==================== key_debounce_1k_flat
<file path="src/rtl/key_debounce_1k_if.sv">
// Key debouncer bus: raw keys and the 1 kHz reference in,
// debounced level and event pulses out.
`timescale 1ns/1ps
interface key_debounce_1k_if #(
    parameter int N_KEYS = 4
);
    logic              clk_1k;
    logic [N_KEYS-1:0] key_in;
    logic [N_KEYS-1:0] key_level;
    logic [N_KEYS-1:0] key_press;
    logic [N_KEYS-1:0] key_release;
    logic [N_KEYS-1:0] key_long;

    modport master (
        output clk_1k,
        output key_in,
        input  key_level,
        input  key_press,
        input  key_release,
        input  key_long
    );

    modport slave (
        input  clk_1k,
        input  key_in,
        output key_level,
        output key_press,
        output key_release,
        output key_long
    );
endinterface

</file>
<file path="src/rtl/key_debounce_1k.sv">
// Multi-key debouncer: 1 ms tick from clk_1k, per-key press,
// release and long-press classification in the clk domain.
`timescale 1ns/1ps
module key_debounce_1k #(
    parameter int N_KEYS     = 4,
    parameter int DEB_MS     = 20,
    parameter int LONG_MS    = 1000,
    parameter bit ACTIVE_LOW = 1'b1
) (
    input  logic             clk,
    input  logic             rst,
    key_debounce_1k_if.slave bus
);
    localparam int CW = $clog2(LONG_MS + 1);
    localparam logic [CW-1:0] DEB_LAST  = CW'(DEB_MS - 1);
    localparam logic [CW-1:0] LONG_LAST = CW'(LONG_MS - 1);
    localparam logic [CW-1:0] CNT_ONE   = CW'(1);
    localparam logic [N_KEYS-1:0] IDLE_LVL = {N_KEYS{ACTIVE_LOW}};

    typedef enum logic [1:0] {
        IDLE,
        PRESS_DEB,
        HELD,
        REL_DEB
    } state_t;

    logic              c1k_s1;
    logic              c1k_s2;
    logic              c1k_d;
    logic              tick;
    logic [N_KEYS-1:0] key_s1;
    logic [N_KEYS-1:0] key_s2;
    logic [N_KEYS-1:0] act;

    state_t            state [N_KEYS];
    logic [CW-1:0]     cnt   [N_KEYS];
    logic [N_KEYS-1:0] long_done;
    logic [N_KEYS-1:0] level_q;
    logic [N_KEYS-1:0] press_q;
    logic [N_KEYS-1:0] rel_q;
    logic [N_KEYS-1:0] long_q;

    // clk_1k is only data here: sync, then a registered rising-edge tick
    always_ff @(posedge clk or negedge rst) begin
        if (!rst) begin
            c1k_s1 <= 1'b0;
            c1k_s2 <= 1'b0;
            c1k_d  <= 1'b0;
            tick   <= 1'b0;
        end else begin
            c1k_s1 <= bus.clk_1k;
            c1k_s2 <= c1k_s1;
            c1k_d  <= c1k_s2;
            tick   <= c1k_s2 & ~c1k_d;
        end
    end

    always_ff @(posedge clk or negedge rst) begin
        if (!rst) begin
            key_s1 <= IDLE_LVL;
            key_s2 <= IDLE_LVL;
        end else begin
            key_s1 <= bus.key_in;
            key_s2 <= key_s1;
        end
    end

    assign act = key_s2 ^ IDLE_LVL;

    // Abort on act change always beats a same-cycle tick
    always_ff @(posedge clk or negedge rst) begin
        if (!rst) begin
            for (int i = 0; i < N_KEYS; i++) begin
                state[i] <= IDLE;
                cnt[i]   <= '0;
            end
            long_done <= '0;
            level_q   <= '0;
            press_q   <= '0;
            rel_q     <= '0;
            long_q    <= '0;
        end else begin
            press_q <= '0;
            rel_q   <= '0;
            long_q  <= '0;
            for (int i = 0; i < N_KEYS; i++) begin
                unique case (state[i])
                    IDLE: begin
                        if (act[i]) begin
                            state[i] <= PRESS_DEB;
                            cnt[i]   <= '0;
                        end
                    end
                    PRESS_DEB: begin
                        if (!act[i]) begin
                            state[i] <= IDLE;
                            cnt[i]   <= '0;
                        end else if (tick) begin
                            if (cnt[i] == DEB_LAST) begin
                                state[i]   <= HELD;
                                cnt[i]     <= '0;
                                level_q[i] <= 1'b1;
                                press_q[i] <= 1'b1;
                            end else begin
                                cnt[i] <= cnt[i] + CNT_ONE;
                            end
                        end
                    end
                    HELD: begin
                        if (!act[i]) begin
                            state[i] <= REL_DEB;
                            cnt[i]   <= '0;
                        end else if (tick && !long_done[i]) begin
                            if (cnt[i] == LONG_LAST) begin
                                long_q[i]    <= 1'b1;
                                long_done[i] <= 1'b1;
                            end else begin
                                cnt[i] <= cnt[i] + CNT_ONE;
                            end
                        end
                    end
                    REL_DEB: begin
                        // long_done survives a bounce back into HELD
                        if (act[i]) begin
                            state[i] <= HELD;
                            cnt[i]   <= '0;
                        end else if (tick) begin
                            if (cnt[i] == DEB_LAST) begin
                                state[i]     <= IDLE;
                                cnt[i]       <= '0;
                                level_q[i]   <= 1'b0;
                                rel_q[i]     <= 1'b1;
                                long_done[i] <= 1'b0;
                            end else begin
                                cnt[i] <= cnt[i] + CNT_ONE;
                            end
                        end
                    end
                    default: begin
                        state[i] <= IDLE;
                        cnt[i]   <= '0;
                    end
                endcase
            end
        end
    end

    assign bus.key_level   = level_q;
    assign bus.key_press   = press_q;
    assign bus.key_release = rel_q;
    assign bus.key_long    = long_q;
endmodule

</file>
<file path="src/flat_wrapper.sv">
// flat-port wrapper written by rule: the top's interface ports become plain ports
module key_debounce_1k_flat 
#(
    parameter int N_KEYS     = 4,
    parameter int DEB_MS     = 20,
    parameter int LONG_MS    = 1000,
    parameter bit ACTIVE_LOW = 1'b1
)
  (clk, rst, bus_clk_1k, bus_key_in, bus_key_level, bus_key_press, bus_key_release, bus_key_long);
  key_debounce_1k_if #(.N_KEYS(N_KEYS)) bus_i ();
  input  logic clk;
  input  logic rst;
  input wire logic [$bits(bus_i.clk_1k)-1:0] bus_clk_1k;
  input wire logic [$bits(bus_i.key_in)-1:0] bus_key_in;
  output wire logic [$bits(bus_i.key_level)-1:0] bus_key_level;
  output wire logic [$bits(bus_i.key_press)-1:0] bus_key_press;
  output wire logic [$bits(bus_i.key_release)-1:0] bus_key_release;
  output wire logic [$bits(bus_i.key_long)-1:0] bus_key_long;
  assign bus_i.clk_1k = bus_clk_1k;
  assign bus_i.key_in = bus_key_in;
  assign bus_key_level = bus_i.key_level;
  assign bus_key_press = bus_i.key_press;
  assign bus_key_release = bus_i.key_release;
  assign bus_key_long = bus_i.key_long;
  key_debounce_1k #(.N_KEYS(N_KEYS), .DEB_MS(DEB_MS), .LONG_MS(LONG_MS), .ACTIVE_LOW(ACTIVE_LOW)) u_core (.clk(clk), .rst(rst), .bus(bus_i));
endmodule
</file>
<file path="config.mk">
export PLATFORM = sky130hd
export DESIGN_NAME = key_debounce_1k_flat
export DESIGN_NICKNAME = d
export VERILOG_FILES = /design/src/rtl/key_debounce_1k_if.sv /design/src/rtl/key_debounce_1k.sv /design/src/flat_wrapper.sv
export SDC_FILE = /design/constraint.sdc
export NUM_CORES = 1
export LEC_CHECK = 0
export ABC_AREA = 0
export CAP_MARGIN = 20
export CORE_ASPECT_RATIO = 0.5
export CORE_MARGIN = 1
export CORE_UTILIZATION = 60
export DETAILED_ROUTE_END_ITERATION = 7
export GPL_ROUTABILITY_DRIVEN = 0
export PLACE_DENSITY_LB_ADDON = 0.15
export SYNTH_ARGS = -nofsm -noshare
export SYNTH_HDL_FRONTEND = slang
export SYNTH_SLANG_ARGS = --single-unit
</file>
<file path="constraint.sdc">
create_clock -name clk -period 4.02 [get_ports clk]
set_clock_uncertainty 0.05 [all_clocks]
set_input_delay 0.402 -clock clk [delete_from_list [all_inputs] [get_ports clk]]
set_output_delay 0.402 -clock clk [all_outputs]
set_load 0.01 [all_outputs]
</file>
Figure 1. Floorplan with the power grid (key_debounce_1k_flat).
Bar = 20 µm. Pins as bars on the die edge. Tap cells in gray.
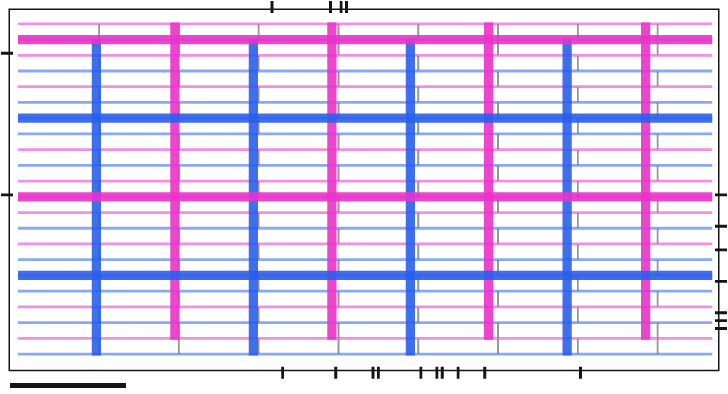
Key: blue = VSS; magenta = VDD
4 straps on met5. The core has 21 rows. 92 tap cells. 23 signal pins sit on the boundary. 8 straps on met4.

Figure 2. Cells colored by class (key_debounce_1k_flat).
Fill, decap, tap and diode cells in gray.
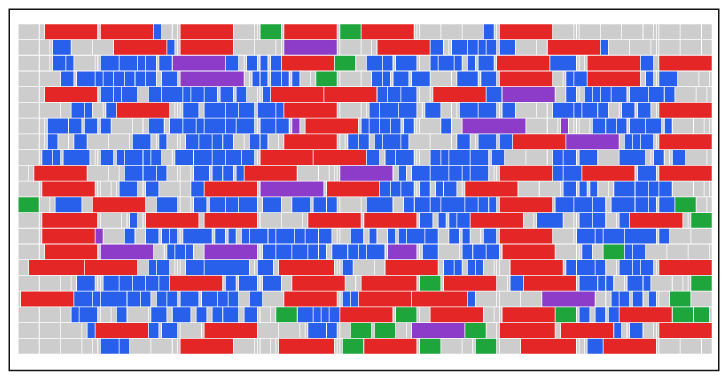
Key: purple = clock drivers and dummy loads [cells 16]; red = flip-flops [cells 80]; blue = all other logic [cells 363]; green = other buffers and delay cells [cells 22]

Figure 3. Placed standard cells (key_debounce_1k_flat).
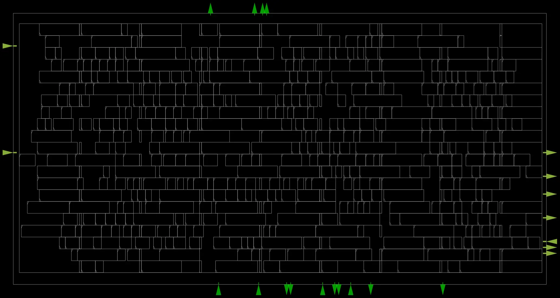
tap cells: 92
core area: 6860 µm²
Final Util: 0.720
Non-Filler Instances: 573

==> sequential cells by signal, summed over array words and instances (netlist names), named ones only <==
signal and count:
u_core.bus.key_press 4, u_core.key_s2 4, u_core.c1k_d 1, u_core.long_done 4
u_core.cnt 40, u_core.c1k_s1 1, u_core.c1k_s2 1, u_core.key_s1 4
u_core.bus.key_level 4, u_core.bus.key_release 4, u_core.tick 1, u_core.state 4
u_core.bus.key_long 4
==> through the flow <==
stage,cells,utilization
3_3_place_gp,557,0.670
6_report,573,0.720
4_1_cts,573,0.720
2_1_floorplan,462,-
5_1_grt,573,0.720
3_5_place_dp,557,0.670
==> Slide: Implementation Results <==
Run Summary

Power
  • Total power: 1.89 mW
  • Main power group: the clock network
  • Flop pwr share: 0.452
  • Switching Share: 0.213
  • Power density over the cells: 383 nW/µm²
  • Clock network power: 933 µW

Worst setup path
  • Crit-path cells: or4bb_1, nor3_2, o22ai_1, a21oi_1, a21oi_1
  • Worst path required time: 4.19 ns
  • CP dominant cell by count: a21oi_1
  • Reg2Reg Launch Point: u_core.tick
  • R2r setup slk: 1.55 ns

Final timing
  • Max-slew headroom: 0.347
  • Final Hold Vio Count: 0
  • Tmin final: 2.47 ns
  • Least-Margin Pin Slew: 0.979 ns
  • RSZ-0062 raised after global routing: no
  • Achievable Freq: 405 MHz

Layout
  • # nets final: 489
  • Share of cells above drive strength 1: 0.0686
  • Design area: 4940 µm²
  • Most used logic cell in the final layout: dfrtp_1
  • Biggest Area Class: combinational gates
  • ClkCell Share: 0.0689
  • Antenna diode count: 0

Routing
  • Residual DRC count: 0
  • Routed wl met3: 657 µm
  • DR WL met2: 4750 µm
  • Drt wl/cell: 17.1 µm

Logic synthesis
  • Yosys Warn Count: 0
  • Mux cell area share: 0.00690
  • Top post-synthesis cells by count: dfrtp_1, nand2_1, o21ai_0
  • Mean post-synth cell area: 9.42 µm²
  • Xor+xnor area frac: 0.0141
  • Most frequent cell after synthesis: dfrtp_1
  • Synth Cell Area: 4350 µm²

Clocking
  • CTS tree: built
  • CTS resizes: 0

Outcome
  • Status: complete, no violations

Floorplanning
  • FP Core Util: 0.635

Global route
  • Maximum number of pins on one net before global-route repair: 81
  • GRT Max-Usage Layer: met2

==================== fir_unfolded_input_packer
Figure 4. Wire density map (fir_unfolded_input_packer).
13 x 13 tiles, from dark blue (low) to red (high), scaled to the fullest tile. Values are wire area over tile area, all layers added.
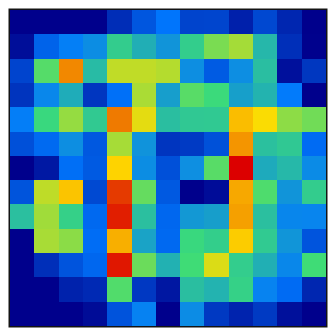
File: config.mk
export PLATFORM = sky130hd
export DESIGN_NAME = fir_unfolded_input_packer
export DESIGN_NICKNAME = d
export VERILOG_FILES = /design/src/rtl/fir_unfolded_pkg.sv /design/src/rtl/fir_lane_reg.sv /design/src/rtl/fir_unfolded_input_packer.sv
export SDC_FILE = /design/constraint.sdc
export NUM_CORES = 1
export LEC_CHECK = 0
export CORE_MARGIN = 2
export CORE_UTILIZATION = 47
export CTS_BUF_LIST = sky130_fd_sc_hd__clkbuf_8
export DETAILED_ROUTE_END_ITERATION = 10
export GPL_TIMING_DRIVEN = 0
export PLACE_DENSITY_LB_ADDON = 0.2
export SLEW_MARGIN = 20
export SYNTH_ARGS = -nofsm -noshare
export SYNTH_HDL_FRONTEND = slang
export SYNTH_SLANG_ARGS = --single-unit
File: constraint.sdc
create_clock -name CLK -period 4.4 [get_ports CLK]
set_input_delay 0.88 -clock CLK [delete_from_list [all_inputs] [get_ports CLK]]
set_output_delay 0.88 -clock CLK [all_outputs]
set_load 0.1 [all_outputs]
File: src/rtl/fir_unfolded_pkg.sv
`default_nettype none
// +----------------------------------------------------------------------------+
// | Package     : fir_unfolded_pkg                                             |
// | Description : Shared constants and types for the 3-way unfolded FIR.       |
// | Revision    : 1.0 - initial release                                        |
// +----------------------------------------------------------------------------+
package fir_unfolded_pkg;

  // Default sample width (two's complement, passed through unmodified)
  localparam int NB_DEF = 8;

  // Unfolding factor: number of samples packed into one parallel word
  localparam int UF = 3;

  // Phase encoding: the phase equals the number of samples currently held
  localparam logic [1:0] P0 = 2'd0;
  localparam logic [1:0] P1 = 2'd1;
  localparam logic [1:0] P2 = 2'd2;

  typedef enum logic [1:0] {
    PH_P0 = P0,
    PH_P1 = P1,
    PH_P2 = P2
  } phase_t;

endpackage : fir_unfolded_pkg
`default_nettype wire

File: src/rtl/fir_lane_reg.sv
`default_nettype none
// +----------------------------------------------------------------------------+
// | Module      : fir_lane_reg                                                 |
// | Description : NB-bit lane register, async active-low clear, load enable.   |
// | Revision    : 1.0 - initial release                                        |
// +----------------------------------------------------------------------------+
module fir_lane_reg
  import fir_unfolded_pkg::*;
#(
  parameter int NB = NB_DEF
) (
  input  logic          CLK,
  input  logic          RST_n,
  input  logic          i_ld,
  input  logic [NB-1:0] i_d,
  output logic [NB-1:0] o_q
);

  logic [NB-1:0] r_q;

  // Capture the lane value only when loaded; otherwise hold it
  always_ff @(posedge CLK or negedge RST_n) begin
    if (!RST_n) begin
      r_q <= '0;
    end else if (i_ld) begin
      r_q <= i_d;
    end
  end

  assign o_q = r_q;

endmodule : fir_lane_reg
`default_nettype wire

File: src/rtl/fir_unfolded_input_packer.sv
`default_nettype none
// +----------------------------------------------------------------------------+
// | Module      : fir_unfolded_input_packer                                    |
// | Description : Serial-to-parallel front end: packs three consecutive valid  |
// |               samples into one 3-lane word (lane 0 oldest, lane 2 newest). |
// | Revision    : 1.0 - initial release                                        |
// +----------------------------------------------------------------------------+
module fir_unfolded_input_packer
  import fir_unfolded_pkg::*;
#(
  parameter int NB = NB_DEF
) (
  input  logic          CLK,
  input  logic          RST_n,
  input  logic [NB-1:0] DIN,
  input  logic          VIN,
  input  logic          CLR,
  output logic [NB-1:0] DOUT0,
  output logic [NB-1:0] DOUT1,
  output logic [NB-1:0] DOUT2,
  output logic          VOUT,
  output logic [1:0]    FILL
);

  phase_t        r_state;
  phase_t        w_nxt;
  logic          w_ld0;
  logic          w_ld1;
  logic          w_ldo;
  logic          w_vout_nxt;
  logic          r_vout;
  logic [1:0]    r_fill;
  logic [NB-1:0] w_hold0;
  logic [NB-1:0] w_hold1;

  // Phase register plus the registered strobe and fill count
  always_ff @(posedge CLK or negedge RST_n) begin
    if (!RST_n) begin
      r_state <= PH_P0;
      r_vout  <= 1'b0;
      r_fill  <= P0;
    end else begin
      r_state <= w_nxt;
      r_vout  <= w_vout_nxt;
      r_fill  <= w_nxt;
    end
  end

  // Next phase and lane load enables; CLR dominates and discards DIN
  always_comb begin
    w_nxt      = r_state;
    w_ld0      = 1'b0;
    w_ld1      = 1'b0;
    w_ldo      = 1'b0;
    w_vout_nxt = 1'b0;
    if (CLR) begin
      w_nxt = PH_P0;
    end else begin
      case (r_state)
        PH_P0: begin
          if (VIN) begin
            w_ld0 = 1'b1;
            w_nxt = PH_P1;
          end
        end
        PH_P1: begin
          if (VIN) begin
            w_ld1 = 1'b1;
            w_nxt = PH_P2;
          end
        end
        PH_P2: begin
          if (VIN) begin
            w_ldo      = 1'b1;
            w_vout_nxt = 1'b1;
            w_nxt      = PH_P0;
          end
        end
        // Unreachable encoding: realign to lane 0 without emitting a group
        default: begin
          w_nxt = PH_P0;
        end
      endcase
    end
  end

  fir_lane_reg #(.NB(NB)) u_hold0 (
    .CLK   (CLK),
    .RST_n (RST_n),
    .i_ld  (w_ld0),
    .i_d   (DIN),
    .o_q   (w_hold0)
  );

  fir_lane_reg #(.NB(NB)) u_hold1 (
    .CLK   (CLK),
    .RST_n (RST_n),
    .i_ld  (w_ld1),
    .i_d   (DIN),
    .o_q   (w_hold1)
  );

  // Output lanes update together when the third sample of a group arrives
  fir_lane_reg #(.NB(NB)) u_dout0 (
    .CLK   (CLK),
    .RST_n (RST_n),
    .i_ld  (w_ldo),
    .i_d   (w_hold0),
    .o_q   (DOUT0)
  );

  fir_lane_reg #(.NB(NB)) u_dout1 (
    .CLK   (CLK),
    .RST_n (RST_n),
    .i_ld  (w_ldo),
    .i_d   (w_hold1),
    .o_q   (DOUT1)
  );

  fir_lane_reg #(.NB(NB)) u_dout2 (
    .CLK   (CLK),
    .RST_n (RST_n),
    .i_ld  (w_ldo),
    .i_d   (DIN),
    .o_q   (DOUT2)
  );

  assign VOUT = r_vout;
  assign FILL = r_fill;

endmodule : fir_unfolded_input_packer
`default_nettype wire

==> Slide: Implementation Results <==
Run Summary

Outcome
  • Status: complete, no violations

Clocking
  • Post-CTS setup buffers: 0
  • Cts hold-fix bufs: 0
  • Clk root buf: clkbuf_8
  • Clk latency late pin: 0.30 ns
  • CTS buffer count: 5
  • CTS tree: built
  • Clock buffer depth: 2

Layout
  • Dominant logic cell types in the final layout: dfrtp_1, clkdlybuf4s50_1, mux2_2
  • Share of cells above drive strength 1: 0.401
  • Antenna diode count: 0

Logic synthesis
  • Xor+xnor area frac: 0.00504
  • Yosys reg bits: 43
  • Number of enable flip-flop cells: 0
  • Synth logic family: multiplexers
  • Register area share after synthesis: 0.619
  • Aoi share: 0.00288
  • Mapped Nets: 107
  • Fa+ha+maj area frac: 0

Floorplanning
  • FP Core Util: 0.482
  • Die Y: 64.8 µm

Global route
  • Met2 Use GR: 0.260
  • GRT met3 Usage: 0.0712

Worst setup path
  • Family with the most delay on the worst path: buffers and inverters
  • Worst R2R End: u_hold0.o_q[3]
  • Worst setup endpoint: FILL[0]
  • Crit path kind: reg -> out
  • Worst path depth: 1
  • Crit path from: FILL[0]
  • Startpoint Class: register

Routing
  • Initial DRC Count: 36
  • Post-DR vias/cell: 5.01
  • Wire length on met1: 1280 µm

Final timing
  • Worst hold margin: 0.492 ns
  • Final setup vio count: 0
  • Tmin final: 2.85 ns
  • Max-slew headroom: 0.348
  • Least-Margin Pin Slew: 0.974 ns
  • Setup TNS: 0 ns

Run
  • OpenROAD warning count: 26

Power
  • P_leak: 0.997 nW
  • Worst VDD drop: 0.346 mV
  • Switching Share: 0.483
  • Power density over the cells: 734 nW/µm²

Placement
  • # port buffers: 38
  • Routability cong.: 0.671
Notes on Figure 4 above:
The densest ninth of the die: east. The fullest tile reaches 0.33. 11% of the tiles are nearly empty.
total number of vias: 951
final WL: 2980 µm

[stage by stage]
stage	area [µm²]	util	setup WS, ns	power [mW]
floorplan	1740	-	2.39	1.24
global placement	2180	0.604	1.47	1.42
detailed placement	2190	0.608	1.75	1.44
CTS	2290	0.634	1.54	1.69
global route	2290	0.634	1.47	1.75
finish	2290	0.634	1.55	1.68
[layout make-up]
class,count,area (µm²)
clock inverter,3,23.8
multi-input combinational,48,606
timing repair buffer,39,395
clock buffer,5,68.8
tap,48,60.1
buffer,4,56.3
sequential,43,1080
fill,281,1320

==================== alu_dispatch
Figure 5. Placed standard cells (alu_dispatch).
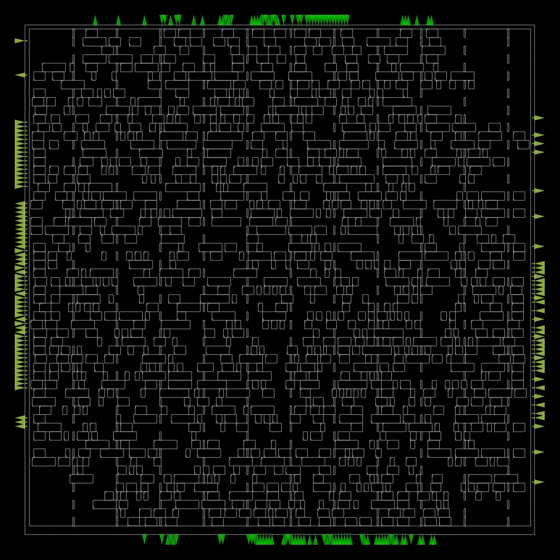
Figure 6. Wire density map (alu_dispatch).
32 x 32 tiles, from dark blue (low) to red (high), scaled to the fullest tile. Values are wire area over tile area, all layers added.
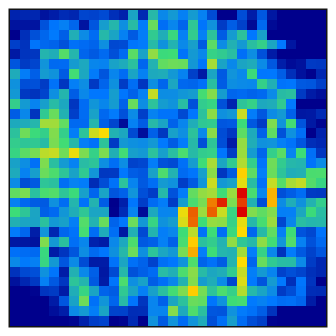
<file path="src/rtl/alu_dispatch_pkg.sv">
// Shared ALU op codes, RV32I opcodes and the issued-command bundle.
// Imported by alu_decode and alu_dispatch.
package alu_dispatch_pkg;

    localparam int XLEN = 32;

    localparam logic [3:0] ALU_ADD   = 4'd0;
    localparam logic [3:0] ALU_SUB   = 4'd1;
    localparam logic [3:0] ALU_SLL   = 4'd2;
    localparam logic [3:0] ALU_SLT   = 4'd3;
    localparam logic [3:0] ALU_SLTU  = 4'd4;
    localparam logic [3:0] ALU_XOR   = 4'd5;
    localparam logic [3:0] ALU_SRL   = 4'd6;
    localparam logic [3:0] ALU_SRA   = 4'd7;
    localparam logic [3:0] ALU_OR    = 4'd8;
    localparam logic [3:0] ALU_AND   = 4'd9;
    localparam logic [3:0] ALU_PASSB = 4'd10;

    localparam logic [6:0] OPC_OP     = 7'b0110011;
    localparam logic [6:0] OPC_OP_IMM = 7'b0010011;
    localparam logic [6:0] OPC_LUI    = 7'b0110111;
    localparam logic [6:0] OPC_AUIPC  = 7'b0010111;
    localparam logic [6:0] OPC_JAL    = 7'b1101111;
    localparam logic [6:0] OPC_JALR   = 7'b1100111;

    localparam logic [6:0] F7_BASE = 7'b0000000;
    localparam logic [6:0] F7_ALT  = 7'b0100000;

    typedef enum logic [1:0] {
        ST_EMPTY,
        ST_ONE,
        ST_TWO
    } skid_state_e;

    typedef struct packed {
        logic [3:0]      sel;
        logic [XLEN-1:0] a;
        logic [XLEN-1:0] b;
        logic [4:0]      rd;
        logic            rd_we;
        logic            illegal;
    } alu_cmd_t;

    localparam alu_cmd_t CMD_RESET = '{sel: ALU_ADD, default: '0};

    // alt picks SUB over ADD and SRA over SRL; ignored elsewhere
    function automatic logic [3:0] f3_to_sel(input logic [2:0] f3,
                                             input logic alt);
        logic [3:0] s;
        unique case (f3)
            3'b000:  s = alt ? ALU_SUB : ALU_ADD;
            3'b001:  s = ALU_SLL;
            3'b010:  s = ALU_SLT;
            3'b011:  s = ALU_SLTU;
            3'b100:  s = ALU_XOR;
            3'b101:  s = alt ? ALU_SRA : ALU_SRL;
            3'b110:  s = ALU_OR;
            default: s = ALU_AND;
        endcase
        return s;
    endfunction

endpackage

</file>
<file path="src/rtl/alu_decode.sv">
// Combinational RV32I decode into an ALU command (sel, a, b, rd).
// Unhandled or malformed encodings come out as illegal ADD 0,0.
module alu_decode
    import alu_dispatch_pkg::*;
(
    input  logic [31:0]     inst,
    input  logic [XLEN-1:0] pc,
    input  logic [XLEN-1:0] rs1,
    input  logic [XLEN-1:0] rs2,
    output alu_cmd_t        cmd
);

    logic [6:0]      opcode;
    logic [6:0]      funct7;
    logic [2:0]      funct3;
    logic [XLEN-1:0] imm_i;
    logic [XLEN-1:0] imm_u;
    logic [XLEN-1:0] shamt;
    logic [3:0]      sel;
    logic [XLEN-1:0] a;
    logic [XLEN-1:0] b;
    logic            legal;
    logic            is_shift;

    assign opcode   = inst[6:0];
    assign funct3   = inst[14:12];
    assign funct7   = inst[31:25];
    assign imm_i    = {{(XLEN-12){inst[31]}}, inst[31:20]};
    assign imm_u    = {inst[31:12], 12'b0};
    assign shamt    = {{(XLEN-5){1'b0}}, inst[24:20]};
    assign is_shift = (funct3 == 3'b001) || (funct3 == 3'b101);

    always_comb begin
        sel   = ALU_ADD;
        a     = '0;
        b     = '0;
        legal = 1'b1;
        unique case (1'b1)
            opcode == OPC_OP: begin
                a     = rs1;
                b     = rs2;
                sel   = f3_to_sel(funct3, funct7[5]);
                legal = (funct7 == F7_BASE) ||
                        ((funct7 == F7_ALT) &&
                         ((funct3 == 3'b000) || (funct3 == 3'b101)));
            end
            opcode == OPC_OP_IMM: begin
                a   = rs1;
                b   = is_shift ? shamt : imm_i;
                // bit 30 is part of the immediate except on right shifts
                sel = f3_to_sel(funct3, (funct3 == 3'b101) && funct7[5]);
                if (funct3 == 3'b001)
                    legal = (funct7 == F7_BASE);
                else if (funct3 == 3'b101)
                    legal = (funct7 == F7_BASE) || (funct7 == F7_ALT);
            end
            opcode == OPC_LUI: begin
                sel = ALU_PASSB;
                b   = imm_u;
            end
            opcode == OPC_AUIPC: begin
                a = pc;
                b = imm_u;
            end
            (opcode == OPC_JAL) || (opcode == OPC_JALR): begin
                a = pc;
                b = XLEN'(4);
            end
            default: legal = 1'b0;
        endcase

        cmd.sel     = legal ? sel : ALU_ADD;
        cmd.a       = legal ? a : '0;
        cmd.b       = legal ? b : '0;
        cmd.rd      = inst[11:7];
        cmd.rd_we   = legal && (inst[11:7] != 5'd0);
        cmd.illegal = !legal;
    end

endmodule

</file>
<file path="src/rtl/alu_dispatch.sv">
// Decode/issue stage: alu_decode behind a 2-entry skid buffer.
// Define ALU_DISPATCH_STATS_EN to add issued/illegal transfer counters.
module alu_dispatch
    import alu_dispatch_pkg::*;
#(
    parameter int DATAW = 32
) (
    input  logic             clk,
    input  logic             rst_n,
    input  logic             in_valid,
    output logic             in_ready,
    input  logic [31:0]      inst,
    input  logic [DATAW-1:0] pc,
    input  logic [DATAW-1:0] rs1_data,
    input  logic [DATAW-1:0] rs2_data,
    output logic             out_valid,
    input  logic             out_ready,
    output logic [3:0]       alu_sel,
    output logic [DATAW-1:0] alu_a,
    output logic [DATAW-1:0] alu_b,
    output logic [4:0]       rd,
    output logic             rd_we,
    output logic             illegal
`ifdef ALU_DISPATCH_STATS_EN
    ,
    output logic [31:0]      stat_issued,
    output logic [31:0]      stat_illegal
`endif
);

    alu_cmd_t    dec;
    alu_cmd_t    main_q;
    alu_cmd_t    skid_q;
    skid_state_e state;
    logic        accept;
    logic        drain;

    alu_decode u_decode (
        .inst (inst),
        .pc   (pc),
        .rs1  (rs1_data),
        .rs2  (rs2_data),
        .cmd  (dec)
    );

    assign accept = in_valid && in_ready;
    assign drain  = out_valid && out_ready;

    always_ff @(posedge clk) begin
        if (!rst_n) begin
            state     <= ST_EMPTY;
            main_q    <= CMD_RESET;
            skid_q    <= CMD_RESET;
            out_valid <= 1'b0;
            in_ready  <= 1'b1;
        end else begin
            unique case (state)
                ST_EMPTY: begin
                    if (accept) begin
                        main_q    <= dec;
                        state     <= ST_ONE;
                        out_valid <= 1'b1;
                    end
                end
                ST_ONE: begin
                    if (accept && !drain) begin
                        skid_q   <= dec;
                        state    <= ST_TWO;
                        in_ready <= 1'b0;
                    end else if (accept) begin
                        main_q <= dec;
                    end else if (drain) begin
                        state     <= ST_EMPTY;
                        out_valid <= 1'b0;
                    end
                end
                ST_TWO: begin
                    if (drain) begin
                        main_q   <= skid_q;
                        state    <= ST_ONE;
                        in_ready <= 1'b1;
                    end
                end
                default: begin
                    state     <= ST_EMPTY;
                    out_valid <= 1'b0;
                    in_ready  <= 1'b1;
                end
            endcase
        end
    end

    assign alu_sel = main_q.sel;
    assign alu_a   = main_q.a;
    assign alu_b   = main_q.b;
    assign rd      = main_q.rd;
    assign rd_we   = main_q.rd_we;
    assign illegal = main_q.illegal;

`ifdef ALU_DISPATCH_STATS_EN
    always_ff @(posedge clk) begin
        if (!rst_n) begin
            stat_issued  <= '0;
            stat_illegal <= '0;
        end else if (drain) begin
            stat_issued <= stat_issued + 32'd1;
            if (main_q.illegal)
                stat_illegal <= stat_illegal + 32'd1;
        end
    end
`endif

endmodule
</file>
<file path="config.mk">
export PLATFORM = sky130hd
export DESIGN_NAME = alu_dispatch
export DESIGN_NICKNAME = d
export VERILOG_FILES = /design/src/rtl/alu_dispatch_pkg.sv /design/src/rtl/alu_decode.sv /design/src/rtl/alu_dispatch.sv
export SDC_FILE = /design/constraint.sdc
export NUM_CORES = 1
export LEC_CHECK = 0
export CELL_PAD_IN_SITES_DETAIL_PLACEMENT = 1
export CELL_PAD_IN_SITES_GLOBAL_PLACEMENT = 2
export CORE_MARGIN = 1
export CORE_UTILIZATION = 31
export DETAILED_ROUTE_END_ITERATION = 7
export GPL_TIMING_DRIVEN = 1
export HOLD_SLACK_MARGIN = 0.03
export MAX_ROUTING_LAYER = met4
export PLACE_DENSITY_LB_ADDON = 0.2
export RECOVER_POWER = 50
export SLEW_MARGIN = 5
export SYNTH_ARGS = -nofsm -noshare
export SYNTH_HDL_FRONTEND = slang
export SYNTH_HIERARCHICAL = 1
export SYNTH_SLANG_ARGS = --single-unit
</file>
<file path="constraint.sdc">
create_clock -name clk -period 4.8 [get_ports clk]
set_input_delay 0.48 -clock clk [delete_from_list [all_inputs] [get_ports clk]]
set_output_delay 0.48 -clock clk [all_outputs]
set_load 0.005 [all_outputs]
</file>
==> Slide: Implementation Results <==
Run Summary

Logic synthesis
  • Mux cell area share: 0.101
  • Synth area leader: dfxtp_1
  • Synth Cell Area: 7910 µm²
  • Yosys stat chip area: 7910 µm²
  • Synth logic family: AND-OR/OR-AND gates
  • Top-area cell share: 0.390
  • Post-synth ARST share: 0
  • Biggest area cells: dfxtp_1, mux2i_1, o211a_1
  • Syn Inst Count: 922
  • Post-synth cell types: 46
  • Number of enable flip-flop cells: 0
  • Prevailing post-synth register cell: dfxtp_1
  • Yosys reg bits: 154

Floorplanning
  • Tap cells: 330
  • Core area: 25,100 µm²

Global route
  • First-pass GRT wire length: 38,400 µm
  • Met2 Use GR: 0.301
  • GRT met3 Usage: 0.0447
  • Maximum number of pins on one net before global-route repair: 150
  • GRT Max-Usage Layer: met2

Worst setup path
  • Reg2Reg Launch Point: in_ready
  • Worst setup endpoint: alu_b[2]
  • Family with the most delay on the worst path: buffers and inverters
  • Biggest cell delay along the critical path: 1.42 ns
  • CP max-delay cell: clkbuf_1
  • Worst reg2reg path depth: 5
  • Crit path from: out_ready
  • Crit-path cells: dlygate4sd3_1, nand4_1, o211ai_1, clkbuf_1, nand2_1, o211a_1

Clocking
  • H-tree depth: 4
  • Clk latency late pin: 0.42 ns
  • Post-CTS setup buffers: 0
  • TritonCTS Sinks: 154

Layout
  • Antenna diode count: 1
  • Share of cells above drive strength 1: 0.0668
  • Seq area share: 0.294
  • Largest register FFs: 75
  • Non-Filler Instances: 1,409
  • Biggest Area Class: combinational gates
  • Logic area: 4160 µm²
  • ClkCell Share: 0.0575
  • Multi-input gate share of total cell area: 0.396

Power
  • Power density over the cells: 332 nW/µm²

Final timing
  • Final worst-path setup slack: 1.27 ns
  • RSZ-0062 raised after global routing: no
  • Slew Limit Fails: 142
  • Final Hold Vio Count: 0
  • Worst hold margin: 0.459 ns
  • Least-Margin Pin Slew: 1.90 ns

Placement
  • Routability cong.: 0.806
  • DP HPWL: 16,300 µm
  • # port buffers: 208

Min path
  • Hold Crit Depth: 2
  • Hold wc startpoint: skid_q[32]

Outcome
  • Status: finished, violations left
  • Failing checks: max-capacitance violations, max-slew violations

Run
  • Max Cap Violations: 3
  • OpenROAD warning count: 28

Routing
  • Antenna-violating nets left: 0
  • Routed wl met3: 1320 µm
About Figure 5:
Final Util: 0.418
# rows: 58
Flops: 154

About Figure 6:
14% of the tiles are over half the peak. The fullest tile reaches 0.49. 6.7% of the tiles are nearly empty. The mean over all tiles is 0.15.

report_power, final:
group / switching (mW) / total (mW) / internal [mW]
clock network: 0.572 / 1.41 / 0.836
logic: 0.326 / 0.658 / 0.331
registers: 0.0533 / 1.42 / 1.37
synth_stat cells, types with 7 or more instances:
cell      number
dfxtp_1      154
nor2_1        19
clkbuf_1      37
a221oi_2      17
inv_1         21
a21oi_1       16
nor3_1        26
nand2_1      174
buf_1          8
nand3_1       77
buf_4         12
o21ai_0       71
buf_2         30
a22oi_1       32
mux2i_1       80
nor2_4        10
buf_6          7
nor2_2         9
o211a_1       75

==================== ss_stream_decoder_flat
### config.mk
export PLATFORM = sky130hd
export DESIGN_NAME = ss_stream_decoder_flat
export DESIGN_NICKNAME = d
export VERILOG_FILES = /design/src/rtl/ss_stream_decoder_if.sv /design/src/rtl/ss_stream_decoder.sv /design/src/flat_wrapper.sv
export SDC_FILE = /design/constraint.sdc
export NUM_CORES = 1
export LEC_CHECK = 0
export CAP_MARGIN = 20
export CORE_MARGIN = 2
export CORE_UTILIZATION = 35
export CTS_CLUSTER_SIZE = 10
export DETAILED_ROUTE_END_ITERATION = 8
export GPL_TIMING_DRIVEN = 0
export SLEW_MARGIN = 20
export SYNTH_ARGS = -nofsm -noshare
export SYNTH_HDL_FRONTEND = slang
export SYNTH_SLANG_ARGS = --single-unit
### constraint.sdc
create_clock -name CLK -period 2.75 [get_ports CLK]
set_input_delay 0.55 -clock CLK [delete_from_list [all_inputs] [get_ports CLK]]
set_output_delay 0.55 -clock CLK [all_outputs]
set_load 0.01 [all_outputs]
### src/rtl/ss_stream_decoder_if.sv
`timescale 1ns/1ps
// Purpose : handshake/bus bundle between the signed stochastic decoder and its producer/consumer.
// Latency : n/a (wiring only).
// Backpr. : OUT_READY from the consumer; OUT_VALID/VALUE hold until accepted.
// Signals : START, IN, SIGN_IN, OUT_READY towards the decoder;
//           BUSY, OUT_VALID, VALUE, OVERRUN from the decoder.
// Modports: slave  = decoder side, master = producer/consumer side.
interface ss_stream_decoder_if #(
    parameter int VAL_W = 10
) ();
    logic                    START;
    logic                    IN;
    logic                    SIGN_IN;
    logic                    OUT_READY;
    logic                    BUSY;
    logic                    OUT_VALID;
    logic signed [VAL_W-1:0] VALUE;
    logic                    OVERRUN;

    modport slave (
        input  START, IN, SIGN_IN, OUT_READY,
        output BUSY, OUT_VALID, VALUE, OVERRUN
    );

    modport master (
        output START, IN, SIGN_IN, OUT_READY,
        input  BUSY, OUT_VALID, VALUE, OVERRUN
    );
endinterface

### src/rtl/ss_stream_decoder.sv
`timescale 1ns/1ps
// Purpose : count a signed stochastic bitstream (IN + SIGN_IN) over 2**WIN_LOG2 samples into a
//           two's-complement VALUE delivered over a valid/ready handshake.
// Latency : result visible 2**WIN_LOG2 edges after the START edge; held until accepted.
// Backpr. : one result pending in HOLD while the previous is unaccepted (no loss); with
//           SS_DEC_CONTINUOUS_EN the stream free-runs and overwrites, flagging OVERRUN.
// Ports   : CLK, INIT_n (async active-low) plain; bus (slave modport) carries START, IN,
//           SIGN_IN, OUT_READY in and BUSY, OUT_VALID, VALUE, OVERRUN out.
// Config  : `define SS_DEC_CONTINUOUS_EN for back-to-back windows after a single START.
module ss_stream_decoder #(
    parameter int WIN_LOG2 = 8,
    parameter int VAL_W    = WIN_LOG2 + 2
) (
    input  logic                 CLK,
    input  logic                 INIT_n,
    ss_stream_decoder_if.slave   bus
);

    typedef enum logic [1:0] {
        ST_IDLE  = 2'd0,
        ST_ACCUM = 2'd1,
        ST_HOLD  = 2'd2
    } state_t;

    state_t                  state_q, state_d;
    logic signed [VAL_W-1:0] acc_q, acc_d;
    logic signed [VAL_W-1:0] value_q, value_d;
    logic signed [VAL_W-1:0] pend_q, pend_d;
    logic [WIN_LOG2-1:0]     cnt_q, cnt_d;
    logic                    out_valid_q, out_valid_d;
    logic                    overrun_q, overrun_d;

    logic signed [VAL_W-1:0] step_val;
    logic signed [VAL_W-1:0] acc_sum;
    logic                    last_sample;
    logic                    accept;

    always_comb begin
        // +1 / -1 / 0 contribution of this cycle's sample; SIGN_IN only matters when IN=1.
        step_val = '0;
        if (bus.IN) begin
            step_val = bus.SIGN_IN ? {VAL_W{1'b1}} : VAL_W'(1);
        end
        acc_sum     = acc_q + step_val;
        last_sample = (cnt_q == {WIN_LOG2{1'b1}});
        accept      = out_valid_q & bus.OUT_READY;

        state_d     = state_q;
        acc_d       = acc_q;
        cnt_d       = cnt_q;
        value_d     = value_q;
        pend_d      = pend_q;
        out_valid_d = out_valid_q & ~accept;
        overrun_d   = overrun_q;

        case (state_q)
            ST_IDLE: begin
                if (bus.START) begin
                    state_d = ST_ACCUM;
                    acc_d   = '0;
                    cnt_d   = '0;
                end
            end

            ST_ACCUM: begin
                acc_d = acc_sum;
                cnt_d = cnt_q + WIN_LOG2'(1);
                if (last_sample) begin
`ifdef SS_DEC_CONTINUOUS_EN
                    // Free-running: next window starts on this same edge.
                    value_d     = acc_sum;
                    out_valid_d = 1'b1;
                    acc_d       = '0;
                    if (out_valid_q && !bus.OUT_READY) begin
                        overrun_d = 1'b1;
                    end
`else
                    if (!out_valid_q || bus.OUT_READY) begin
                        // Output register free (or being freed): new result wins.
                        value_d     = acc_sum;
                        out_valid_d = 1'b1;
                        state_d     = ST_IDLE;
                    end else begin
                        // Previous result still owned by the consumer: park this one.
                        pend_d  = acc_sum;
                        state_d = ST_HOLD;
                    end
`endif
                end
            end

            ST_HOLD: begin
                // OUT_VALID is always 1 here, so OUT_READY alone is the handshake.
                if (bus.OUT_READY) begin
                    value_d     = pend_q;
                    out_valid_d = 1'b1;
                    state_d     = ST_IDLE;
                end
            end

            default: begin
                state_d = ST_IDLE;
            end
        endcase
    end

    always_ff @(posedge CLK or negedge INIT_n) begin
        if (!INIT_n) begin
            state_q     <= ST_IDLE;
            acc_q       <= '0;
            cnt_q       <= '0;
            value_q     <= '0;
            pend_q      <= '0;
            out_valid_q <= 1'b0;
            overrun_q   <= 1'b0;
        end else begin
            state_q     <= state_d;
            acc_q       <= acc_d;
            cnt_q       <= cnt_d;
            value_q     <= value_d;
            pend_q      <= pend_d;
            out_valid_q <= out_valid_d;
            overrun_q   <= overrun_d;
        end
    end

    assign bus.BUSY      = (state_q == ST_ACCUM);
    assign bus.OUT_VALID = out_valid_q;
    assign bus.VALUE     = value_q;
    assign bus.OVERRUN   = overrun_q;

endmodule

### src/flat_wrapper.sv
// flat-port wrapper written by rule: the top's interface ports become plain ports
module ss_stream_decoder_flat 
#(
    parameter int WIN_LOG2 = 8,
    parameter int VAL_W    = WIN_LOG2 + 2
)
  (CLK, INIT_n, bus_START, bus_IN, bus_SIGN_IN, bus_OUT_READY, bus_BUSY, bus_OUT_VALID, bus_VALUE, bus_OVERRUN);
  ss_stream_decoder_if #(.VAL_W(VAL_W)) bus_i ();
  input  logic CLK;
  input  logic INIT_n;
  input wire logic [$bits(bus_i.START)-1:0] bus_START;
  input wire logic [$bits(bus_i.IN)-1:0] bus_IN;
  input wire logic [$bits(bus_i.SIGN_IN)-1:0] bus_SIGN_IN;
  input wire logic [$bits(bus_i.OUT_READY)-1:0] bus_OUT_READY;
  output wire logic [$bits(bus_i.BUSY)-1:0] bus_BUSY;
  output wire logic [$bits(bus_i.OUT_VALID)-1:0] bus_OUT_VALID;
  output wire logic [$bits(bus_i.VALUE)-1:0] bus_VALUE;
  output wire logic [$bits(bus_i.OVERRUN)-1:0] bus_OVERRUN;
  assign bus_i.START = bus_START;
  assign bus_i.IN = bus_IN;
  assign bus_i.SIGN_IN = bus_SIGN_IN;
  assign bus_i.OUT_READY = bus_OUT_READY;
  assign bus_BUSY = bus_i.BUSY;
  assign bus_OUT_VALID = bus_i.OUT_VALID;
  assign bus_VALUE = bus_i.VALUE;
  assign bus_OVERRUN = bus_i.OVERRUN;
  ss_stream_decoder #(.WIN_LOG2(WIN_LOG2), .VAL_W(VAL_W)) u_core (.CLK(CLK), .INIT_n(INIT_n), .bus(bus_i));
endmodule
Figure 7. Placed standard cells (ss_stream_decoder_flat).
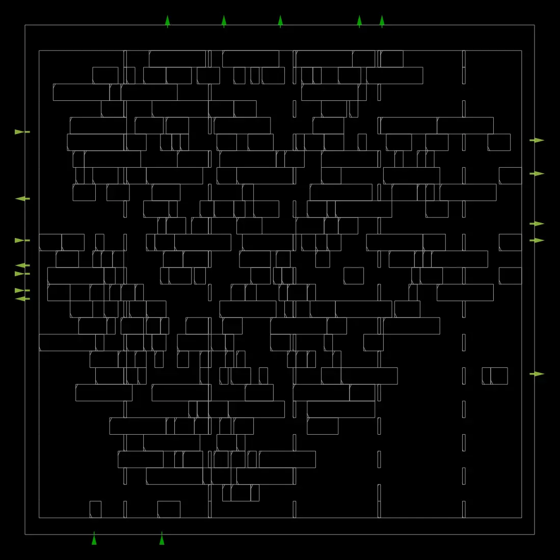
Non-Filler Instances: 308
core area: 5990 µm²
fillers: 585

==> Slide: Implementation Results <==
Run Summary

Outcome
  • Status: complete, no violations

Logic synthesis
  • Simple-Gate Area Share: 0.161
  • Mux cell area share: 0.109
  • Aoi share: 0.138
  • Prevailing post-synth register cell: dfrtp_1
  • Top-area cell share: 0.469
  • Synth logic family: simple AND/OR/NAND/NOR gates
  • Biggest area cells: dfrtp_1, mux2_2, nand2_1
  • Yosys stat chip area: 2190 µm²

Floorplanning
  • Tap cells: 75
  • Die Y: 83.1 µm

Clocking
  • Cts hold-fix bufs: 0
  • TritonCTS Sinks: 41
  • Clock buffer depth: 2
  • Post-CTS setup buffers: 0

Power
  • Sequential Power: 888 µW
  • Power density over the cells: 933 nW/µm²
  • Main power group: combinational logic
  • Flop pwr share: 0.370

Routing
  • Final WL: 4410 µm
  • Drt pass-1 iters: 4
  • Total number of vias: 1,603
  • Residual DRC count: 0

Global route
  • Global route overflow: 0
  • Antenna violations before repair: 0
  • Vias in the first global route: 1,610
  • Maximum number of pins on one net before global-route repair: 30

Layout
  • Share of cells above drive strength 1: 0.129
  • Antenna diode count: 0
  • Dominant logic cell types in the final layout: dfrtp_1, nand2_1, nor2_1
  • Logic area: 1100 µm²
  • Final Util: 0.429
  • Seq area share: 0.399

Worst setup path
  • R2r setup slk: 0.52 ns
  • Worst R2R End: u_core.pend_q[9]
  • Worst path depth: 8

Final timing
  • Worst hold margin: 0.147 ns
  • Tmin final: 2.54 ns
  • Final Hold Vio Count: 0

Placement
  • Cell count after placement: 301
  • Dpl ws: -0.0867 ns
Figure 8. Cells colored by class (ss_stream_decoder_flat).
Fill, decap, tap and diode cells in gray.
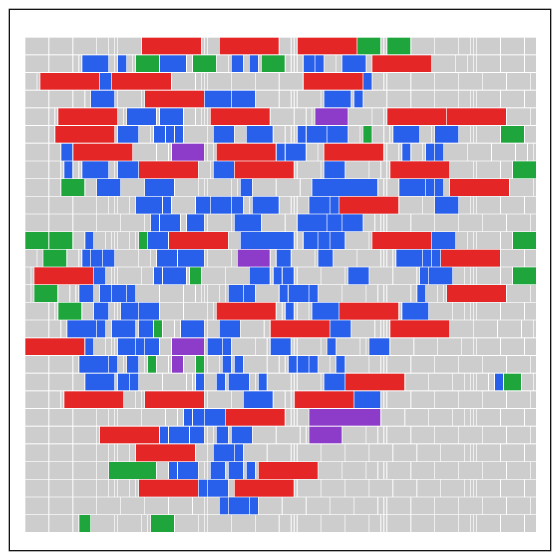
Key: green = other buffers and delay cells [cells 25]; blue = all other logic [cells 160]; purple = clock drivers and dummy loads [cells 7]; red = flip-flops [cells 41]
# rows: 28
design area: 2570 µm²

sequential cells by signal, indices dropped and copies added, names as in the netlist:
name	count
u_core.bus.VALUE	10
u_core.bus.OUT_VALID	1
u_core.state_q	2
u_core.cnt_q	8
u_core.acc_q	10
u_core.pend_q	10
per-layer routing:
layer	track usage	up-vias	share of wire
li1	-	780	-
met1	0.184	797	0.49
met2	0.227	19	0.47
met3	0.0328	7	0.023
met4	0.0447	0	0.014
met5	0	-	0

==================== hazard_stall_ctrl
Figure 9. Cells colored by class (hazard_stall_ctrl).
Fill, decap, tap and diode cells in gray.
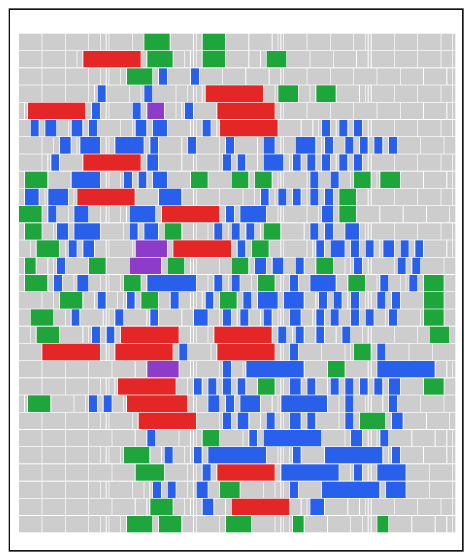
===== src/rtl/pipe_defs.sv =====
// Shared pipeline definitions: hazard field widths, MD unit timing defaults, MD FSM encodings.
package pipe_defs;
  localparam int TW          = 2;
  localparam logic [TW-1:0] TUSE_NONE = 2'd3;
  localparam int MULT_CYCLES = 5;
  localparam int DIV_CYCLES  = 10;

  typedef enum logic {
    MD_IDLE = 1'b0,
    MD_BUSY = 1'b1
  } md_state_t;
endpackage


===== src/rtl/md_busy_timer.sv =====
// Multiply/divide busy window: goes busy on the edge after a start and stays busy for exactly N cycles.
// Start requests arriving while busy are dropped; the controller's stall keeps them from happening.
import pipe_defs::*;

module md_busy_timer #(
  parameter int MULT_CYCLES = pipe_defs::MULT_CYCLES,
  parameter int DIV_CYCLES  = pipe_defs::DIV_CYCLES
) (
  input  logic clk,
  input  logic reset,
  input  logic go,
  input  logic div,
  output logic busy
);
  localparam int MAXC = (MULT_CYCLES > DIV_CYCLES) ? MULT_CYCLES : DIV_CYCLES;
  localparam int CW   = $clog2(MAXC + 1);

  md_state_t     state, state_next;
  logic [CW-1:0] cnt, cnt_next;

  always_ff @(posedge clk or posedge reset) begin
    if (reset) begin
      state <= MD_IDLE;
      cnt   <= '0;
    end else begin
      state <= state_next;
      cnt   <= cnt_next;
    end
  end

  always_comb begin
    state_next = state;
    cnt_next   = cnt;
    case (state)
      MD_IDLE: begin
        if (go) begin
          state_next = MD_BUSY;
          cnt_next   = div ? CW'(DIV_CYCLES - 1) : CW'(MULT_CYCLES - 1);
        end
      end
      MD_BUSY: begin
        if (cnt == '0) state_next = MD_IDLE;
        else           cnt_next   = cnt - CW'(1);
      end
      default: begin
        state_next = MD_IDLE;
        cnt_next   = '0;
      end
    endcase
  end

  always_comb begin
    busy = (state == MD_BUSY);
  end

  a_no_start_while_busy: assert property (@(posedge clk) disable iff (reset) !(go && state == MD_BUSY));
endmodule


===== src/rtl/hazard_stall_ctrl.sv =====
// Stall/flush controller: zero-latency RAW and MD-busy stalls for PC, F/D and D/E; M-stage exceptions flush all.
// Shadow copies of the E/M destination and Tnew track what the D/E and E/M registers hold.
import pipe_defs::*;

module hazard_stall_ctrl #(
  parameter int MULT_CYCLES = pipe_defs::MULT_CYCLES,
  parameter int DIV_CYCLES  = pipe_defs::DIV_CYCLES,
  parameter int TW          = pipe_defs::TW
) (
  input  logic          clk,
  input  logic          reset,
  input  logic [4:0]    rs_D,
  input  logic [4:0]    rt_D,
  input  logic [TW-1:0] tuse_rs_D,
  input  logic [TW-1:0] tuse_rt_D,
  input  logic [4:0]    a3_D,
  input  logic [TW-1:0] tnew_D,
  input  logic          md_use_D,
  input  logic          md_start_E,
  input  logic          md_div_E,
  input  logic          exc_M,
  output logic          stall_F,
  output logic          stall_D,
  output logic          clr_E,
  output logic          flush_all,
  output logic          md_go_E,
  output logic          md_busy
);
  logic [4:0]    a3_Es, a3_Ms;
  logic [TW-1:0] tnew_Es, tnew_Ms;
  logic          raw_rs, raw_rt, md_stall, hold;

  // Register $0 never creates a dependency, even if a shadow slot holds 0.
  assign raw_rs = (rs_D != 5'd0) &&
                  (((rs_D == a3_Es) && (tnew_Es > tuse_rs_D)) ||
                   ((rs_D == a3_Ms) && (tnew_Ms > tuse_rs_D)));
  assign raw_rt = (rt_D != 5'd0) &&
                  (((rt_D == a3_Es) && (tnew_Es > tuse_rt_D)) ||
                   ((rt_D == a3_Ms) && (tnew_Ms > tuse_rt_D)));

  assign md_stall  = md_use_D & (md_busy | md_start_E);
  assign hold      = (raw_rs | raw_rt | md_stall) & ~exc_M;
  assign stall_F   = hold;
  assign stall_D   = hold;
  assign clr_E     = hold;
  assign flush_all = exc_M;
  assign md_go_E   = md_start_E & ~exc_M;

  always_ff @(posedge clk or posedge reset) begin
    if (reset) begin
      a3_Es   <= '0;
      tnew_Es <= '0;
      a3_Ms   <= '0;
      tnew_Ms <= '0;
    end else begin
      if (clr_E | flush_all) begin
        a3_Es   <= '0;
        tnew_Es <= '0;
      end else begin
        a3_Es   <= a3_D;
        tnew_Es <= tnew_D;
      end
      if (flush_all) begin
        a3_Ms   <= '0;
        tnew_Ms <= '0;
      end else begin
        a3_Ms   <= a3_Es;
        tnew_Ms <= (tnew_Es == '0) ? '0 : tnew_Es - TW'(1);
      end
    end
  end

  md_busy_timer #(
    .MULT_CYCLES(MULT_CYCLES),
    .DIV_CYCLES (DIV_CYCLES)
  ) u_md_busy_timer (
    .clk  (clk),
    .reset(reset),
    .go   (md_go_E),
    .div  (md_div_E),
    .busy (md_busy)
  );
endmodule


===== config.mk =====
export PLATFORM = sky130hd
export DESIGN_NAME = hazard_stall_ctrl
export DESIGN_NICKNAME = d
export VERILOG_FILES = /design/src/rtl/pipe_defs.sv /design/src/rtl/md_busy_timer.sv /design/src/rtl/hazard_stall_ctrl.sv
export SDC_FILE = /design/constraint.sdc
export NUM_CORES = 1
export LEC_CHECK = 0
export ABC_AREA = 1
export ABC_CLOCK_PERIOD_IN_PS = 2000
export CELL_PAD_IN_SITES_DETAIL_PLACEMENT = 1
export CELL_PAD_IN_SITES_GLOBAL_PLACEMENT = 2
export CORE_ASPECT_RATIO = 1.2
export CORE_UTILIZATION = 24
export CTS_BUF_LIST = sky130_fd_sc_hd__clkbuf_4 sky130_fd_sc_hd__clkbuf_8 sky130_fd_sc_hd__clkbuf_16
export CTS_CLUSTER_DIAMETER = 30
export DETAILED_ROUTE_END_ITERATION = 6
export HOLD_SLACK_MARGIN = 0.12
export PLACE_DENSITY = 0.86
export SYNTH_ARGS = -nofsm -noshare
export SYNTH_HDL_FRONTEND = slang
export SYNTH_HIERARCHICAL = 1
export SYNTH_SLANG_ARGS = --single-unit

===== constraint.sdc =====
create_clock -name clk -period 2 [get_ports clk]
set_input_delay 0.5 -clock clk [delete_from_list [all_inputs] [get_ports clk]]
set_output_delay 0.5 -clock clk [all_outputs]
set_load 0.02 [all_outputs]

==> Slide: Implementation Results <==
Run Summary

Layout
  • Fillers: 681
  • Top Registers: a3_Es x5, a3_Ms x5, u_md_busy_timer/cnt x4
  • Inverters, non-clock: 47
  • Area growth syn-to-layout: 52.0%
  • #MultiIn Comb: 135

Placement
  • DP Area: 2040 µm²
  • # port buffers: 32
  • DP HPWL: 3440 µm
  • Dpl ws: -1.29 ns
  • Cell count after placement: 317

Final timing
  • Final setup vio count: 3
  • Worst hold margin: 0.490 ns
  • Clock skew: 0.00371 ns
  • Final worst-path setup slack: -0.320 ns

Logic synthesis
  • Xor+xnor area frac: 0.0379
  • Mux cell area share: 0
  • Yosys stat chip area: 1390 µm²
  • Post-synth cell types: 21
  • Synth Cell Area: 1390 µm²
  • Syn Inst Count: 205

Outcome
  • Status: finished, violations left
  • Failing checks: design-rule violations, negative setup slack

Routing
  • Antenna-violating nets left: 0
  • Drt pass-1 iters: 6
  • Residual DRC count: 2

Clocking
  • Clock buffer depth: 2
  • Clk root buf: clkbuf_8
  • Cts hold-fix bufs: 0

Worst setup path
  • CP max-delay cell: ha_4
  • Crit end category: primary output
  • Startpoint Class: primary input

Min path
  • Hold Crit Class: in -> async

Global route
  • M1 GR Usage: 0.155
  • GR Util All Layers: 0.141
  • First-pass GRT wire length: 6680 µm

Floorplanning
  • Tap cells: 62

Power
  • Sequential Power: 517 µW
  • Net Sw Power: 561 µW
  • Clock network power: 269 µW
## Picture notes: Figure 9
Key: purple = clock drivers and dummy loads [cells 4]; blue = all other logic [cells 182]; red = flip-flops [cells 19]; green = other buffers and delay cells [cells 56]
Final Util: 0.388
# rows: 29
design area: 2110 µm²
core area: 5440 µm²

synthesized netlist by cell type:
cell type  number  share of area
nand2_1        54           0.15
nand2_2         4          0.018
nor2_2          1         0.0045
inv_2           1         0.0027
ha_1           10          0.090
buf_4           3          0.016
nor3_1          4          0.014
o21ai_0         2         0.0072
a21oi_1         4          0.014
nand4_1         1         0.0045
nand4_4         1          0.015
clkbuf_1        1         0.0027
nor2_1         30          0.081
nand2_4         2          0.016
o21ai_2         1         0.0063
o22ai_1         1         0.0045
xor2_1          6          0.038
dfrtp_1        19           0.34
nand3_1        12          0.043
inv_1          46           0.12
o21ai_1         2         0.0072

==================== uart_rx
Figure 10. Placed standard cells (uart_rx).
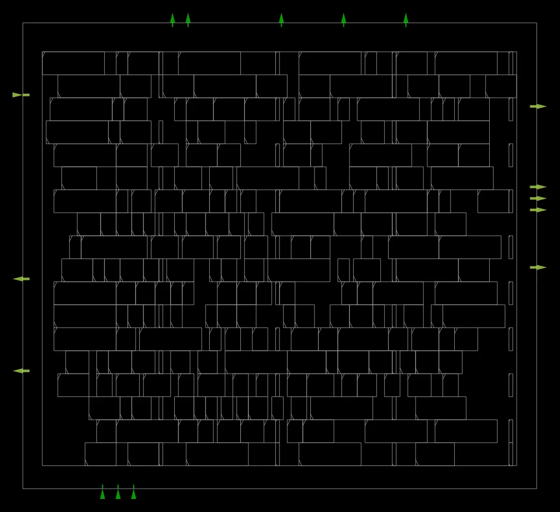
Figure 11. Wire density map (uart_rx).
12 x 11 tiles, from dark blue (low) to red (high), scaled to the fullest tile. Values are wire area over tile area, all layers added.
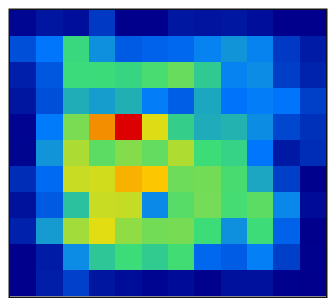
File: src/rtl/uart_rx.sv
// UART receiver: 16x-oversampled, LSB-first frame with optional parity.
// Outputs the received word with a one-clock rx_done strobe and error flags.
module uart_rx #(
   parameter int unsigned BAUD              = 9600,
   parameter int unsigned clk_freq          = 50_000_000,
   parameter int unsigned oversampling_rate = 16,
   parameter int unsigned data_wd           = 8,
   parameter int unsigned parity            = 1
) (
   input  logic               clk,
   input  logic               rst,
   input  logic               tick,
   input  logic               rx,
   output logic [data_wd-1:0] dout,
   output logic               rx_done,
   output logic               rx_busy,
   output logic               parity_err,
   output logic               frame_err
);

   localparam int CW = $clog2(oversampling_rate);
   localparam int IW = $clog2(data_wd) + 1;
   localparam logic [CW-1:0] mid_cnt  = CW'(oversampling_rate / 2 - 1);
   localparam logic [CW-1:0] last_cnt = CW'(oversampling_rate - 1);
   localparam logic [IW-1:0] last_bit = IW'(data_wd - 1);
   localparam bit has_parity = (parity == 1) || (parity == 2);

   // BAUD and clk_freq only matter to the tick generator; reject impossible pairs early.
   if (clk_freq < BAUD * oversampling_rate) begin : g_rate_check
      $error("uart_rx: clk_freq cannot supply BAUD * oversampling_rate ticks");
   end

   typedef enum logic [5:0] {
      IDLE   = 6'b000001,
      START  = 6'b000010,
      DATA   = 6'b000100,
      PARITY = 6'b001000,
      STOP   = 6'b010000,
      DONE   = 6'b100000
   } state_t;

   state_t             state_reg;
   logic [1:0]         rx_sync_reg;
   logic [CW-1:0]      tick_count_reg;
   logic [IW-1:0]      bit_index_reg;
   logic [data_wd-1:0] shift_reg;
   logic [data_wd-1:0] dout_reg;
   logic               rx_done_reg;
   logic               parity_err_reg;
   logic               frame_err_reg;
   logic               rx_s;
   logic               exp_parity;

   assign rx_s = rx_sync_reg[1];

   always_comb begin
      exp_parity = (parity == 1) ? ~^shift_reg : ^shift_reg;
   end

   always_ff @(posedge clk) begin
      if (!rst) begin
         state_reg      <= IDLE;
         rx_sync_reg    <= 2'b11;
         tick_count_reg <= '0;
         bit_index_reg  <= '0;
         shift_reg      <= '0;
         dout_reg       <= '0;
         rx_done_reg    <= 1'b0;
         parity_err_reg <= 1'b0;
         frame_err_reg  <= 1'b0;
      end else begin
         rx_sync_reg <= {rx_sync_reg[0], rx};
         rx_done_reg <= 1'b0;
         unique case (state_reg)
            IDLE: begin
               if (!rx_s) begin
                  state_reg      <= START;
                  tick_count_reg <= '0;
               end
            end
            START: begin
               if (tick) begin
                  if (tick_count_reg == mid_cnt) begin
                     tick_count_reg <= '0;
                     if (!rx_s) begin
                        state_reg      <= DATA;
                        bit_index_reg  <= '0;
                        parity_err_reg <= 1'b0;
                        frame_err_reg  <= 1'b0;
                     end else begin
                        state_reg <= IDLE;
                     end
                  end else begin
                     tick_count_reg <= tick_count_reg + 1'b1;
                  end
               end
            end
            DATA: begin
               if (tick) begin
                  if (tick_count_reg == last_cnt) begin
                     tick_count_reg <= '0;
                     // Shift in from the top so the first (LSB) bit ends up at bit 0.
                     shift_reg <= (shift_reg >> 1) |
                                  ({{(data_wd-1){1'b0}}, rx_s} << (data_wd - 1));
                     if (bit_index_reg == last_bit) begin
                        state_reg <= has_parity ? PARITY : STOP;
                     end else begin
                        bit_index_reg <= bit_index_reg + 1'b1;
                     end
                  end else begin
                     tick_count_reg <= tick_count_reg + 1'b1;
                  end
               end
            end
            PARITY: begin
               if (tick) begin
                  if (tick_count_reg == last_cnt) begin
                     tick_count_reg <= '0;
                     parity_err_reg <= (rx_s != exp_parity);
                     state_reg      <= STOP;
                  end else begin
                     tick_count_reg <= tick_count_reg + 1'b1;
                  end
               end
            end
            STOP: begin
               if (tick) begin
                  if (tick_count_reg == last_cnt) begin
                     tick_count_reg <= '0;
                     frame_err_reg  <= ~rx_s;
                     state_reg      <= DONE;
                  end else begin
                     tick_count_reg <= tick_count_reg + 1'b1;
                  end
               end
            end
            DONE: begin
               dout_reg    <= shift_reg;
               rx_done_reg <= 1'b1;
               state_reg   <= IDLE;
            end
            default: begin
               state_reg <= IDLE;
            end
         endcase
      end
   end

   // IDLE is bit 0 of the one-hot state, so busy comes straight from a flop.
   assign rx_busy    = ~state_reg[0];
   assign dout       = dout_reg;
   assign rx_done    = rx_done_reg;
   assign parity_err = parity_err_reg;
   assign frame_err  = frame_err_reg;

endmodule

File: config.mk
export PLATFORM = sky130hd
export DESIGN_NAME = uart_rx
export DESIGN_NICKNAME = d
export VERILOG_FILES = /design/src/rtl/uart_rx.sv
export SDC_FILE = /design/constraint.sdc
export NUM_CORES = 1
export LEC_CHECK = 0
export CORE_ASPECT_RATIO = 0.9
export CORE_MARGIN = 2
export CORE_UTILIZATION = 61
export CTS_CLUSTER_DIAMETER = 50
export DETAILED_ROUTE_END_ITERATION = 12
export GPL_TIMING_DRIVEN = 0
export PLACE_DENSITY = 0.84
export SYNTH_ARGS = -nofsm -noshare
export SYNTH_HDL_FRONTEND = slang
export SYNTH_SLANG_ARGS = --single-unit
File: constraint.sdc
create_clock -name clk -period 3.75 [get_ports clk]
set_input_delay 0.9375 -clock clk [delete_from_list [all_inputs] [get_ports clk]]
set_output_delay 0.9375 -clock clk [all_outputs]
set_load 0.01 [all_outputs]
==> Slide: Implementation Results <==
Run Summary

Power
  • P_leak: 0.776 nW
  • Flop pwr share: 0.612
  • Main power group: sequential cells

Routing
  • Drt wl/cell: 14.9 µm
  • Post-DR vias/cell: 6.10
  • Final WL: 3860 µm
  • Initial DRC Count: 111
  • Antenna-violating nets left: 0

Worst setup path
  • Crit end category: register
  • Crit-path cells: clkdlybuf4s50_1, nand3_1, nor3_4, mux2i_1, nor2_1
  • Startpoint Class: primary input
  • Family with the most delay on the worst path: simple AND/OR/NAND/NOR gates
  • Worst setup endpoint: shift_reg[2]
  • R2r setup slk: 1.73 ns
  • Worst R2R End: bit_index_reg[3]
  • Worst path required time: 3.98 ns

Placement
  • DP Area: 1970 µm²
  • Dpl ws: 0.979 ns

Final timing
  • Slew Limit Fails: 0
  • Final Hold Vio Count: 0
  • Final worst-path setup slack: 1.29 ns
  • Clock skew: 0.0107 ns
  • Crit share post-route: 0.656

Outcome
  • Status: complete, no violations

Floorplanning
  • Die Y: 55.1 µm
  • Horiz. Die Dim: 60.8 µm

Layout
  • Non-Filler Instances: 259
  • Multi-input gate share of total cell area: 0.492
  • # nets final: 224
  • Biggest Area Class: combinational gates
  • Logic area: 993 µm²
  • Inverters, non-clock: 9
  • #MultiIn Comb: 144

Logic synthesis
  • Mean post-synth cell area: 9.03 µm²
  • Register area share after synthesis: 0.396

Min path
  • End point of the worst hold path: rx_sync_reg[1]

Clocking
  • CTS tree: built
  • Clk latency late pin: 0.35 ns
  • Cts hold-fix bufs: 0

Global route
  • Global route overflow: 0
  • Vias in the first global route: 1,355
Notes on Figure 10 above:
Flops: 35
tap cells: 40
# rows: 18
Seq area share: 0.347

Notes on Figure 11 above:
12% of the tiles are nearly empty. The emptiest ninth of the die: north-east. The mean over all tiles is 0.19.

[kinds of logic after synthesis]
family / share of synthesized area
flops: 0.396
fa+ha+maj: 0.0141
xor+xnor: 0.0445
compound gates: 0.148
mux: 0.0961
simple gates: 0.258
buf+inv: 0.0431
[worst register-to-register path, delay by kind of cell, from the launching register on]
family,cells,cell delay (ns)
AOI/OAI and AO/OA,3,0.68
and+or+nand+nor,2,0.75
DFF,1,0.32
buffers and inverters,1,0.16
[metal layers]
layer / track usage / vias to the layer above
met5: 0 / -
met4: 0.101 / 0
met3: 0.0674 / 6
met2: 0.421 / 64
met1: 0.329 / 747
li1: - / 764

==================== half_mult_operand_queue
<file path="src/rtl/half_mult_operand_queue.sv">
// Operand staging FIFO ahead of the binary16 multiplier: classifies each pair on push
// and presents a registered head. Optional saturating exception counter: HALF_MULT_EXC_CNT_EN.
module half_mult_operand_queue #(
    parameter int DEPTH = 4
) (
    input  logic                     CLK,
    input  logic                     nRST,
    input  logic                     flush,
    input  logic                     in_valid,
    output logic                     in_ready,
    input  logic [15:0]              in_a,
    input  logic [15:0]              in_b,
    output logic                     out_valid,
    input  logic                     out_ready,
    output logic [15:0]              out_float1,
    output logic [15:0]              out_float2,
    output logic [2:0]               out_class,
    output logic [$clog2(DEPTH):0]   count,
    output logic [7:0]               exc_count
);

    localparam int PW = $clog2(DEPTH);
    localparam int CW = PW + 1;

    typedef enum logic [2:0] {
        CLS_NORMAL = 3'd0,
        CLS_ZERO   = 3'd1,
        CLS_QNAN   = 3'd2,
        CLS_SNAN   = 3'd3,
        CLS_INF    = 3'd4
    } cls_e;

    typedef struct packed {
        logic [15:0] a;
        logic [15:0] b;
        cls_e        cls;
    } entry_t;

    function automatic logic is_qnan(input logic [15:0] x);
        return (x[14:10] == 5'h1F) && x[9];
    endfunction

    function automatic logic is_snan(input logic [15:0] x);
        return (x[14:10] == 5'h1F) && !x[9] && (x[9:0] != 10'd0);
    endfunction

    function automatic logic is_inf(input logic [15:0] x);
        return (x[14:10] == 5'h1F) && (x[9:0] == 10'd0);
    endfunction

    // Pair class: first match wins across both operands; -0 (8000) is not ZERO.
    function automatic cls_e classify(input logic [15:0] a, input logic [15:0] b);
        if (a == 16'h0000 || b == 16'h0000) return CLS_ZERO;
        if (is_qnan(a) || is_qnan(b))       return CLS_QNAN;
        if (is_snan(a) || is_snan(b))       return CLS_SNAN;
        if (is_inf(a) || is_inf(b))         return CLS_INF;
        return CLS_NORMAL;
    endfunction

    entry_t          mem_q [DEPTH];
    entry_t          head_q, head_d;
    entry_t          new_entry;
    logic            out_valid_q, out_valid_d;
    logic [PW-1:0]   wr_ptr_q, wr_ptr_d;
    logic [PW-1:0]   rd_ptr_q, rd_ptr_d;
    logic [CW-1:0]   count_q, count_d;
    logic [CW-1:0]   remain;
    logic            push, pop;

    assign in_ready  = (count_q != CW'(DEPTH)) & ~flush;
    assign push      = in_valid & in_ready;
    assign pop       = out_valid_q & out_ready & ~flush;
    assign new_entry = '{a: in_a, b: in_b, cls: classify(in_a, in_b)};
    assign remain    = count_q - CW'(pop);

    always_comb begin
        // NOTE: every always_comb output gets a default first so no path can infer a latch.
        wr_ptr_d    = wr_ptr_q;
        rd_ptr_d    = rd_ptr_q;
        count_d     = count_q;
        out_valid_d = out_valid_q;
        head_d      = head_q;
        if (flush) begin
            wr_ptr_d    = '0;
            rd_ptr_d    = '0;
            count_d     = '0;
            out_valid_d = 1'b0;
        end else begin
            if (push) wr_ptr_d = wr_ptr_q + PW'(1);
            if (pop)  rd_ptr_d = rd_ptr_q + PW'(1);
            count_d     = remain + CW'(push);
            out_valid_d = (count_d != '0);
            // Nothing left behind the head: the incoming pair bypasses storage into the head.
            if (remain == '0) begin
                if (push) head_d = new_entry;
            end else begin
                head_d = mem_q[rd_ptr_d];
            end
        end
    end

    always_ff @(posedge CLK or negedge nRST) begin
        // NOTE: sequential state uses non-blocking assignments only, so all flops see pre-edge values.
        if (!nRST) begin
            wr_ptr_q    <= '0;
            rd_ptr_q    <= '0;
            count_q     <= '0;
            out_valid_q <= 1'b0;
            head_q      <= '0;
        end else begin
            wr_ptr_q    <= wr_ptr_d;
            rd_ptr_q    <= rd_ptr_d;
            count_q     <= count_d;
            out_valid_q <= out_valid_d;
            head_q      <= head_d;
        end
    end

    // NOTE: storage has no reset; count/pointers decide validity, so stale contents are never observed.
    always_ff @(posedge CLK) begin
        if (push) mem_q[wr_ptr_q] <= new_entry;
    end

`ifdef HALF_MULT_EXC_CNT_EN
    logic [7:0] exc_q, exc_d;

    always_comb begin
        exc_d = exc_q;
        if (pop && (head_q.cls inside {CLS_QNAN, CLS_SNAN, CLS_INF}) && exc_q != 8'hFF)
            exc_d = exc_q + 8'd1;
    end

    // Only reset clears the counter; flush leaves it alone.
    always_ff @(posedge CLK or negedge nRST) begin
        if (!nRST) exc_q <= 8'h00;
        else       exc_q <= exc_d;
    end

    assign exc_count = exc_q;
`else
    assign exc_count = 8'h00;
`endif

    assign out_valid  = out_valid_q;
    assign out_float1 = head_q.a;
    assign out_float2 = head_q.b;
    assign out_class  = head_q.cls;
    assign count      = count_q;

endmodule

</file>
<file path="config.mk">
export PLATFORM = sky130hd
export DESIGN_NAME = half_mult_operand_queue
export DESIGN_NICKNAME = d
export VERILOG_FILES = /design/src/rtl/half_mult_operand_queue.sv
export SDC_FILE = /design/constraint.sdc
export NUM_CORES = 1
export LEC_CHECK = 0
export CORE_ASPECT_RATIO = 0.6
export CORE_MARGIN = 1.5
export CORE_UTILIZATION = 25
export DETAILED_ROUTE_END_ITERATION = 6
export SYNTH_ARGS = -nofsm -noshare
export SYNTH_HDL_FRONTEND = slang
export SYNTH_SLANG_ARGS = --single-unit
</file>
<file path="constraint.sdc">
create_clock -name CLK -period 3.4 [get_ports CLK]
set_clock_uncertainty 0.05 [all_clocks]
set_input_delay 0.68 -clock CLK [delete_from_list [all_inputs] [get_ports CLK]]
set_output_delay 0.68 -clock CLK [all_outputs]
set_load 0.02 [all_outputs]
</file>
Figure 12. I/O nets highlighted (half_mult_operand_queue).
Bar = 50 µm.
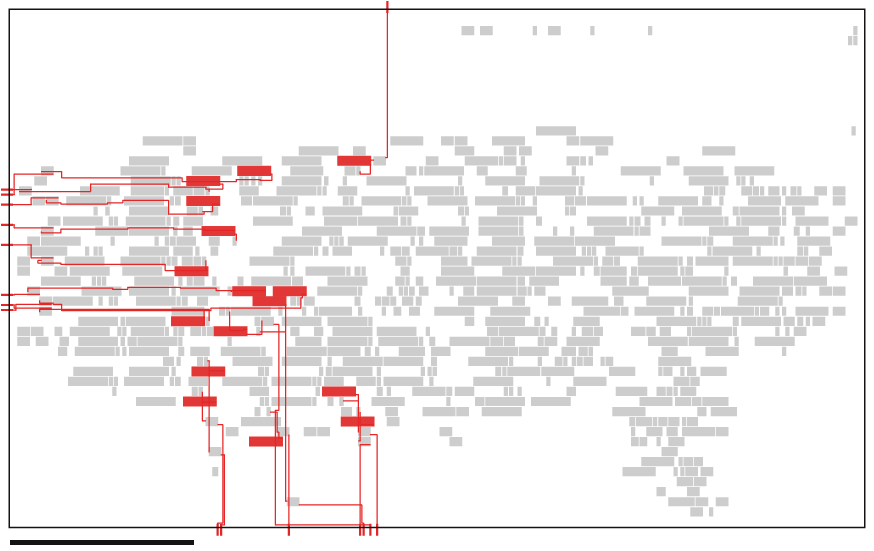
Key: red = `out_float2` [direction output, end cells 16, wire 1,030 µm]

==> Slide: Implementation Results <==
Run Summary

Outcome
  • Status: complete, no violations

Global route
  • GR Util All Layers: 0.125
  • Maximum number of pins on one net before global-route repair: 70
  • First-pass GRT wire length: 30,300 µm

Layout
  • Multi-input gate share of total cell area: 0.233
  • Inverters, non-clock: 9
  • Biggest Area Class: flip-flops and latches
  • Largest register FFs: 140
  • #MultiIn Comb: 396
  • Nonclk buf count: 104
  • Non-Filler Instances: 1,132
  • Seq area share: 0.539
  • Antenna diode count: 0
  • Seq. cell area: 5280 µm²
  • Final Util: 0.322

Worst setup path
  • Biggest cell delay along the critical path: 0.64 ns
  • Worst reg2reg path depth: 10
  • Worst setup endpoint: out_float2[10]
  • Crit-path cells: clkdlybuf4s50_1, nand3b_4, inv_1, ha_1, ha_1, xnor2_1, and3_2, nor2_4, buf_12, a221oi_1, a21oi_1
  • Worst path required time: 3.70 ns
  • R2r setup slk: 0.72 ns
  • Reg2Reg Launch Point: out_valid

Final timing
  • Max-slew headroom: 0.410
  • Slew Limit Fails: 0
  • Final setup vio count: 0

Placement
  • DP HPWL: 12,500 µm
  • DP Area: 9200 µm²

Clocking
  • TritonCTS Sinks: 183
  • Cts hold-fix bufs: 0
  • CTS tree: built
  • CTS resizes: 0
  • CTS buffer count: 17

Logic synthesis
  • Register area share after synthesis: 0.673
  • Number of enable flip-flop cells: 140
  • Prevailing post-synth register cell: edfxtp_1
  • Yosys stat chip area: 7840 µm²
  • Top-area cell share: 0.536
  • Post-synth ARST share: 0.235
  • Most frequent cell after synthesis: nand2_1
  • Post-synth cell types: 53
  • Yosys Warn Count: 0

Routing
  • Drt pass-1 iters: 4
  • Drt wl/cell: 17.2 µm
  • Antenna-violating nets left: 0

Floorplanning
  • IO Count: 85
  • Die ar.: 32,500 µm²
  • Tap cells: 408

Power
  • Total power: 7.07 mW
  • Combinational power: 2.12 mW
  • Clock network power: 2.04 mW
  • Flop pwr share: 0.411
  • Power density over the cells: 721 nW/µm²
==> kinds of logic after synthesis <==
kind of cell	synth area share
DFF	0.673
muxes	0.00957
other	0.000478
adders and majority gates	0.0128
xor gates and xnor gates	0.00989
buffers and inverters	0.0431
AOI/OAI and AO/OA	0.115
and+or+nand+nor	0.136
==> routing by layer <==
layer  up-vias  track usage  routed length, µm
li1       2408            -                  -
met1      2478        0.187               9880
met2       141        0.181               8400
met3        15       0.0281               1020
met4         0       0.0308                148
met5         -            0                  0

==================== mult_hilo_unit
## src/rtl/mips_pkg.sv

```systemverilog
// Shared MIPS execute-stage definitions: funct codes, HI/LO read selects and
// the multiply FSM state type.
package mips_pkg;

  localparam logic [5:0] FUNCT_MULT  = 6'h18;
  localparam logic [5:0] FUNCT_MULTU = 6'h19;

  localparam logic [1:0] LOHI_NONE = 2'b00;
  localparam logic [1:0] LOHI_HI   = 2'b01;
  localparam logic [1:0] LOHI_LO   = 2'b10;

  typedef enum logic [1:0] {
    IDLE = 2'd0,
    RUN  = 2'd1,
    DONE = 2'd2
  } mult_state_t;

endpackage

```

## src/rtl/mult_iter_core.sv

```systemverilog
// Iterative shift-add multiplier datapath: accumulator, per-cycle add/shift
// step and iteration counter. Operands are unsigned magnitudes.
// Optional macro MULT_EARLY_OUT_EN: finish early once the remaining
// multiplier bits are all zero.
// Ports:
//   clk, rst            clock, synchronous active-high reset
//   load                latch operands, clear accumulator and counter
//   step                perform one shift-add iteration
//   mcand_in, mplier_in unsigned multiplicand / multiplier
//   product             current 2*WIDTH accumulator contents
//   last_c              this step is the final one
module mult_iter_core #(
  parameter int unsigned WIDTH = 32,
  parameter int unsigned CNT_W = $clog2(WIDTH)
) (
  input  logic                 clk,
  input  logic                 rst,
  input  logic                 load,
  input  logic                 step,
  input  logic [WIDTH-1:0]     mcand_in,
  input  logic [WIDTH-1:0]     mplier_in,
  output logic [2*WIDTH-1:0]   product,
  output logic                 last_c
);

  localparam int unsigned PW = 2 * WIDTH;

  logic [PW-1:0]    acc_q, acc_d;
  logic [WIDTH-1:0] mcand_q;
  logic [WIDTH-1:0] mplier_q, mplier_d;
  logic [CNT_W-1:0] cnt_q, cnt_d;
  logic [WIDTH:0]   upper_sum;
  logic [PW:0]      acc_wide;

`ifdef MULT_EARLY_OUT_EN
  localparam int unsigned SHW = CNT_W + 1;
  logic [SHW-1:0] remaining;
`endif

  // One iteration: add into the upper half with carry, then shift right by 1
  always_comb begin
    upper_sum = {1'b0, acc_q[PW-1:WIDTH]} + (mplier_q[0] ? {1'b0, mcand_q} : '0);
    acc_wide  = {upper_sum, acc_q[WIDTH-1:0]};
    acc_d     = acc_wide[PW:1];
    mplier_d  = mplier_q >> 1;
    cnt_d     = cnt_q + CNT_W'(1);
    last_c    = (cnt_q == CNT_W'(WIDTH - 1));
`ifdef MULT_EARLY_OUT_EN
    // No more partial products: apply all outstanding shifts at once
    remaining = SHW'(WIDTH) - SHW'(cnt_q);
    if (mplier_q == '0) begin
      acc_d  = acc_q >> remaining;
      last_c = 1'b1;
    end
`endif
  end

  always_ff @(posedge clk) begin
    if (rst) begin
      acc_q    <= '0;
      mcand_q  <= '0;
      mplier_q <= '0;
      cnt_q    <= '0;
    end else if (load) begin
      acc_q    <= '0;
      mcand_q  <= mcand_in;
      mplier_q <= mplier_in;
      cnt_q    <= '0;
    end else if (step) begin
      acc_q    <= acc_d;
      mplier_q <= mplier_d;
      cnt_q    <= cnt_d;
    end
  end

  assign product = acc_q;

endmodule

```

## src/rtl/mult_hilo_unit.sv

```systemverilog
// Execute-stage MULT/MULTU unit owning the HI/LO registers and serving
// MFHI/MFLO reads, with a stall while a multiply is in flight.
// Optional macro MULT_EARLY_OUT_EN: early termination in the iterative core.
// Ports:
//   clk, rst                 clock, synchronous active-high reset
//   valid, hi_en, lo_en      multiply request when all three are high
//   funct                    6'h18 signed MULT, otherwise unsigned
//   alu_lo_hi                01 read HI, 10 read LO
//   rs_val, rt_val           operands
//   kill                     flush; aborts an in-flight multiply
//   busy                     multiply in flight
//   stall                    hold EX this cycle (combinational)
//   mf_result                selected HI/LO or 0 (combinational)
//   hi_out, lo_out           architectural HI/LO registers
module mult_hilo_unit
  import mips_pkg::*;
#(
  parameter int unsigned WIDTH = 32,
  parameter int unsigned CNT_W = $clog2(WIDTH)
) (
  input  logic             clk,
  input  logic             rst,
  input  logic             valid,
  input  logic             hi_en,
  input  logic             lo_en,
  input  logic [5:0]       funct,
  input  logic [1:0]       alu_lo_hi,
  input  logic [WIDTH-1:0] rs_val,
  input  logic [WIDTH-1:0] rt_val,
  input  logic             kill,
  output logic             busy,
  output logic             stall,
  output logic [WIDTH-1:0] mf_result,
  output logic [WIDTH-1:0] hi_out,
  output logic [WIDTH-1:0] lo_out
);

  localparam int unsigned PW = 2 * WIDTH;

  mult_state_t      state_q, state_d;
  logic             sign_q;
  logic [WIDTH-1:0] hi_q, lo_q;
  logic             req;
  logic             is_signed;
  logic [WIDTH-1:0] rs_mag, rt_mag;
  logic             load, step, write_en;
  logic             core_last;
  logic [PW-1:0]    product, result;

  assign req       = valid & hi_en & lo_en;
  assign is_signed = (funct == FUNCT_MULT);

  // Signed multiply runs on magnitudes; the most-negative value maps onto itself
  always_comb begin
    rs_mag = (is_signed && rs_val[WIDTH-1]) ? -rs_val : rs_val;
    rt_mag = (is_signed && rt_val[WIDTH-1]) ? -rt_val : rt_val;
  end

  assign result = sign_q ? -product : product;

  mult_iter_core #(
    .WIDTH (WIDTH),
    .CNT_W (CNT_W)
  ) u_core (
    .clk       (clk),
    .rst       (rst),
    .load      (load),
    .step      (step),
    .mcand_in  (rs_mag),
    .mplier_in (rt_mag),
    .product   (product),
    .last_c    (core_last)
  );

  // Next-state and control strobes
  always_comb begin
    state_d  = state_q;
    load     = 1'b0;
    step     = 1'b0;
    write_en = 1'b0;
    case (state_q)
      IDLE: begin
        if (req && !kill) begin
          load    = 1'b1;
          state_d = RUN;
        end
      end
      RUN: begin
        if (kill) begin
          state_d = IDLE;
        end else begin
          step = 1'b1;
          if (core_last) state_d = DONE;
        end
      end
      DONE: begin
        state_d  = IDLE;
        write_en = !kill;
      end
      default: state_d = IDLE;
    endcase
  end

  // State, sign and HI/LO registers
  always_ff @(posedge clk) begin
    if (rst) begin
      state_q <= IDLE;
      sign_q  <= 1'b0;
      hi_q    <= '0;
      lo_q    <= '0;
    end else begin
      state_q <= state_d;
      if (load) sign_q <= is_signed & (rs_val[WIDTH-1] ^ rt_val[WIDTH-1]);
      if (write_en) begin
        hi_q <= result[PW-1:WIDTH];
        lo_q <= result[WIDTH-1:0];
      end
    end
  end

  assign busy   = (state_q != IDLE);
  assign stall  = busy & (req | (alu_lo_hi == LOHI_HI) | (alu_lo_hi == LOHI_LO));
  assign hi_out = hi_q;
  assign lo_out = lo_q;

  // Reads during a multiply see the old HI/LO; the stall keeps them from retiring
  always_comb begin
    case (alu_lo_hi)
      LOHI_HI: mf_result = hi_q;
      LOHI_LO: mf_result = lo_q;
      default: mf_result = '0;
    endcase
  end

endmodule

```

## config.mk

```make
export PLATFORM = sky130hd
export DESIGN_NAME = mult_hilo_unit
export DESIGN_NICKNAME = d
export VERILOG_FILES = /design/src/rtl/mips_pkg.sv /design/src/rtl/mult_iter_core.sv /design/src/rtl/mult_hilo_unit.sv
export SDC_FILE = /design/constraint.sdc
export NUM_CORES = 1
export LEC_CHECK = 0
export CAP_MARGIN = 10
export CORE_MARGIN = 1.5
export CORE_UTILIZATION = 48
export CTS_CLUSTER_DIAMETER = 60
export CTS_CLUSTER_SIZE = 10
export DETAILED_ROUTE_END_ITERATION = 10
export PLACE_DENSITY = 0.78
export SYNTH_ARGS = -nofsm -noshare
export SYNTH_HDL_FRONTEND = slang
export SYNTH_SLANG_ARGS = --single-unit
```

## constraint.sdc

```tcl
create_clock -name clk -period 8.25 [get_ports clk]
set_input_delay 1.65 -clock clk [delete_from_list [all_inputs] [get_ports clk]]
set_output_delay 1.65 -clock clk [all_outputs]
set_load 0.05 [all_outputs]
```

Figure 13. Floorplan with the power grid (mult_hilo_unit).
Bar = 50 µm. Pins as bars on the die edge. Tap cells in gray.
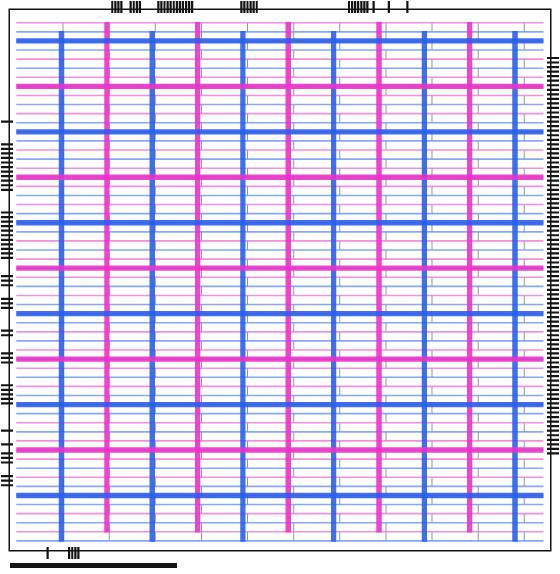
Key: magenta = VDD; blue = VSS
324 tap cells. 11 straps on met4. 176 signal pins sit on the boundary.
core area: 24,500 µm²
Horiz. Die Dim: 162 µm

Figure 14. Placed standard cells (mult_hilo_unit).
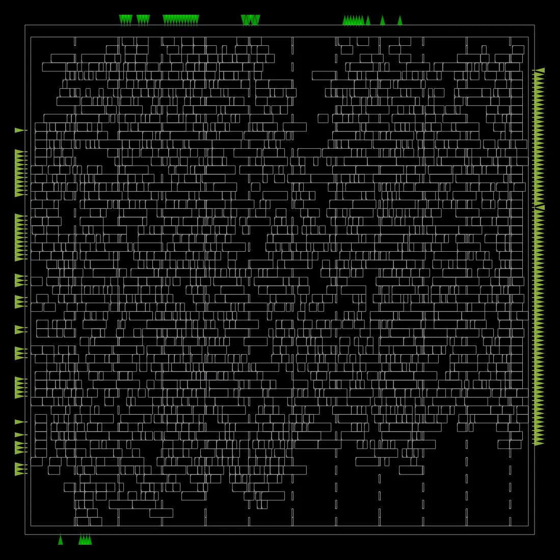
Final Util: 0.593
# rows: 57
Non-Filler Instances: 2,006

Figure 15. Wire density map (mult_hilo_unit).
32 x 32 tiles, from dark blue (low) to red (high), scaled to the fullest tile. Values are wire area over tile area, all layers added.
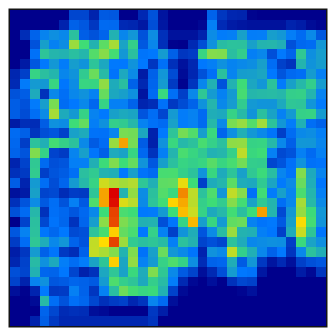
The emptiest ninth of the die: south-east. The mean over all tiles is 0.20. The fullest tile reaches 0.74.

==> Slide: Implementation Results <==
Run Summary

Worst setup path
  • Crit path from: alu_lo_hi[0]
  • Startpoint Class: primary input
  • CP arrival: 4.41 ns

Routing
  • Residual DRC count: 0
  • Drt wl/cell: 16.5 µm
  • Initial DRC Count: 803

Floorplanning
  • Die ar.: 26,100 µm²
  • IO Count: 176

Logic synthesis
  • Prevailing post-synth register cell: dfxtp_1
  • Mean post-synth cell area: 7.69 µm²
  • Synth logic family: simple AND/OR/NAND/NOR gates
  • Top post-synthesis cells by count: nand2_1, dfxtp_1, nor2_1
  • Mapped Nets: 1,688
  • Yosys stat chip area: 12,100 µm²

Layout
  • Seq area share: 0.276
  • Design area: 14,500 µm²
  • Multi-input gate share of total cell area: 0.521
  • Logic area: 7560 µm²
  • Flops: 200
  • Fillers: 2,194
  • Most used logic cell in the final layout: nand2_1

Clocking
  • Clk latency late pin: 0.45 ns
  • Cts hold-fix bufs: 0

Final timing
  • Final Hold Vio Count: 0

Outcome
  • Status: complete, no violations

Run
  • OpenROAD warning count: 27

Power
  • Total power: 1.97 mW
  • P_leak: 5.14 nW

Min path
  • Hold wc startpoint: u_core.mcand_q[22]
==> flip-flops by register name (all words and copies together), names as in the netlist <==
register         flops
u_core.product      64
hi_out              32
lo_out              32
u_core.mcand_q      32
u_core.mplier_q     32
u_core.cnt_q         5
state_q              2
sign_q               1
==> worst max-delay path: stages <==
cell,delay [ns]
clkdlybuf4s50_1,0.48
ha_1,0.90
nor2_1,0.28
a21boi_0,0.26
clkdlybuf4s50_1,0.84
==> power by group <==
group / leakage [nW] / switching, mW / internal (mW)
registers: 1.61 / 0.00681 / 0.975
clock network: 0.295 / 0.441 / 0.416
logic: 3.23 / 0.0753 / 0.0591

==================== bcd_counter_chain
**src/rtl/bcd_counter_chain.sv**
```systemverilog
// Cascaded multi-digit BCD counter with per-digit moduli, up/down stepping,
// saturating load, chain-wrap carry pulse and a lap-freeze display path.
module bcd_counter_chain #(
  parameter int unsigned DIGITS = 4,
  parameter logic [31:0] MODS   = 32'h0000_6A6A
) (
  input  logic                  i_clk,
  input  logic                  i_reset,
  input  logic                  i_en,
  input  logic                  i_up,
  input  logic                  i_clear,
  input  logic                  i_load,
  input  logic [4*DIGITS-1:0]   i_load_val,
  input  logic                  i_lap,
  output logic [4*DIGITS-1:0]   o_count,
  output logic [4*DIGITS-1:0]   o_disp,
  output logic                  o_lap_active,
  output logic                  o_carry
);

  localparam int unsigned W = 4 * DIGITS;

  logic [W-1:0] r_count;
  logic [W-1:0] r_lap_reg;
  logic         r_lap_active;
  logic         r_carry;

  logic [W-1:0] w_count_step;
  logic [W-1:0] w_load_sat;
  logic [3:0]   w_mod;
  logic [3:0]   w_max;
  logic [3:0]   w_dig;
  logic [3:0]   w_ld;
  logic         w_up_ok;
  logic         w_dn_ok;
  logic         w_wrap;

  // Ripple the step-enable upward: after digit i is processed, w_up_ok/w_dn_ok
  // say whether digits 0..i are all at max/zero, which gates digit i+1.
  always_comb begin
    w_count_step = r_count;
    w_load_sat   = '0;
    w_mod        = 4'd0;
    w_max        = 4'd0;
    w_dig        = 4'd0;
    w_ld         = 4'd0;
    w_up_ok      = 1'b1;
    w_dn_ok      = 1'b1;
    for (int i = 0; i < int'(DIGITS); i++) begin
      w_mod = MODS[4*i +: 4];
      w_max = w_mod - 4'd1;
      w_dig = r_count[4*i +: 4];
      w_ld  = i_load_val[4*i +: 4];
      if (i_up) begin
        if (w_up_ok) begin
          w_count_step[4*i +: 4] = (w_dig == w_max) ? 4'd0 : w_dig + 4'd1;
        end
      end else if (w_dn_ok) begin
        w_count_step[4*i +: 4] = (w_dig == 4'd0) ? w_max : w_dig - 4'd1;
      end
      w_up_ok = w_up_ok & (w_dig == w_max);
      w_dn_ok = w_dn_ok & (w_dig == 4'd0);
      w_load_sat[4*i +: 4] = (w_ld >= w_mod) ? w_max : w_ld;
    end
    w_wrap = i_up ? w_up_ok : w_dn_ok;
  end

  always_ff @(posedge i_clk) begin
    if (i_reset || i_clear) begin
      r_count      <= '0;
      r_carry      <= 1'b0;
      r_lap_reg    <= '0;
      r_lap_active <= 1'b0;
    end else begin
      if (i_load) begin
        r_count <= w_load_sat;
        r_carry <= 1'b0;
      end else if (i_en) begin
        r_count <= w_count_step;
        r_carry <= w_wrap;
      end else begin
        r_carry <= 1'b0;
      end
      // Lap snapshots the pre-update count, so it composes with load/en.
      if (i_lap) begin
        if (!r_lap_active) begin
          r_lap_reg    <= r_count;
          r_lap_active <= 1'b1;
        end else begin
          r_lap_active <= 1'b0;
        end
      end
    end
  end

  assign o_count      = r_count;
  assign o_disp       = r_lap_active ? r_lap_reg : r_count;
  assign o_lap_active = r_lap_active;
  assign o_carry      = r_carry;

endmodule

```
**config.mk**
```make
export PLATFORM = sky130hd
export DESIGN_NAME = bcd_counter_chain
export DESIGN_NICKNAME = d
export VERILOG_FILES = /design/src/rtl/bcd_counter_chain.sv
export SDC_FILE = /design/constraint.sdc
export NUM_CORES = 1
export LEC_CHECK = 0
export CORE_UTILIZATION = 40
export CTS_CLUSTER_DIAMETER = 80
export DETAILED_ROUTE_END_ITERATION = 7
export PLACE_DENSITY = 0.7
export SYNTH_ARGS = -nofsm -noshare
export SYNTH_HDL_FRONTEND = slang
export SYNTH_SLANG_ARGS = --single-unit
```
**constraint.sdc**
```tcl
create_clock -name i_clk -period 1.7 [get_ports i_clk]
set_input_delay 0.34 -clock i_clk [delete_from_list [all_inputs] [get_ports i_clk]]
set_output_delay 0.34 -clock i_clk [all_outputs]
set_load 0.01 [all_outputs]
```
==> Slide: Implementation Results <==
Run Summary

Final timing
  • Crit share post-route: 1.04
  • Achievable Freq: 566 MHz
  • Least-Margin Pin Slew: 0.499 ns
  • Final setup vio count: 5
  • Final worst-path setup slack: -0.0653 ns

Global route
  • Vias in the first global route: 2,439
  • Maximum number of pins on one net before global-route repair: 21
  • Antenna violations before repair: 0
  • First-pass GRT wire length: 11,600 µm

Routing
  • Drt wl/cell: 14.9 µm
  • Final WL: 7100 µm
  • Antenna-violating nets left: 0
  • Total number of vias: 2,644

Placement
  • DP HPWL: 5120 µm
  • # port buffers: 56
  • Routability cong.: 0.859

Logic synthesis
  • Number of enable flip-flop cells: 0
  • Synth area leader: dfxtp_1
  • Mux cell area share: 0.0674
  • Xor+xnor area frac: 0.0268
  • Simple-Gate Area Share: 0.280
  • Yosys Warn Count: 0
  • Top post-synthesis cells by count: nand2_1, dfxtp_1, a21oi_1, clkbuf_1, o21ai_0
  • Most frequent cell after synthesis: nand2_1
  • Synth logic family: simple AND/OR/NAND/NOR gates

Worst setup path
  • R2r setup slk: -0.05 ns
  • CP Max Fanout: 7
  • Crit path kind: reg -> out
  • CP arrival: 1.43 ns
  • Family with the most delay on the worst path: buffers and inverters

Layout
  • Dominant logic cell types in the final layout: buf_4, nand2_1, clkdlybuf4s50_1
  • ClkCell Share: 0.0276
  • Fillers: 503
  • # nets final: 425
  • Non-Filler Instances: 475
  • Seq. cell area: 701 µm²
  • Antenna diode count: 0

Power
  • Comb pwr share: 0.273
  • Main power group: sequential cells
  • P_leak: 1.42 nW
  • Sequential Power: 834 µW

Run
  • OpenROAD warning count: 29
  • Max Cap Violations: 0

Clocking
  • Post-CTS setup buffers: 2
  • Clk root buf: clkbuf_8
  • CTS resizes: 60
  • TritonCTS Sinks: 34

Floorplanning
  • Tap cells: 72
  • Die ar.: 6020 µm²

Outcome
  • Failing checks: negative setup slack
  • Status: finished, violations left
## layer usage
metal	track usage	wire length, µm
met5	0	0
met4	0.0679	152
met3	0.0341	307
met2	0.434	3550
met1	0.299	3080
## final timing paths
path / from / end / cells after the start
max reg2reg: o_count[10] / o_count[12] / 6
min reg2reg: r_lap_reg[9] / r_lap_reg[9] / 2
min: r_lap_reg[9] / r_lap_reg[9] / 2
max: o_count[12] / o_count[12] / 2
## stage by stage
stage,setup slack [ns],utilization
after global routing,-0.110,0.625
after global placement,-0.481,0.595
after floorplan,-0.0813,-
final,-0.0653,0.625
after detailed placement,-0.525,0.595
after CTS,-0.130,0.619
Figure 16. Cells colored by class (bcd_counter_chain).
Fill, decap, tap and diode cells in gray.
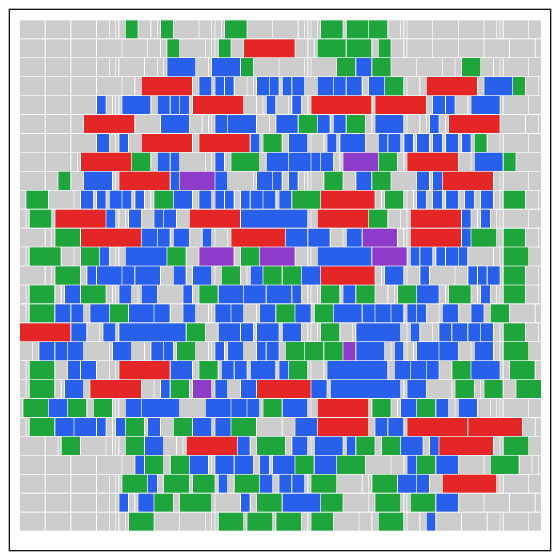
Key: blue = all other logic [cells 242]; purple = clock drivers and dummy loads [cells 8]; green = other buffers and delay cells [cells 119]; red = flip-flops [cells 34]

Figure 17. Floorplan with the power grid (bcd_counter_chain).
Bar = 20 µm. Pins as bars on the die edge. Tap cells in gray.
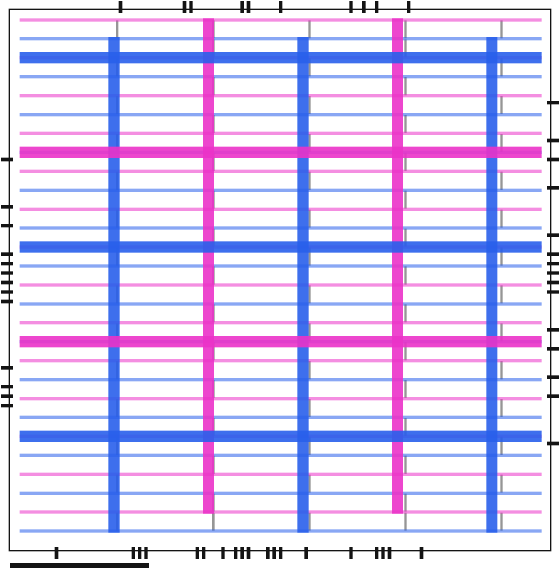
Key: blue = VSS; magenta = VDD
The core has 27 rows. 72 tap cells. 28 met1 rails follow the rows. 5 straps on met4. 5 straps on met5.
Worst VDD drop: 0.461 mV
Horiz. Die Dim: 77.6 µm


==================== ms_stereo_encoder
Figure 18. Wire density map (ms_stereo_encoder).
32 x 32 tiles, from dark blue (low) to red (high), scaled to the fullest tile. Values are wire area over tile area, all layers added.
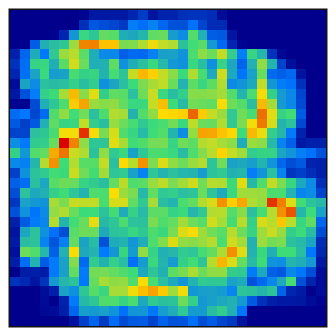
Figure 19. Floorplan with the power grid (ms_stereo_encoder).
Bar = 100 µm. Pins as bars on the die edge. Tap cells in gray.
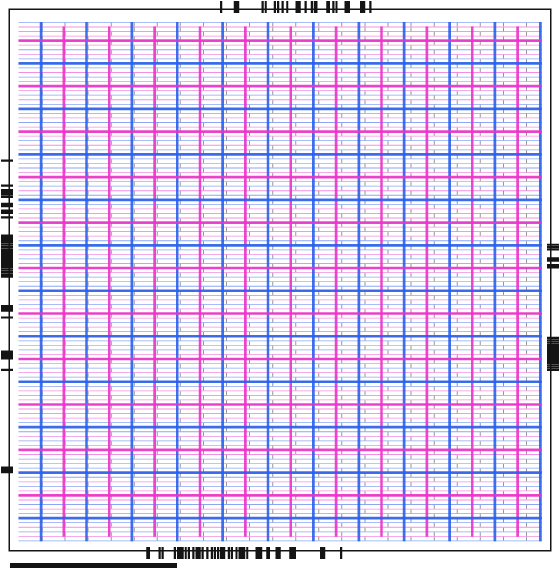
Figure 20. Placed standard cells (ms_stereo_encoder).
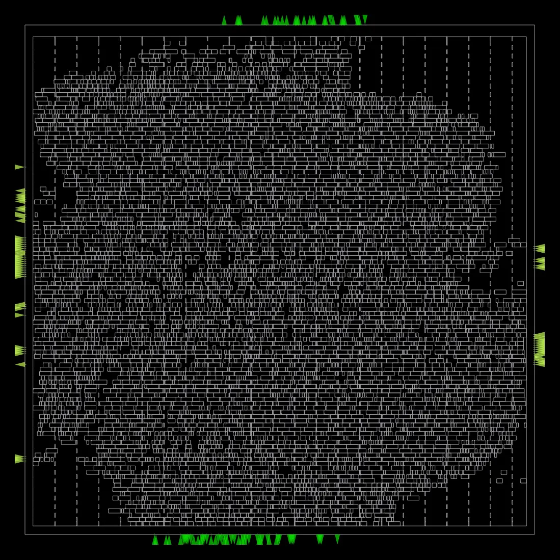
$ cat src/rtl/mp3_stereo_pkg.sv
// Shared types and constants for the MP3 joint-stereo datapath.
package mp3_stereo_pkg;

    typedef logic signed [31:0] q2_30_t;

    localparam int unsigned GRANULE_LEN = 576;
    localparam int unsigned IDX_W       = 10;
    localparam int unsigned ACC_W       = 28;

    localparam logic [1:0] MODE_JOINT = 2'b01;
    localparam q2_30_t     MS_K       = 32'sh2d413ccc;
    localparam q2_30_t     SAT_MAX    = 32'sh7fffffff;
    localparam q2_30_t     SAT_MIN    = 32'sh80000000;

    // Stage-1 payload: one accepted sample plus its granule bookkeeping.
    typedef struct packed {
        q2_30_t           l;
        q2_30_t           r;
        logic [IDX_W-1:0] idx;
        logic             gr;
        logic             ms_act;
        logic             err;
    } s1_payload_t;

    // |v| >> 16 for the granule energy accumulators; |-2^32| still fits 33 bits unsigned.
    function automatic logic [ACC_W-1:0] mag_q16(input logic signed [32:0] v);
        logic [32:0] m;
        m = v[32] ? 33'(-v) : 33'(v);
        return ACC_W'(m >> 16);
    endfunction

endpackage

$ cat src/rtl/ms_scale_sat.sv
// Registered 33-bit x sqrt(2)/2 scaler with Q2.30 saturation, or pass-through.
module ms_scale_sat (
    input  logic        clk,
    input  logic        rst,
    input  logic        en,
    input  logic        scale,
    input  logic [32:0] x,
    input  logic [31:0] pass,
    output logic [31:0] y
);
    import mp3_stereo_pkg::*;

    logic signed [64:0] prod;
    logic signed [64:0] shifted;
    logic [31:0]        sat_c;

    // Truncating shift (toward -inf), then clamp to the Q2.30 range.
    always_comb begin
        prod    = 65'($signed(x)) * 65'(MS_K);
        shifted = prod >>> 30;
        sat_c   = 32'(shifted);
        if (shifted > 65'(SAT_MAX)) begin
            sat_c = SAT_MAX;
        end else if (shifted < 65'(SAT_MIN)) begin
            sat_c = SAT_MIN;
        end
    end

    always_ff @(posedge clk) begin
        if (rst) begin
            y <= '0;
        end else if (en) begin
            y <= scale ? sat_c : pass;
        end
    end

endmodule

$ cat src/rtl/ms_stereo_encoder.sv
// Joint-stereo mid/side encoder: 3-stage pipeline plus per-granule MS recommendation.
module ms_stereo_encoder #(
    parameter int unsigned GRANULE_LEN = mp3_stereo_pkg::GRANULE_LEN,
    parameter int unsigned HINT_SHIFT  = 3
) (
    input  logic        clk,
    input  logic        rst,
    input  logic [1:0]  mode_in,
    input  logic        ms_en_in,
    input  logic [31:0] ch1_in,
    input  logic [31:0] ch2_in,
    input  logic        gr_in,
    input  logic        din_v,
    output logic [31:0] ch1_out,
    output logic [31:0] ch2_out,
    output logic        gr_out,
    output logic        dout_v,
    output logic        ms_hint_out,
    output logic        ms_hint_v,
    output logic        gr_err
);
    import mp3_stereo_pkg::*;

    localparam int unsigned CMP_W = ACC_W + HINT_SHIFT;
    localparam logic [IDX_W-1:0] LAST_IDX = IDX_W'(GRANULE_LEN - 1);

    logic [IDX_W-1:0] idx;
    logic             prev_gr;
    logic             ms_act;
    logic             abort_c;
    logic             act_c;
    logic [IDX_W-1:0] cur_idx_c;

    s1_payload_t      s1;
    logic             s1_v;

    logic signed [32:0] sum_c;
    logic signed [32:0] diff_c;
    logic signed [32:0] s2_sum;
    logic signed [32:0] s2_diff;
    q2_30_t             s2_l;
    q2_30_t             s2_r;
    logic               s2_v;
    logic               s2_gr;
    logic               s2_act;
    logic               s2_err;
    logic               s2_last;

    logic [ACC_W-1:0] mid_acc;
    logic [ACC_W-1:0] side_acc;
    logic [ACC_W-1:0] mid_base_c;
    logic [ACC_W-1:0] side_base_c;
    logic             acc_clr_c;
    logic             hint_c;

    // A granule-index change away from idx 0 aborts the granule and restarts at idx 0.
    always_comb begin
        abort_c   = (idx != '0) && (gr_in != prev_gr);
        cur_idx_c = abort_c ? '0 : idx;
        act_c     = ms_act;
        if (cur_idx_c == '0) begin
            act_c = (mode_in == MODE_JOINT) && ms_en_in;
        end
    end

    always_ff @(posedge clk) begin
        if (rst) begin
            idx     <= '0;
            prev_gr <= 1'b0;
            ms_act  <= 1'b0;
            s1_v    <= 1'b0;
            s1      <= '0;
        end else begin
            s1_v <= din_v;
            if (din_v) begin
                s1      <= '{l: ch1_in, r: ch2_in, idx: cur_idx_c, gr: gr_in,
                             ms_act: act_c, err: abort_c};
                prev_gr <= gr_in;
                ms_act  <= act_c;
                idx     <= (cur_idx_c == LAST_IDX) ? '0 : cur_idx_c + IDX_W'(1);
            end
        end
    end

    // Accumulators restart when a granule completes or when an aborting sample arrives.
    always_comb begin
        sum_c       = 33'($signed(s1.l)) + 33'($signed(s1.r));
        diff_c      = 33'($signed(s1.l)) - 33'($signed(s1.r));
        acc_clr_c   = (s2_v && s2_last) || (s1_v && s1.err);
        mid_base_c  = acc_clr_c ? '0 : mid_acc;
        side_base_c = acc_clr_c ? '0 : side_acc;
        hint_c      = (CMP_W'(side_acc) << HINT_SHIFT) < CMP_W'(mid_acc);
    end

    always_ff @(posedge clk) begin
        if (rst) begin
            mid_acc  <= '0;
            side_acc <= '0;
            s2_v     <= 1'b0;
            s2_sum   <= '0;
            s2_diff  <= '0;
            s2_l     <= '0;
            s2_r     <= '0;
            s2_gr    <= 1'b0;
            s2_act   <= 1'b0;
            s2_err   <= 1'b0;
            s2_last  <= 1'b0;
        end else begin
            s2_v <= s1_v;
            if (s1_v) begin
                mid_acc  <= mid_base_c + mag_q16(sum_c);
                side_acc <= side_base_c + mag_q16(diff_c);
                s2_sum   <= sum_c;
                s2_diff  <= diff_c;
                s2_l     <= s1.l;
                s2_r     <= s1.r;
                s2_gr    <= s1.gr;
                s2_act   <= s1.ms_act;
                s2_err   <= s1.err;
                s2_last  <= (s1.idx == LAST_IDX);
            end else begin
                mid_acc  <= mid_base_c;
                side_acc <= side_base_c;
            end
        end
    end

    always_ff @(posedge clk) begin
        if (rst) begin
            dout_v      <= 1'b0;
            gr_out      <= 1'b0;
            gr_err      <= 1'b0;
            ms_hint_v   <= 1'b0;
            ms_hint_out <= 1'b0;
        end else begin
            dout_v    <= s2_v;
            gr_err    <= s2_v && s2_err;
            ms_hint_v <= s2_v && s2_last;
            if (s2_v) begin
                gr_out <= s2_gr;
            end
            if (s2_v && s2_last) begin
                ms_hint_out <= hint_c;
            end
        end
    end

    ms_scale_sat u_mid (
        .clk   (clk),
        .rst   (rst),
        .en    (s2_v),
        .scale (s2_act),
        .x     (s2_sum),
        .pass  (s2_l),
        .y     (ch1_out)
    );

    ms_scale_sat u_side (
        .clk   (clk),
        .rst   (rst),
        .en    (s2_v),
        .scale (s2_act),
        .x     (s2_diff),
        .pass  (s2_r),
        .y     (ch2_out)
    );

endmodule

$ cat config.mk
export PLATFORM = sky130hd
export DESIGN_NAME = ms_stereo_encoder
export DESIGN_NICKNAME = d
export VERILOG_FILES = /design/src/rtl/mp3_stereo_pkg.sv /design/src/rtl/ms_scale_sat.sv /design/src/rtl/ms_stereo_encoder.sv
export SDC_FILE = /design/constraint.sdc
export NUM_CORES = 2
export LEC_CHECK = 0
export CAP_MARGIN = 5
export CORE_MARGIN = 5
export CORE_UTILIZATION = 55
export DETAILED_ROUTE_END_ITERATION = 10
export PLACE_DENSITY = 0.72
export RECOVER_POWER = 50
export SLEW_MARGIN = 20
export SYNTH_ARGS = -nofsm -noshare
export SYNTH_HDL_FRONTEND = slang
export SYNTH_SLANG_ARGS = --single-unit
$ cat constraint.sdc
create_clock -name clk -period 25.6 [get_ports clk]
set_input_delay 3.84 -clock clk [delete_from_list [all_inputs] [get_ports clk]]
set_output_delay 3.84 -clock clk [all_outputs]
set_load 0.01 [all_outputs]
==> Slide: Implementation Results <==
Run Summary

Routing
  • Antenna-violating nets left: 0
  • Initial DRC Count: 2,647

Power
  • Main power group: combinational logic
  • Switching Share: 0.540

Outcome
  • Failing checks: max-capacitance violations, max-slew violations
  • Status: finished, violations left

Final timing
  • Achievable Freq: 68.7 MHz
  • Worst hold margin: 0.461 ns
  • Slew Limit Fails: 331

Worst setup path
  • Worst path required time: 26.10 ns

Global route
  • Global route overflow: 0
  • Antenna violations before repair: 0

Logic synthesis
  • Post-synth ARST share: 0
  • Synth Cell Area: 53,900 µm²

Run
  • Max Cap Violations: 3
  • OpenROAD warning count: 98

Layout
  • Non-Filler Instances: 7,239
  • Nonclk buf count: 208

Placement
  • Cell count after placement: 7,162

Floorplanning
  • IO Count: 140
## Picture notes: Figure 18
35% of the tiles are over half the peak. The fullest tile reaches 0.56. 12% of the tiles are nearly empty.

## Picture notes: Figure 19
Key: magenta = VDD; blue = VSS
1,276 tap cells. 22 straps on met5. 140 signal pins sit on the boundary. 23 straps on met4.
Die Y: 323 µm
Horiz. Die Dim: 323 µm

## Picture notes: Figure 20
Final Util: 0.600
core area: 97,000 µm²

layer usage:
metal	routed length [µm]	track usage	share of wire	up-vias
met5	0	0	0	-
met4	7200	0.113	0.052	0
met3	7480	0.0312	0.054	246
met2	64800	0.444	0.47	1007
met1	59800	0.367	0.43	20052
li1	-	-	-	18834
worst paths after layout:
check	start	endpoint	slack, ns	depth (start not counted)
worst max-delay path	rst	u_mid.y[17]	11.05	5
worst min-delay path	u_side.y[9]	u_side.y[9]	0.46	2
worst max register to register	s2_diff[7]	u_side.y[6]	16.42	28
worst min register to register	u_side.y[9]	u_side.y[9]	0.46	2

==================== hazard_ctrl
==> src/rtl/hazard_pkg.sv <==
// Shared types and constants for the pipeline hazard controller.
package hazard_pkg;

  typedef enum logic [1:0] {
    FWD_RF = 2'b00,
    FWD_W  = 2'b01,
    FWD_M  = 2'b10
  } fwd_sel_t;

  typedef enum logic {
    RUN      = 1'b0,
    MEM_WAIT = 1'b1
  } hz_state_t;

  localparam logic [1:0] RESULT_SRC_LOAD = 2'b01;

  // Newest producer wins: MEM is younger than WB. x0 is never forwarded.
  function automatic fwd_sel_t fwd_pick(input logic [4:0] rs,
                                        input logic [4:0] rd_m, input logic wr_m,
                                        input logic [4:0] rd_w, input logic wr_w);
    if (wr_m && (rd_m != 5'd0) && (rd_m == rs))
      return FWD_M;
    else if (wr_w && (rd_w != 5'd0) && (rd_w == rs))
      return FWD_W;
    else
      return FWD_RF;
  endfunction

endpackage

==> src/rtl/hazard_ctrl_forward_unit.sv <==
// EX-stage operand forwarding selects; purely combinational.
module forward_unit
  import hazard_pkg::*;
(
  input  logic [4:0] i_rs1_e,
  input  logic [4:0] i_rs2_e,
  input  logic [4:0] i_rd_m,
  input  logic       i_reg_write_m,
  input  logic [4:0] i_rd_w,
  input  logic       i_reg_write_w,
  output logic [1:0] o_forward_a,
  output logic [1:0] o_forward_b
);

  assign o_forward_a = fwd_pick(i_rs1_e, i_rd_m, i_reg_write_m, i_rd_w, i_reg_write_w);
  assign o_forward_b = fwd_pick(i_rs2_e, i_rd_m, i_reg_write_m, i_rd_w, i_reg_write_w);

endmodule

==> src/rtl/hazard_ctrl.sv <==
// Pipeline stall/flush/forward controller with memory-wait watchdog.
// Optional performance counters are built when HAZARD_PERF_CNT_EN is defined.
module hazard_ctrl
  import hazard_pkg::*;
#(
  parameter int MEM_TIMEOUT = 64,
  parameter int CNT_W       = 16
) (
  input  logic             clk,
  input  logic             reset,
  input  logic [4:0]       rs1_D,
  input  logic [4:0]       rs2_D,
  input  logic [4:0]       rs1_E,
  input  logic [4:0]       rs2_E,
  input  logic [4:0]       rd_E,
  input  logic [1:0]       resultSrc_E,
  input  logic             pcSrc_E,
  input  logic [4:0]       rd_M,
  input  logic             regWrite_M,
  input  logic [4:0]       rd_W,
  input  logic             regWrite_W,
  input  logic             memReq_M,
  input  logic             memReady_M,
  output logic             stall_F,
  output logic             stall_D,
  output logic             stall_E,
  output logic             stall_M,
  output logic             flush_D,
  output logic             flush_E,
  output logic             flush_W,
  output logic [1:0]       forwardA_E,
  output logic [1:0]       forwardB_E,
  output logic             memTimeout,
  output logic [CNT_W-1:0] loadUseCnt,
  output logic [CNT_W-1:0] memWaitCnt,
  output logic             o_dbg_state
);

  localparam logic [CNT_W-1:0] TIMEOUT_VAL = CNT_W'(MEM_TIMEOUT);

  hz_state_t        r_state, w_state_nxt;
  logic [CNT_W-1:0] r_wait_cnt, w_wait_cnt_nxt;
  logic             r_timeout, w_timeout_nxt;
  logic             w_mem_stall, w_load_use, w_lu_issue;
  logic [1:0]       w_fwd_a, w_fwd_b;

  assign w_mem_stall = memReq_M & ~memReady_M;
  assign w_load_use  = (resultSrc_E == RESULT_SRC_LOAD) && (rd_E != 5'd0) &&
                       ((rd_E == rs1_D) || (rd_E == rs2_D));
  assign w_lu_issue  = w_load_use & ~w_mem_stall & ~pcSrc_E;

  forward_unit u_forward_unit (
    .i_rs1_e       (rs1_E),
    .i_rs2_e       (rs2_E),
    .i_rd_m        (rd_M),
    .i_reg_write_m (regWrite_M),
    .i_rd_w        (rd_W),
    .i_reg_write_w (regWrite_W),
    .o_forward_a   (w_fwd_a),
    .o_forward_b   (w_fwd_b)
  );

  always_ff @(posedge clk or posedge reset) begin
    if (reset) begin
      r_state    <= RUN;
      r_wait_cnt <= '0;
      r_timeout  <= 1'b0;
    end else begin
      r_state    <= w_state_nxt;
      r_wait_cnt <= w_wait_cnt_nxt;
      r_timeout  <= w_timeout_nxt;
    end
  end

  // The FSM only measures wait duration; stalls come straight from the inputs.
  always_comb begin
    w_state_nxt    = r_state;
    w_wait_cnt_nxt = r_wait_cnt;
    w_timeout_nxt  = r_timeout;
    case (r_state)
      RUN: begin
        if (w_mem_stall) begin
          w_state_nxt    = MEM_WAIT;
          w_wait_cnt_nxt = {{(CNT_W-1){1'b0}}, 1'b1};
        end
      end
      MEM_WAIT: begin
        if (w_mem_stall) begin
          if (r_wait_cnt != {CNT_W{1'b1}})
            w_wait_cnt_nxt = r_wait_cnt + 1'b1;
        end else begin
          w_state_nxt    = RUN;
          w_wait_cnt_nxt = '0;
        end
      end
      default: begin
        w_state_nxt    = RUN;
        w_wait_cnt_nxt = '0;
      end
    endcase
    if (w_mem_stall && (w_wait_cnt_nxt == TIMEOUT_VAL))
      w_timeout_nxt = 1'b1;
  end

  // Priority: memory stall > taken branch > load-use.
  always_comb begin
    stall_F = 1'b0;
    stall_D = 1'b0;
    stall_E = 1'b0;
    stall_M = 1'b0;
    flush_D = 1'b0;
    flush_E = 1'b0;
    flush_W = 1'b0;
    if (reset) begin
      flush_D = 1'b1;
      flush_E = 1'b1;
      flush_W = 1'b1;
    end else if (w_mem_stall) begin
      stall_F = 1'b1;
      stall_D = 1'b1;
      stall_E = 1'b1;
      stall_M = 1'b1;
      flush_W = 1'b1;
    end else if (pcSrc_E) begin
      flush_D = 1'b1;
      flush_E = 1'b1;
    end else if (w_load_use) begin
      stall_F = 1'b1;
      stall_D = 1'b1;
      flush_E = 1'b1;
    end
  end

  assign forwardA_E  = reset ? FWD_RF : w_fwd_a;
  assign forwardB_E  = reset ? FWD_RF : w_fwd_b;
  assign memTimeout  = r_timeout;
  assign o_dbg_state = r_state;

`ifdef HAZARD_PERF_CNT_EN
  logic [CNT_W-1:0] r_lu_cnt, r_mw_cnt;

  always_ff @(posedge clk or posedge reset) begin
    if (reset) begin
      r_lu_cnt <= '0;
      r_mw_cnt <= '0;
    end else begin
      if (w_lu_issue && (r_lu_cnt != {CNT_W{1'b1}}))
        r_lu_cnt <= r_lu_cnt + 1'b1;
      if (w_mem_stall && (r_mw_cnt != {CNT_W{1'b1}}))
        r_mw_cnt <= r_mw_cnt + 1'b1;
    end
  end

  assign loadUseCnt = r_lu_cnt;
  assign memWaitCnt = r_mw_cnt;
`else
  logic w_unused;
  assign w_unused   = w_lu_issue;
  assign loadUseCnt = '0;
  assign memWaitCnt = '0;
`endif

endmodule

==> config.mk <==
export PLATFORM = sky130hd
export DESIGN_NAME = hazard_ctrl
export DESIGN_NICKNAME = d
export VERILOG_FILES = /design/src/rtl/hazard_pkg.sv /design/src/rtl/hazard_ctrl_forward_unit.sv /design/src/rtl/hazard_ctrl.sv
export SDC_FILE = /design/constraint.sdc
export NUM_CORES = 1
export LEC_CHECK = 0
export ABC_AREA = 1
export CORE_UTILIZATION = 36
export DETAILED_ROUTE_END_ITERATION = 6
export GPL_TIMING_DRIVEN = 0
export PLACE_DENSITY_LB_ADDON = 0.05
export SLEW_MARGIN = 20
export SYNTH_ARGS = -nofsm -noshare
export SYNTH_HDL_FRONTEND = slang
export SYNTH_HIERARCHICAL = 1
export SYNTH_SLANG_ARGS = --single-unit
==> constraint.sdc <==
create_clock -name clk -period 2.1 [get_ports clk]
set_input_delay 0.42 -clock clk [delete_from_list [all_inputs] [get_ports clk]]
set_output_delay 0.42 -clock clk [all_outputs]
set_load 0.05 [all_outputs]
Figure 21. Placed standard cells (hazard_ctrl).
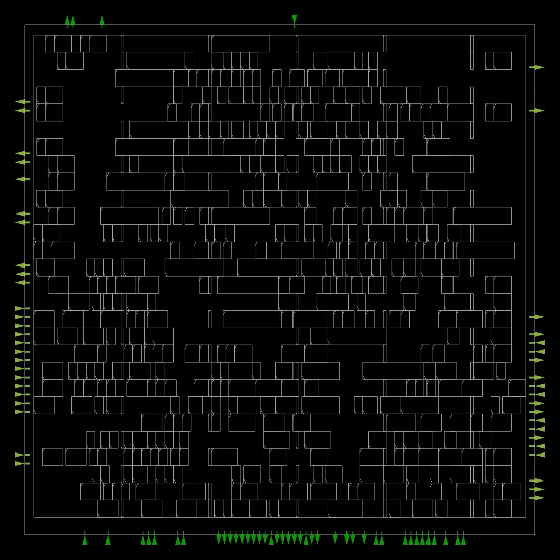
core area: 5920 µm²
Seq area share: 0.146

Figure 22. I/O nets highlighted (hazard_ctrl).
Bar = 20 µm.
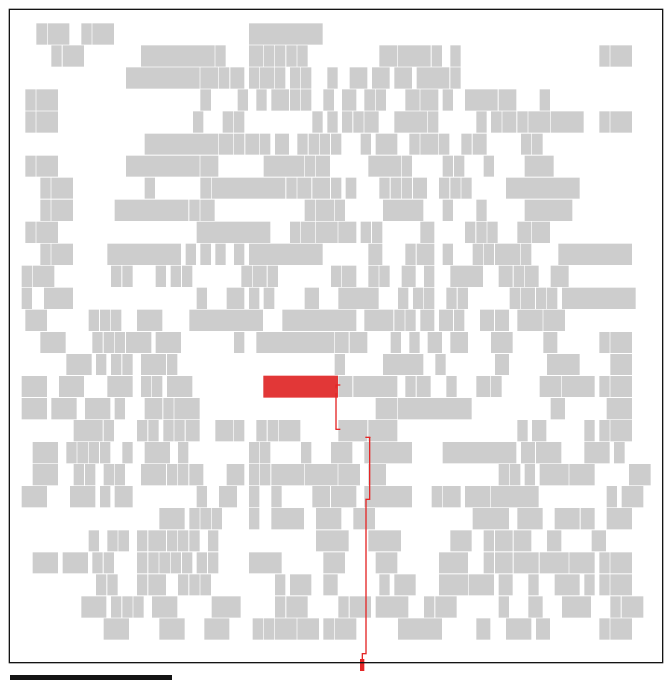
Key: red = `o_dbg_state` [direction output, end cells 1, wire 34.4 µm]

==> Slide: Implementation Results <==
Run Summary

Min path
  • Hold Crit Depth: 2
  • Hold Crit Class: reg -> reg
  • End point of the worst hold path: memTimeout

Logic synthesis
  • Synth area leader: dfrtp_1
  • Synth Cell Area: 2220 µm²
  • Fa+ha+maj area frac: 0.00564
  • Syn Inst Count: 367
  • Most frequent cell after synthesis: nand2_1
  • Biggest area cells: dfrtp_1, nand2_1, buf_4
  • Top post-synthesis cells by count: nand2_1, inv_1, nor2_1
  • Mean post-synth cell area: 6.04 µm²
  • Number of enable flip-flop cells: 0
  • Post-synth ARST share: 1.00

Final timing
  • Setup TNS: 0 ns
  • Final setup vio count: 0
  • Clock skew: 0.00542 ns
  • Crit share post-route: 0.960
  • Tmin final: 2.02 ns
  • Slew Limit Fails: 0

Worst setup path
  • Worst setup endpoint: stall_F
  • Crit path from: rs1_D[2]
  • Family with the most delay on the worst path: buffers and inverters
  • Crit path kind: in -> out
  • Worst path required time: 1.68 ns
  • Reg2Reg Launch Point: r_wait_cnt[1]
  • Startpoint Class: primary input
  • Crit-path cells: dlygate4sd2_1, xor2_1, o32ai_2, nand2_2, a21oi_4, buf_6, buf_8
  • Worst reg2reg path depth: 10
  • Crit end category: primary output

Global route
  • Met2 Use GR: 0.326
  • GRT met3 Usage: 0.0216
  • Antenna violations before repair: 0
  • Maximum number of pins on one net before global-route repair: 19
  • GR Util All Layers: 0.186
  • M1 GR Usage: 0.240
  • Global route overflow: 0

Floorplanning
  • Die Y: 80.5 µm
  • Horiz. Die Dim: 80.5 µm

Routing
  • Antenna-violating nets left: 0
  • Total number of vias: 2,382
  • Wire length on met1: 2460 µm
  • Routed wl met3: 354 µm

Power
  • P_leak: 1.71 nW
  • Switching Share: 0.387
  • Flop pwr share: 0.325
  • Comb pwr share: 0.415
  • Clock power frac: 0.259

Clocking
  • TritonCTS Sinks: 18
  • Clk root buf: clkbuf_8
  • CTS tree: built
  • H-tree depth: 1

Run
  • OpenROAD warning count: 27

Layout
  • Non-Filler Instances: 538
  • Dominant logic cell types in the final layout: nand2_1, inv_1, nor2_1, buf_4, conb_1
  • Area growth syn-to-layout: 39.6%
  • # nets final: 509
  • Most used logic cell in the final layout: nand2_1

Placement
  • Routability cong.: 0.848
  • # port buffers: 56
  • Cell count after placement: 529

Outcome
  • Status: complete, no violations
[final cells by class]
cell class / count / area, µm² / area share
repair buffers: 61 / 528 / 0.171
plain buffers: 36 / 279 / 0.0902
inverters: 56 / 225 / 0.0728
clock buffers: 4 / 55.1 / 0.0178
well taps: 75 / 93.8 / 0.0303
flip-flops and latches: 18 / 452 / 0.146
multi-input cells: 288 / 1460 / 0.472
[what timing repair did]
action / 4_1_cts / 5_1_grt
endpoints found under the setup margin: 12 / 7
hold buffers: 0 / 0
pin swaps: 11 / 8
resized: 121 / 14
setup buffers: 4 / 1


==> gallery <==
Cells colored by class.
Fill, decap, tap and diode cells in gray.
Plate I
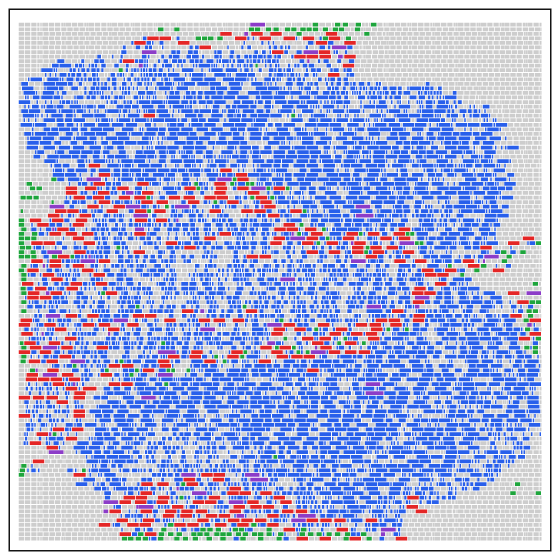
Plate II
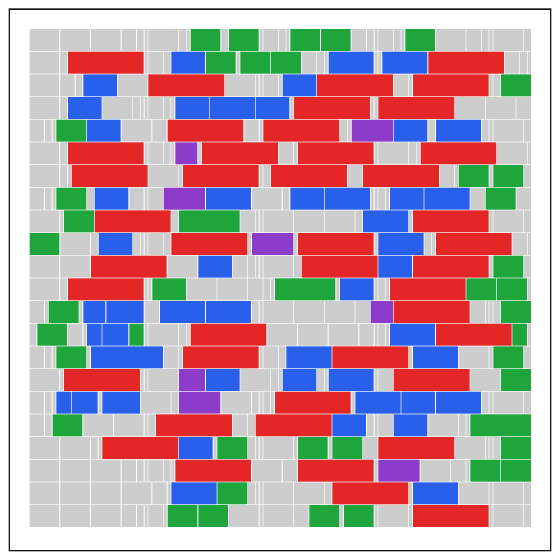
Plate III
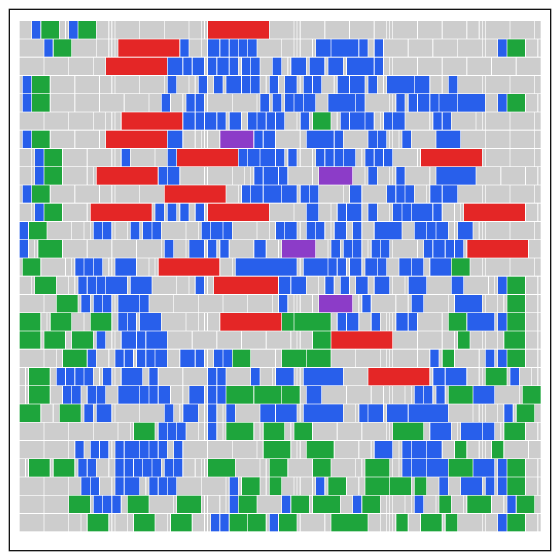
Plate IV
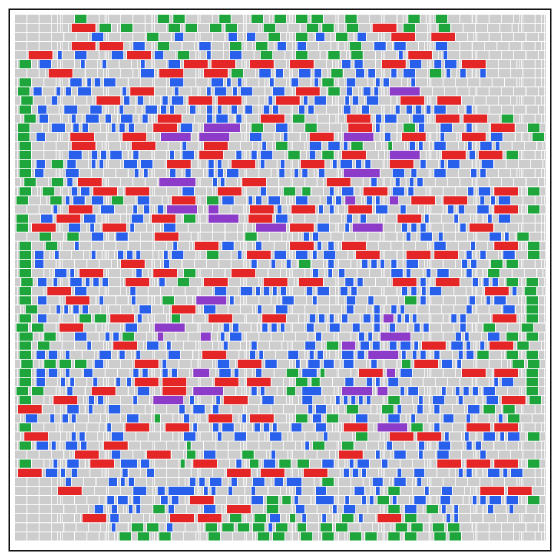
Plate V
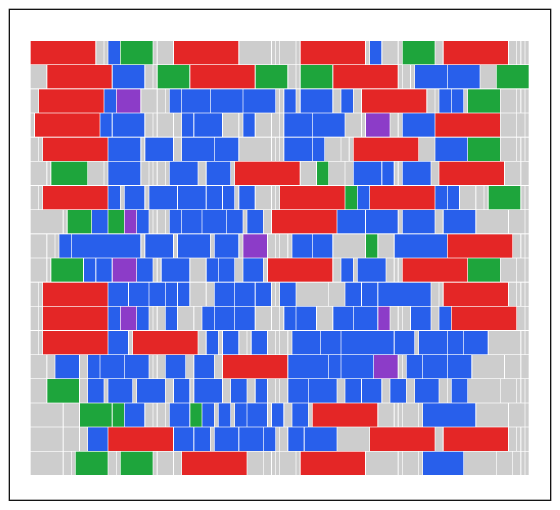
Plate VI
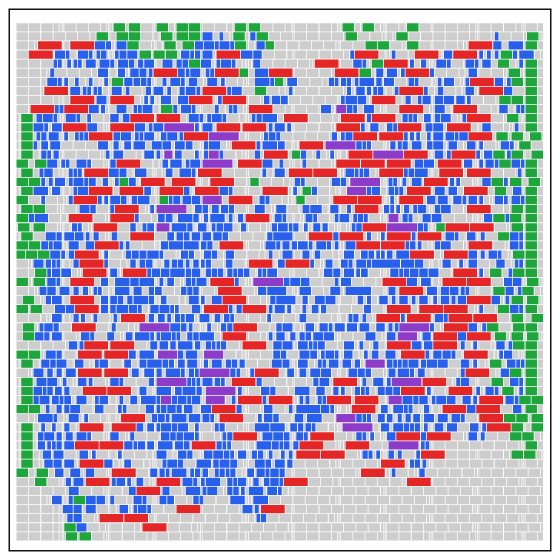
Plate I: ms_stereo_encoder
Plate VI: mult_hilo_unit
Plate II: fir_unfolded_input_packer
Plate III: hazard_ctrl
Plate IV: alu_dispatch
Plate V: uart_rx
The one with the fewest cells is Plate II.

Key to Plate I:
Key: purple = clock drivers and dummy loads [cells 77]; green = other buffers and delay cells [cells 208]; red = flip-flops [cells 347]; blue = all other logic [cells 5,331]


==> gallery <==
Wire density map.
image #1
14 x 17 tiles, from dark blue (low) to red (high), scaled to the fullest tile. Values are wire area over tile area, all layers added.
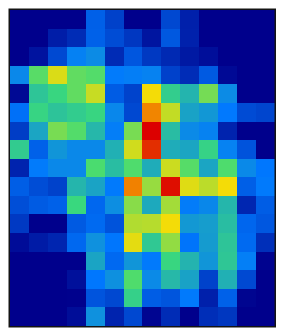
image #2
16 x 16 tiles, from dark blue (low) to red (high), scaled to the fullest tile. Values are wire area over tile area, all layers added.
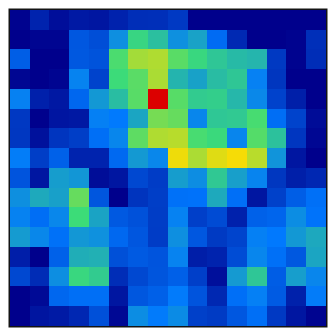
image #3
24 x 12 tiles, from dark blue (low) to red (high), scaled to the fullest tile. Values are wire area over tile area, all layers added.
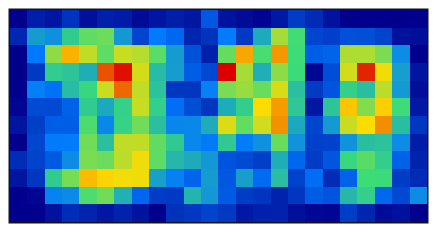
image #4
17 x 17 tiles, from dark blue (low) to red (high), scaled to the fullest tile. Values are wire area over tile area, all layers added.
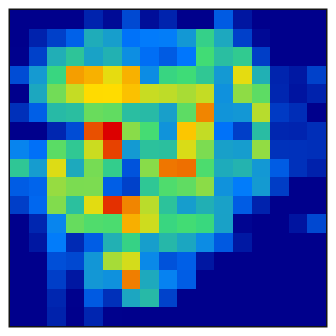
image #5
23 x 14 tiles, from dark blue (low) to red (high), scaled to the fullest tile. Values are wire area over tile area, all layers added.
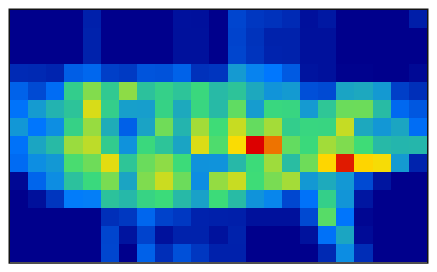
image #6
16 x 16 tiles, from dark blue (low) to red (high), scaled to the fullest tile. Values are wire area over tile area, all layers added.
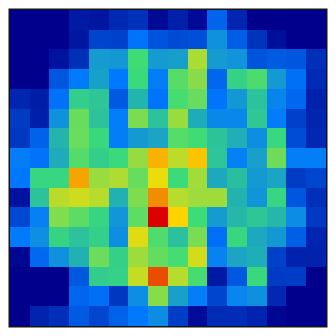
- image #4 = ss_stream_decoder_flat
- image #2 = hazard_ctrl
- image #3 = key_debounce_1k_flat
- image #5 = half_mult_operand_queue
- image #1 = hazard_stall_ctrl
- image #6 = bcd_counter_chain

No activity file was given, so power comes from the tool's default toggle rates.
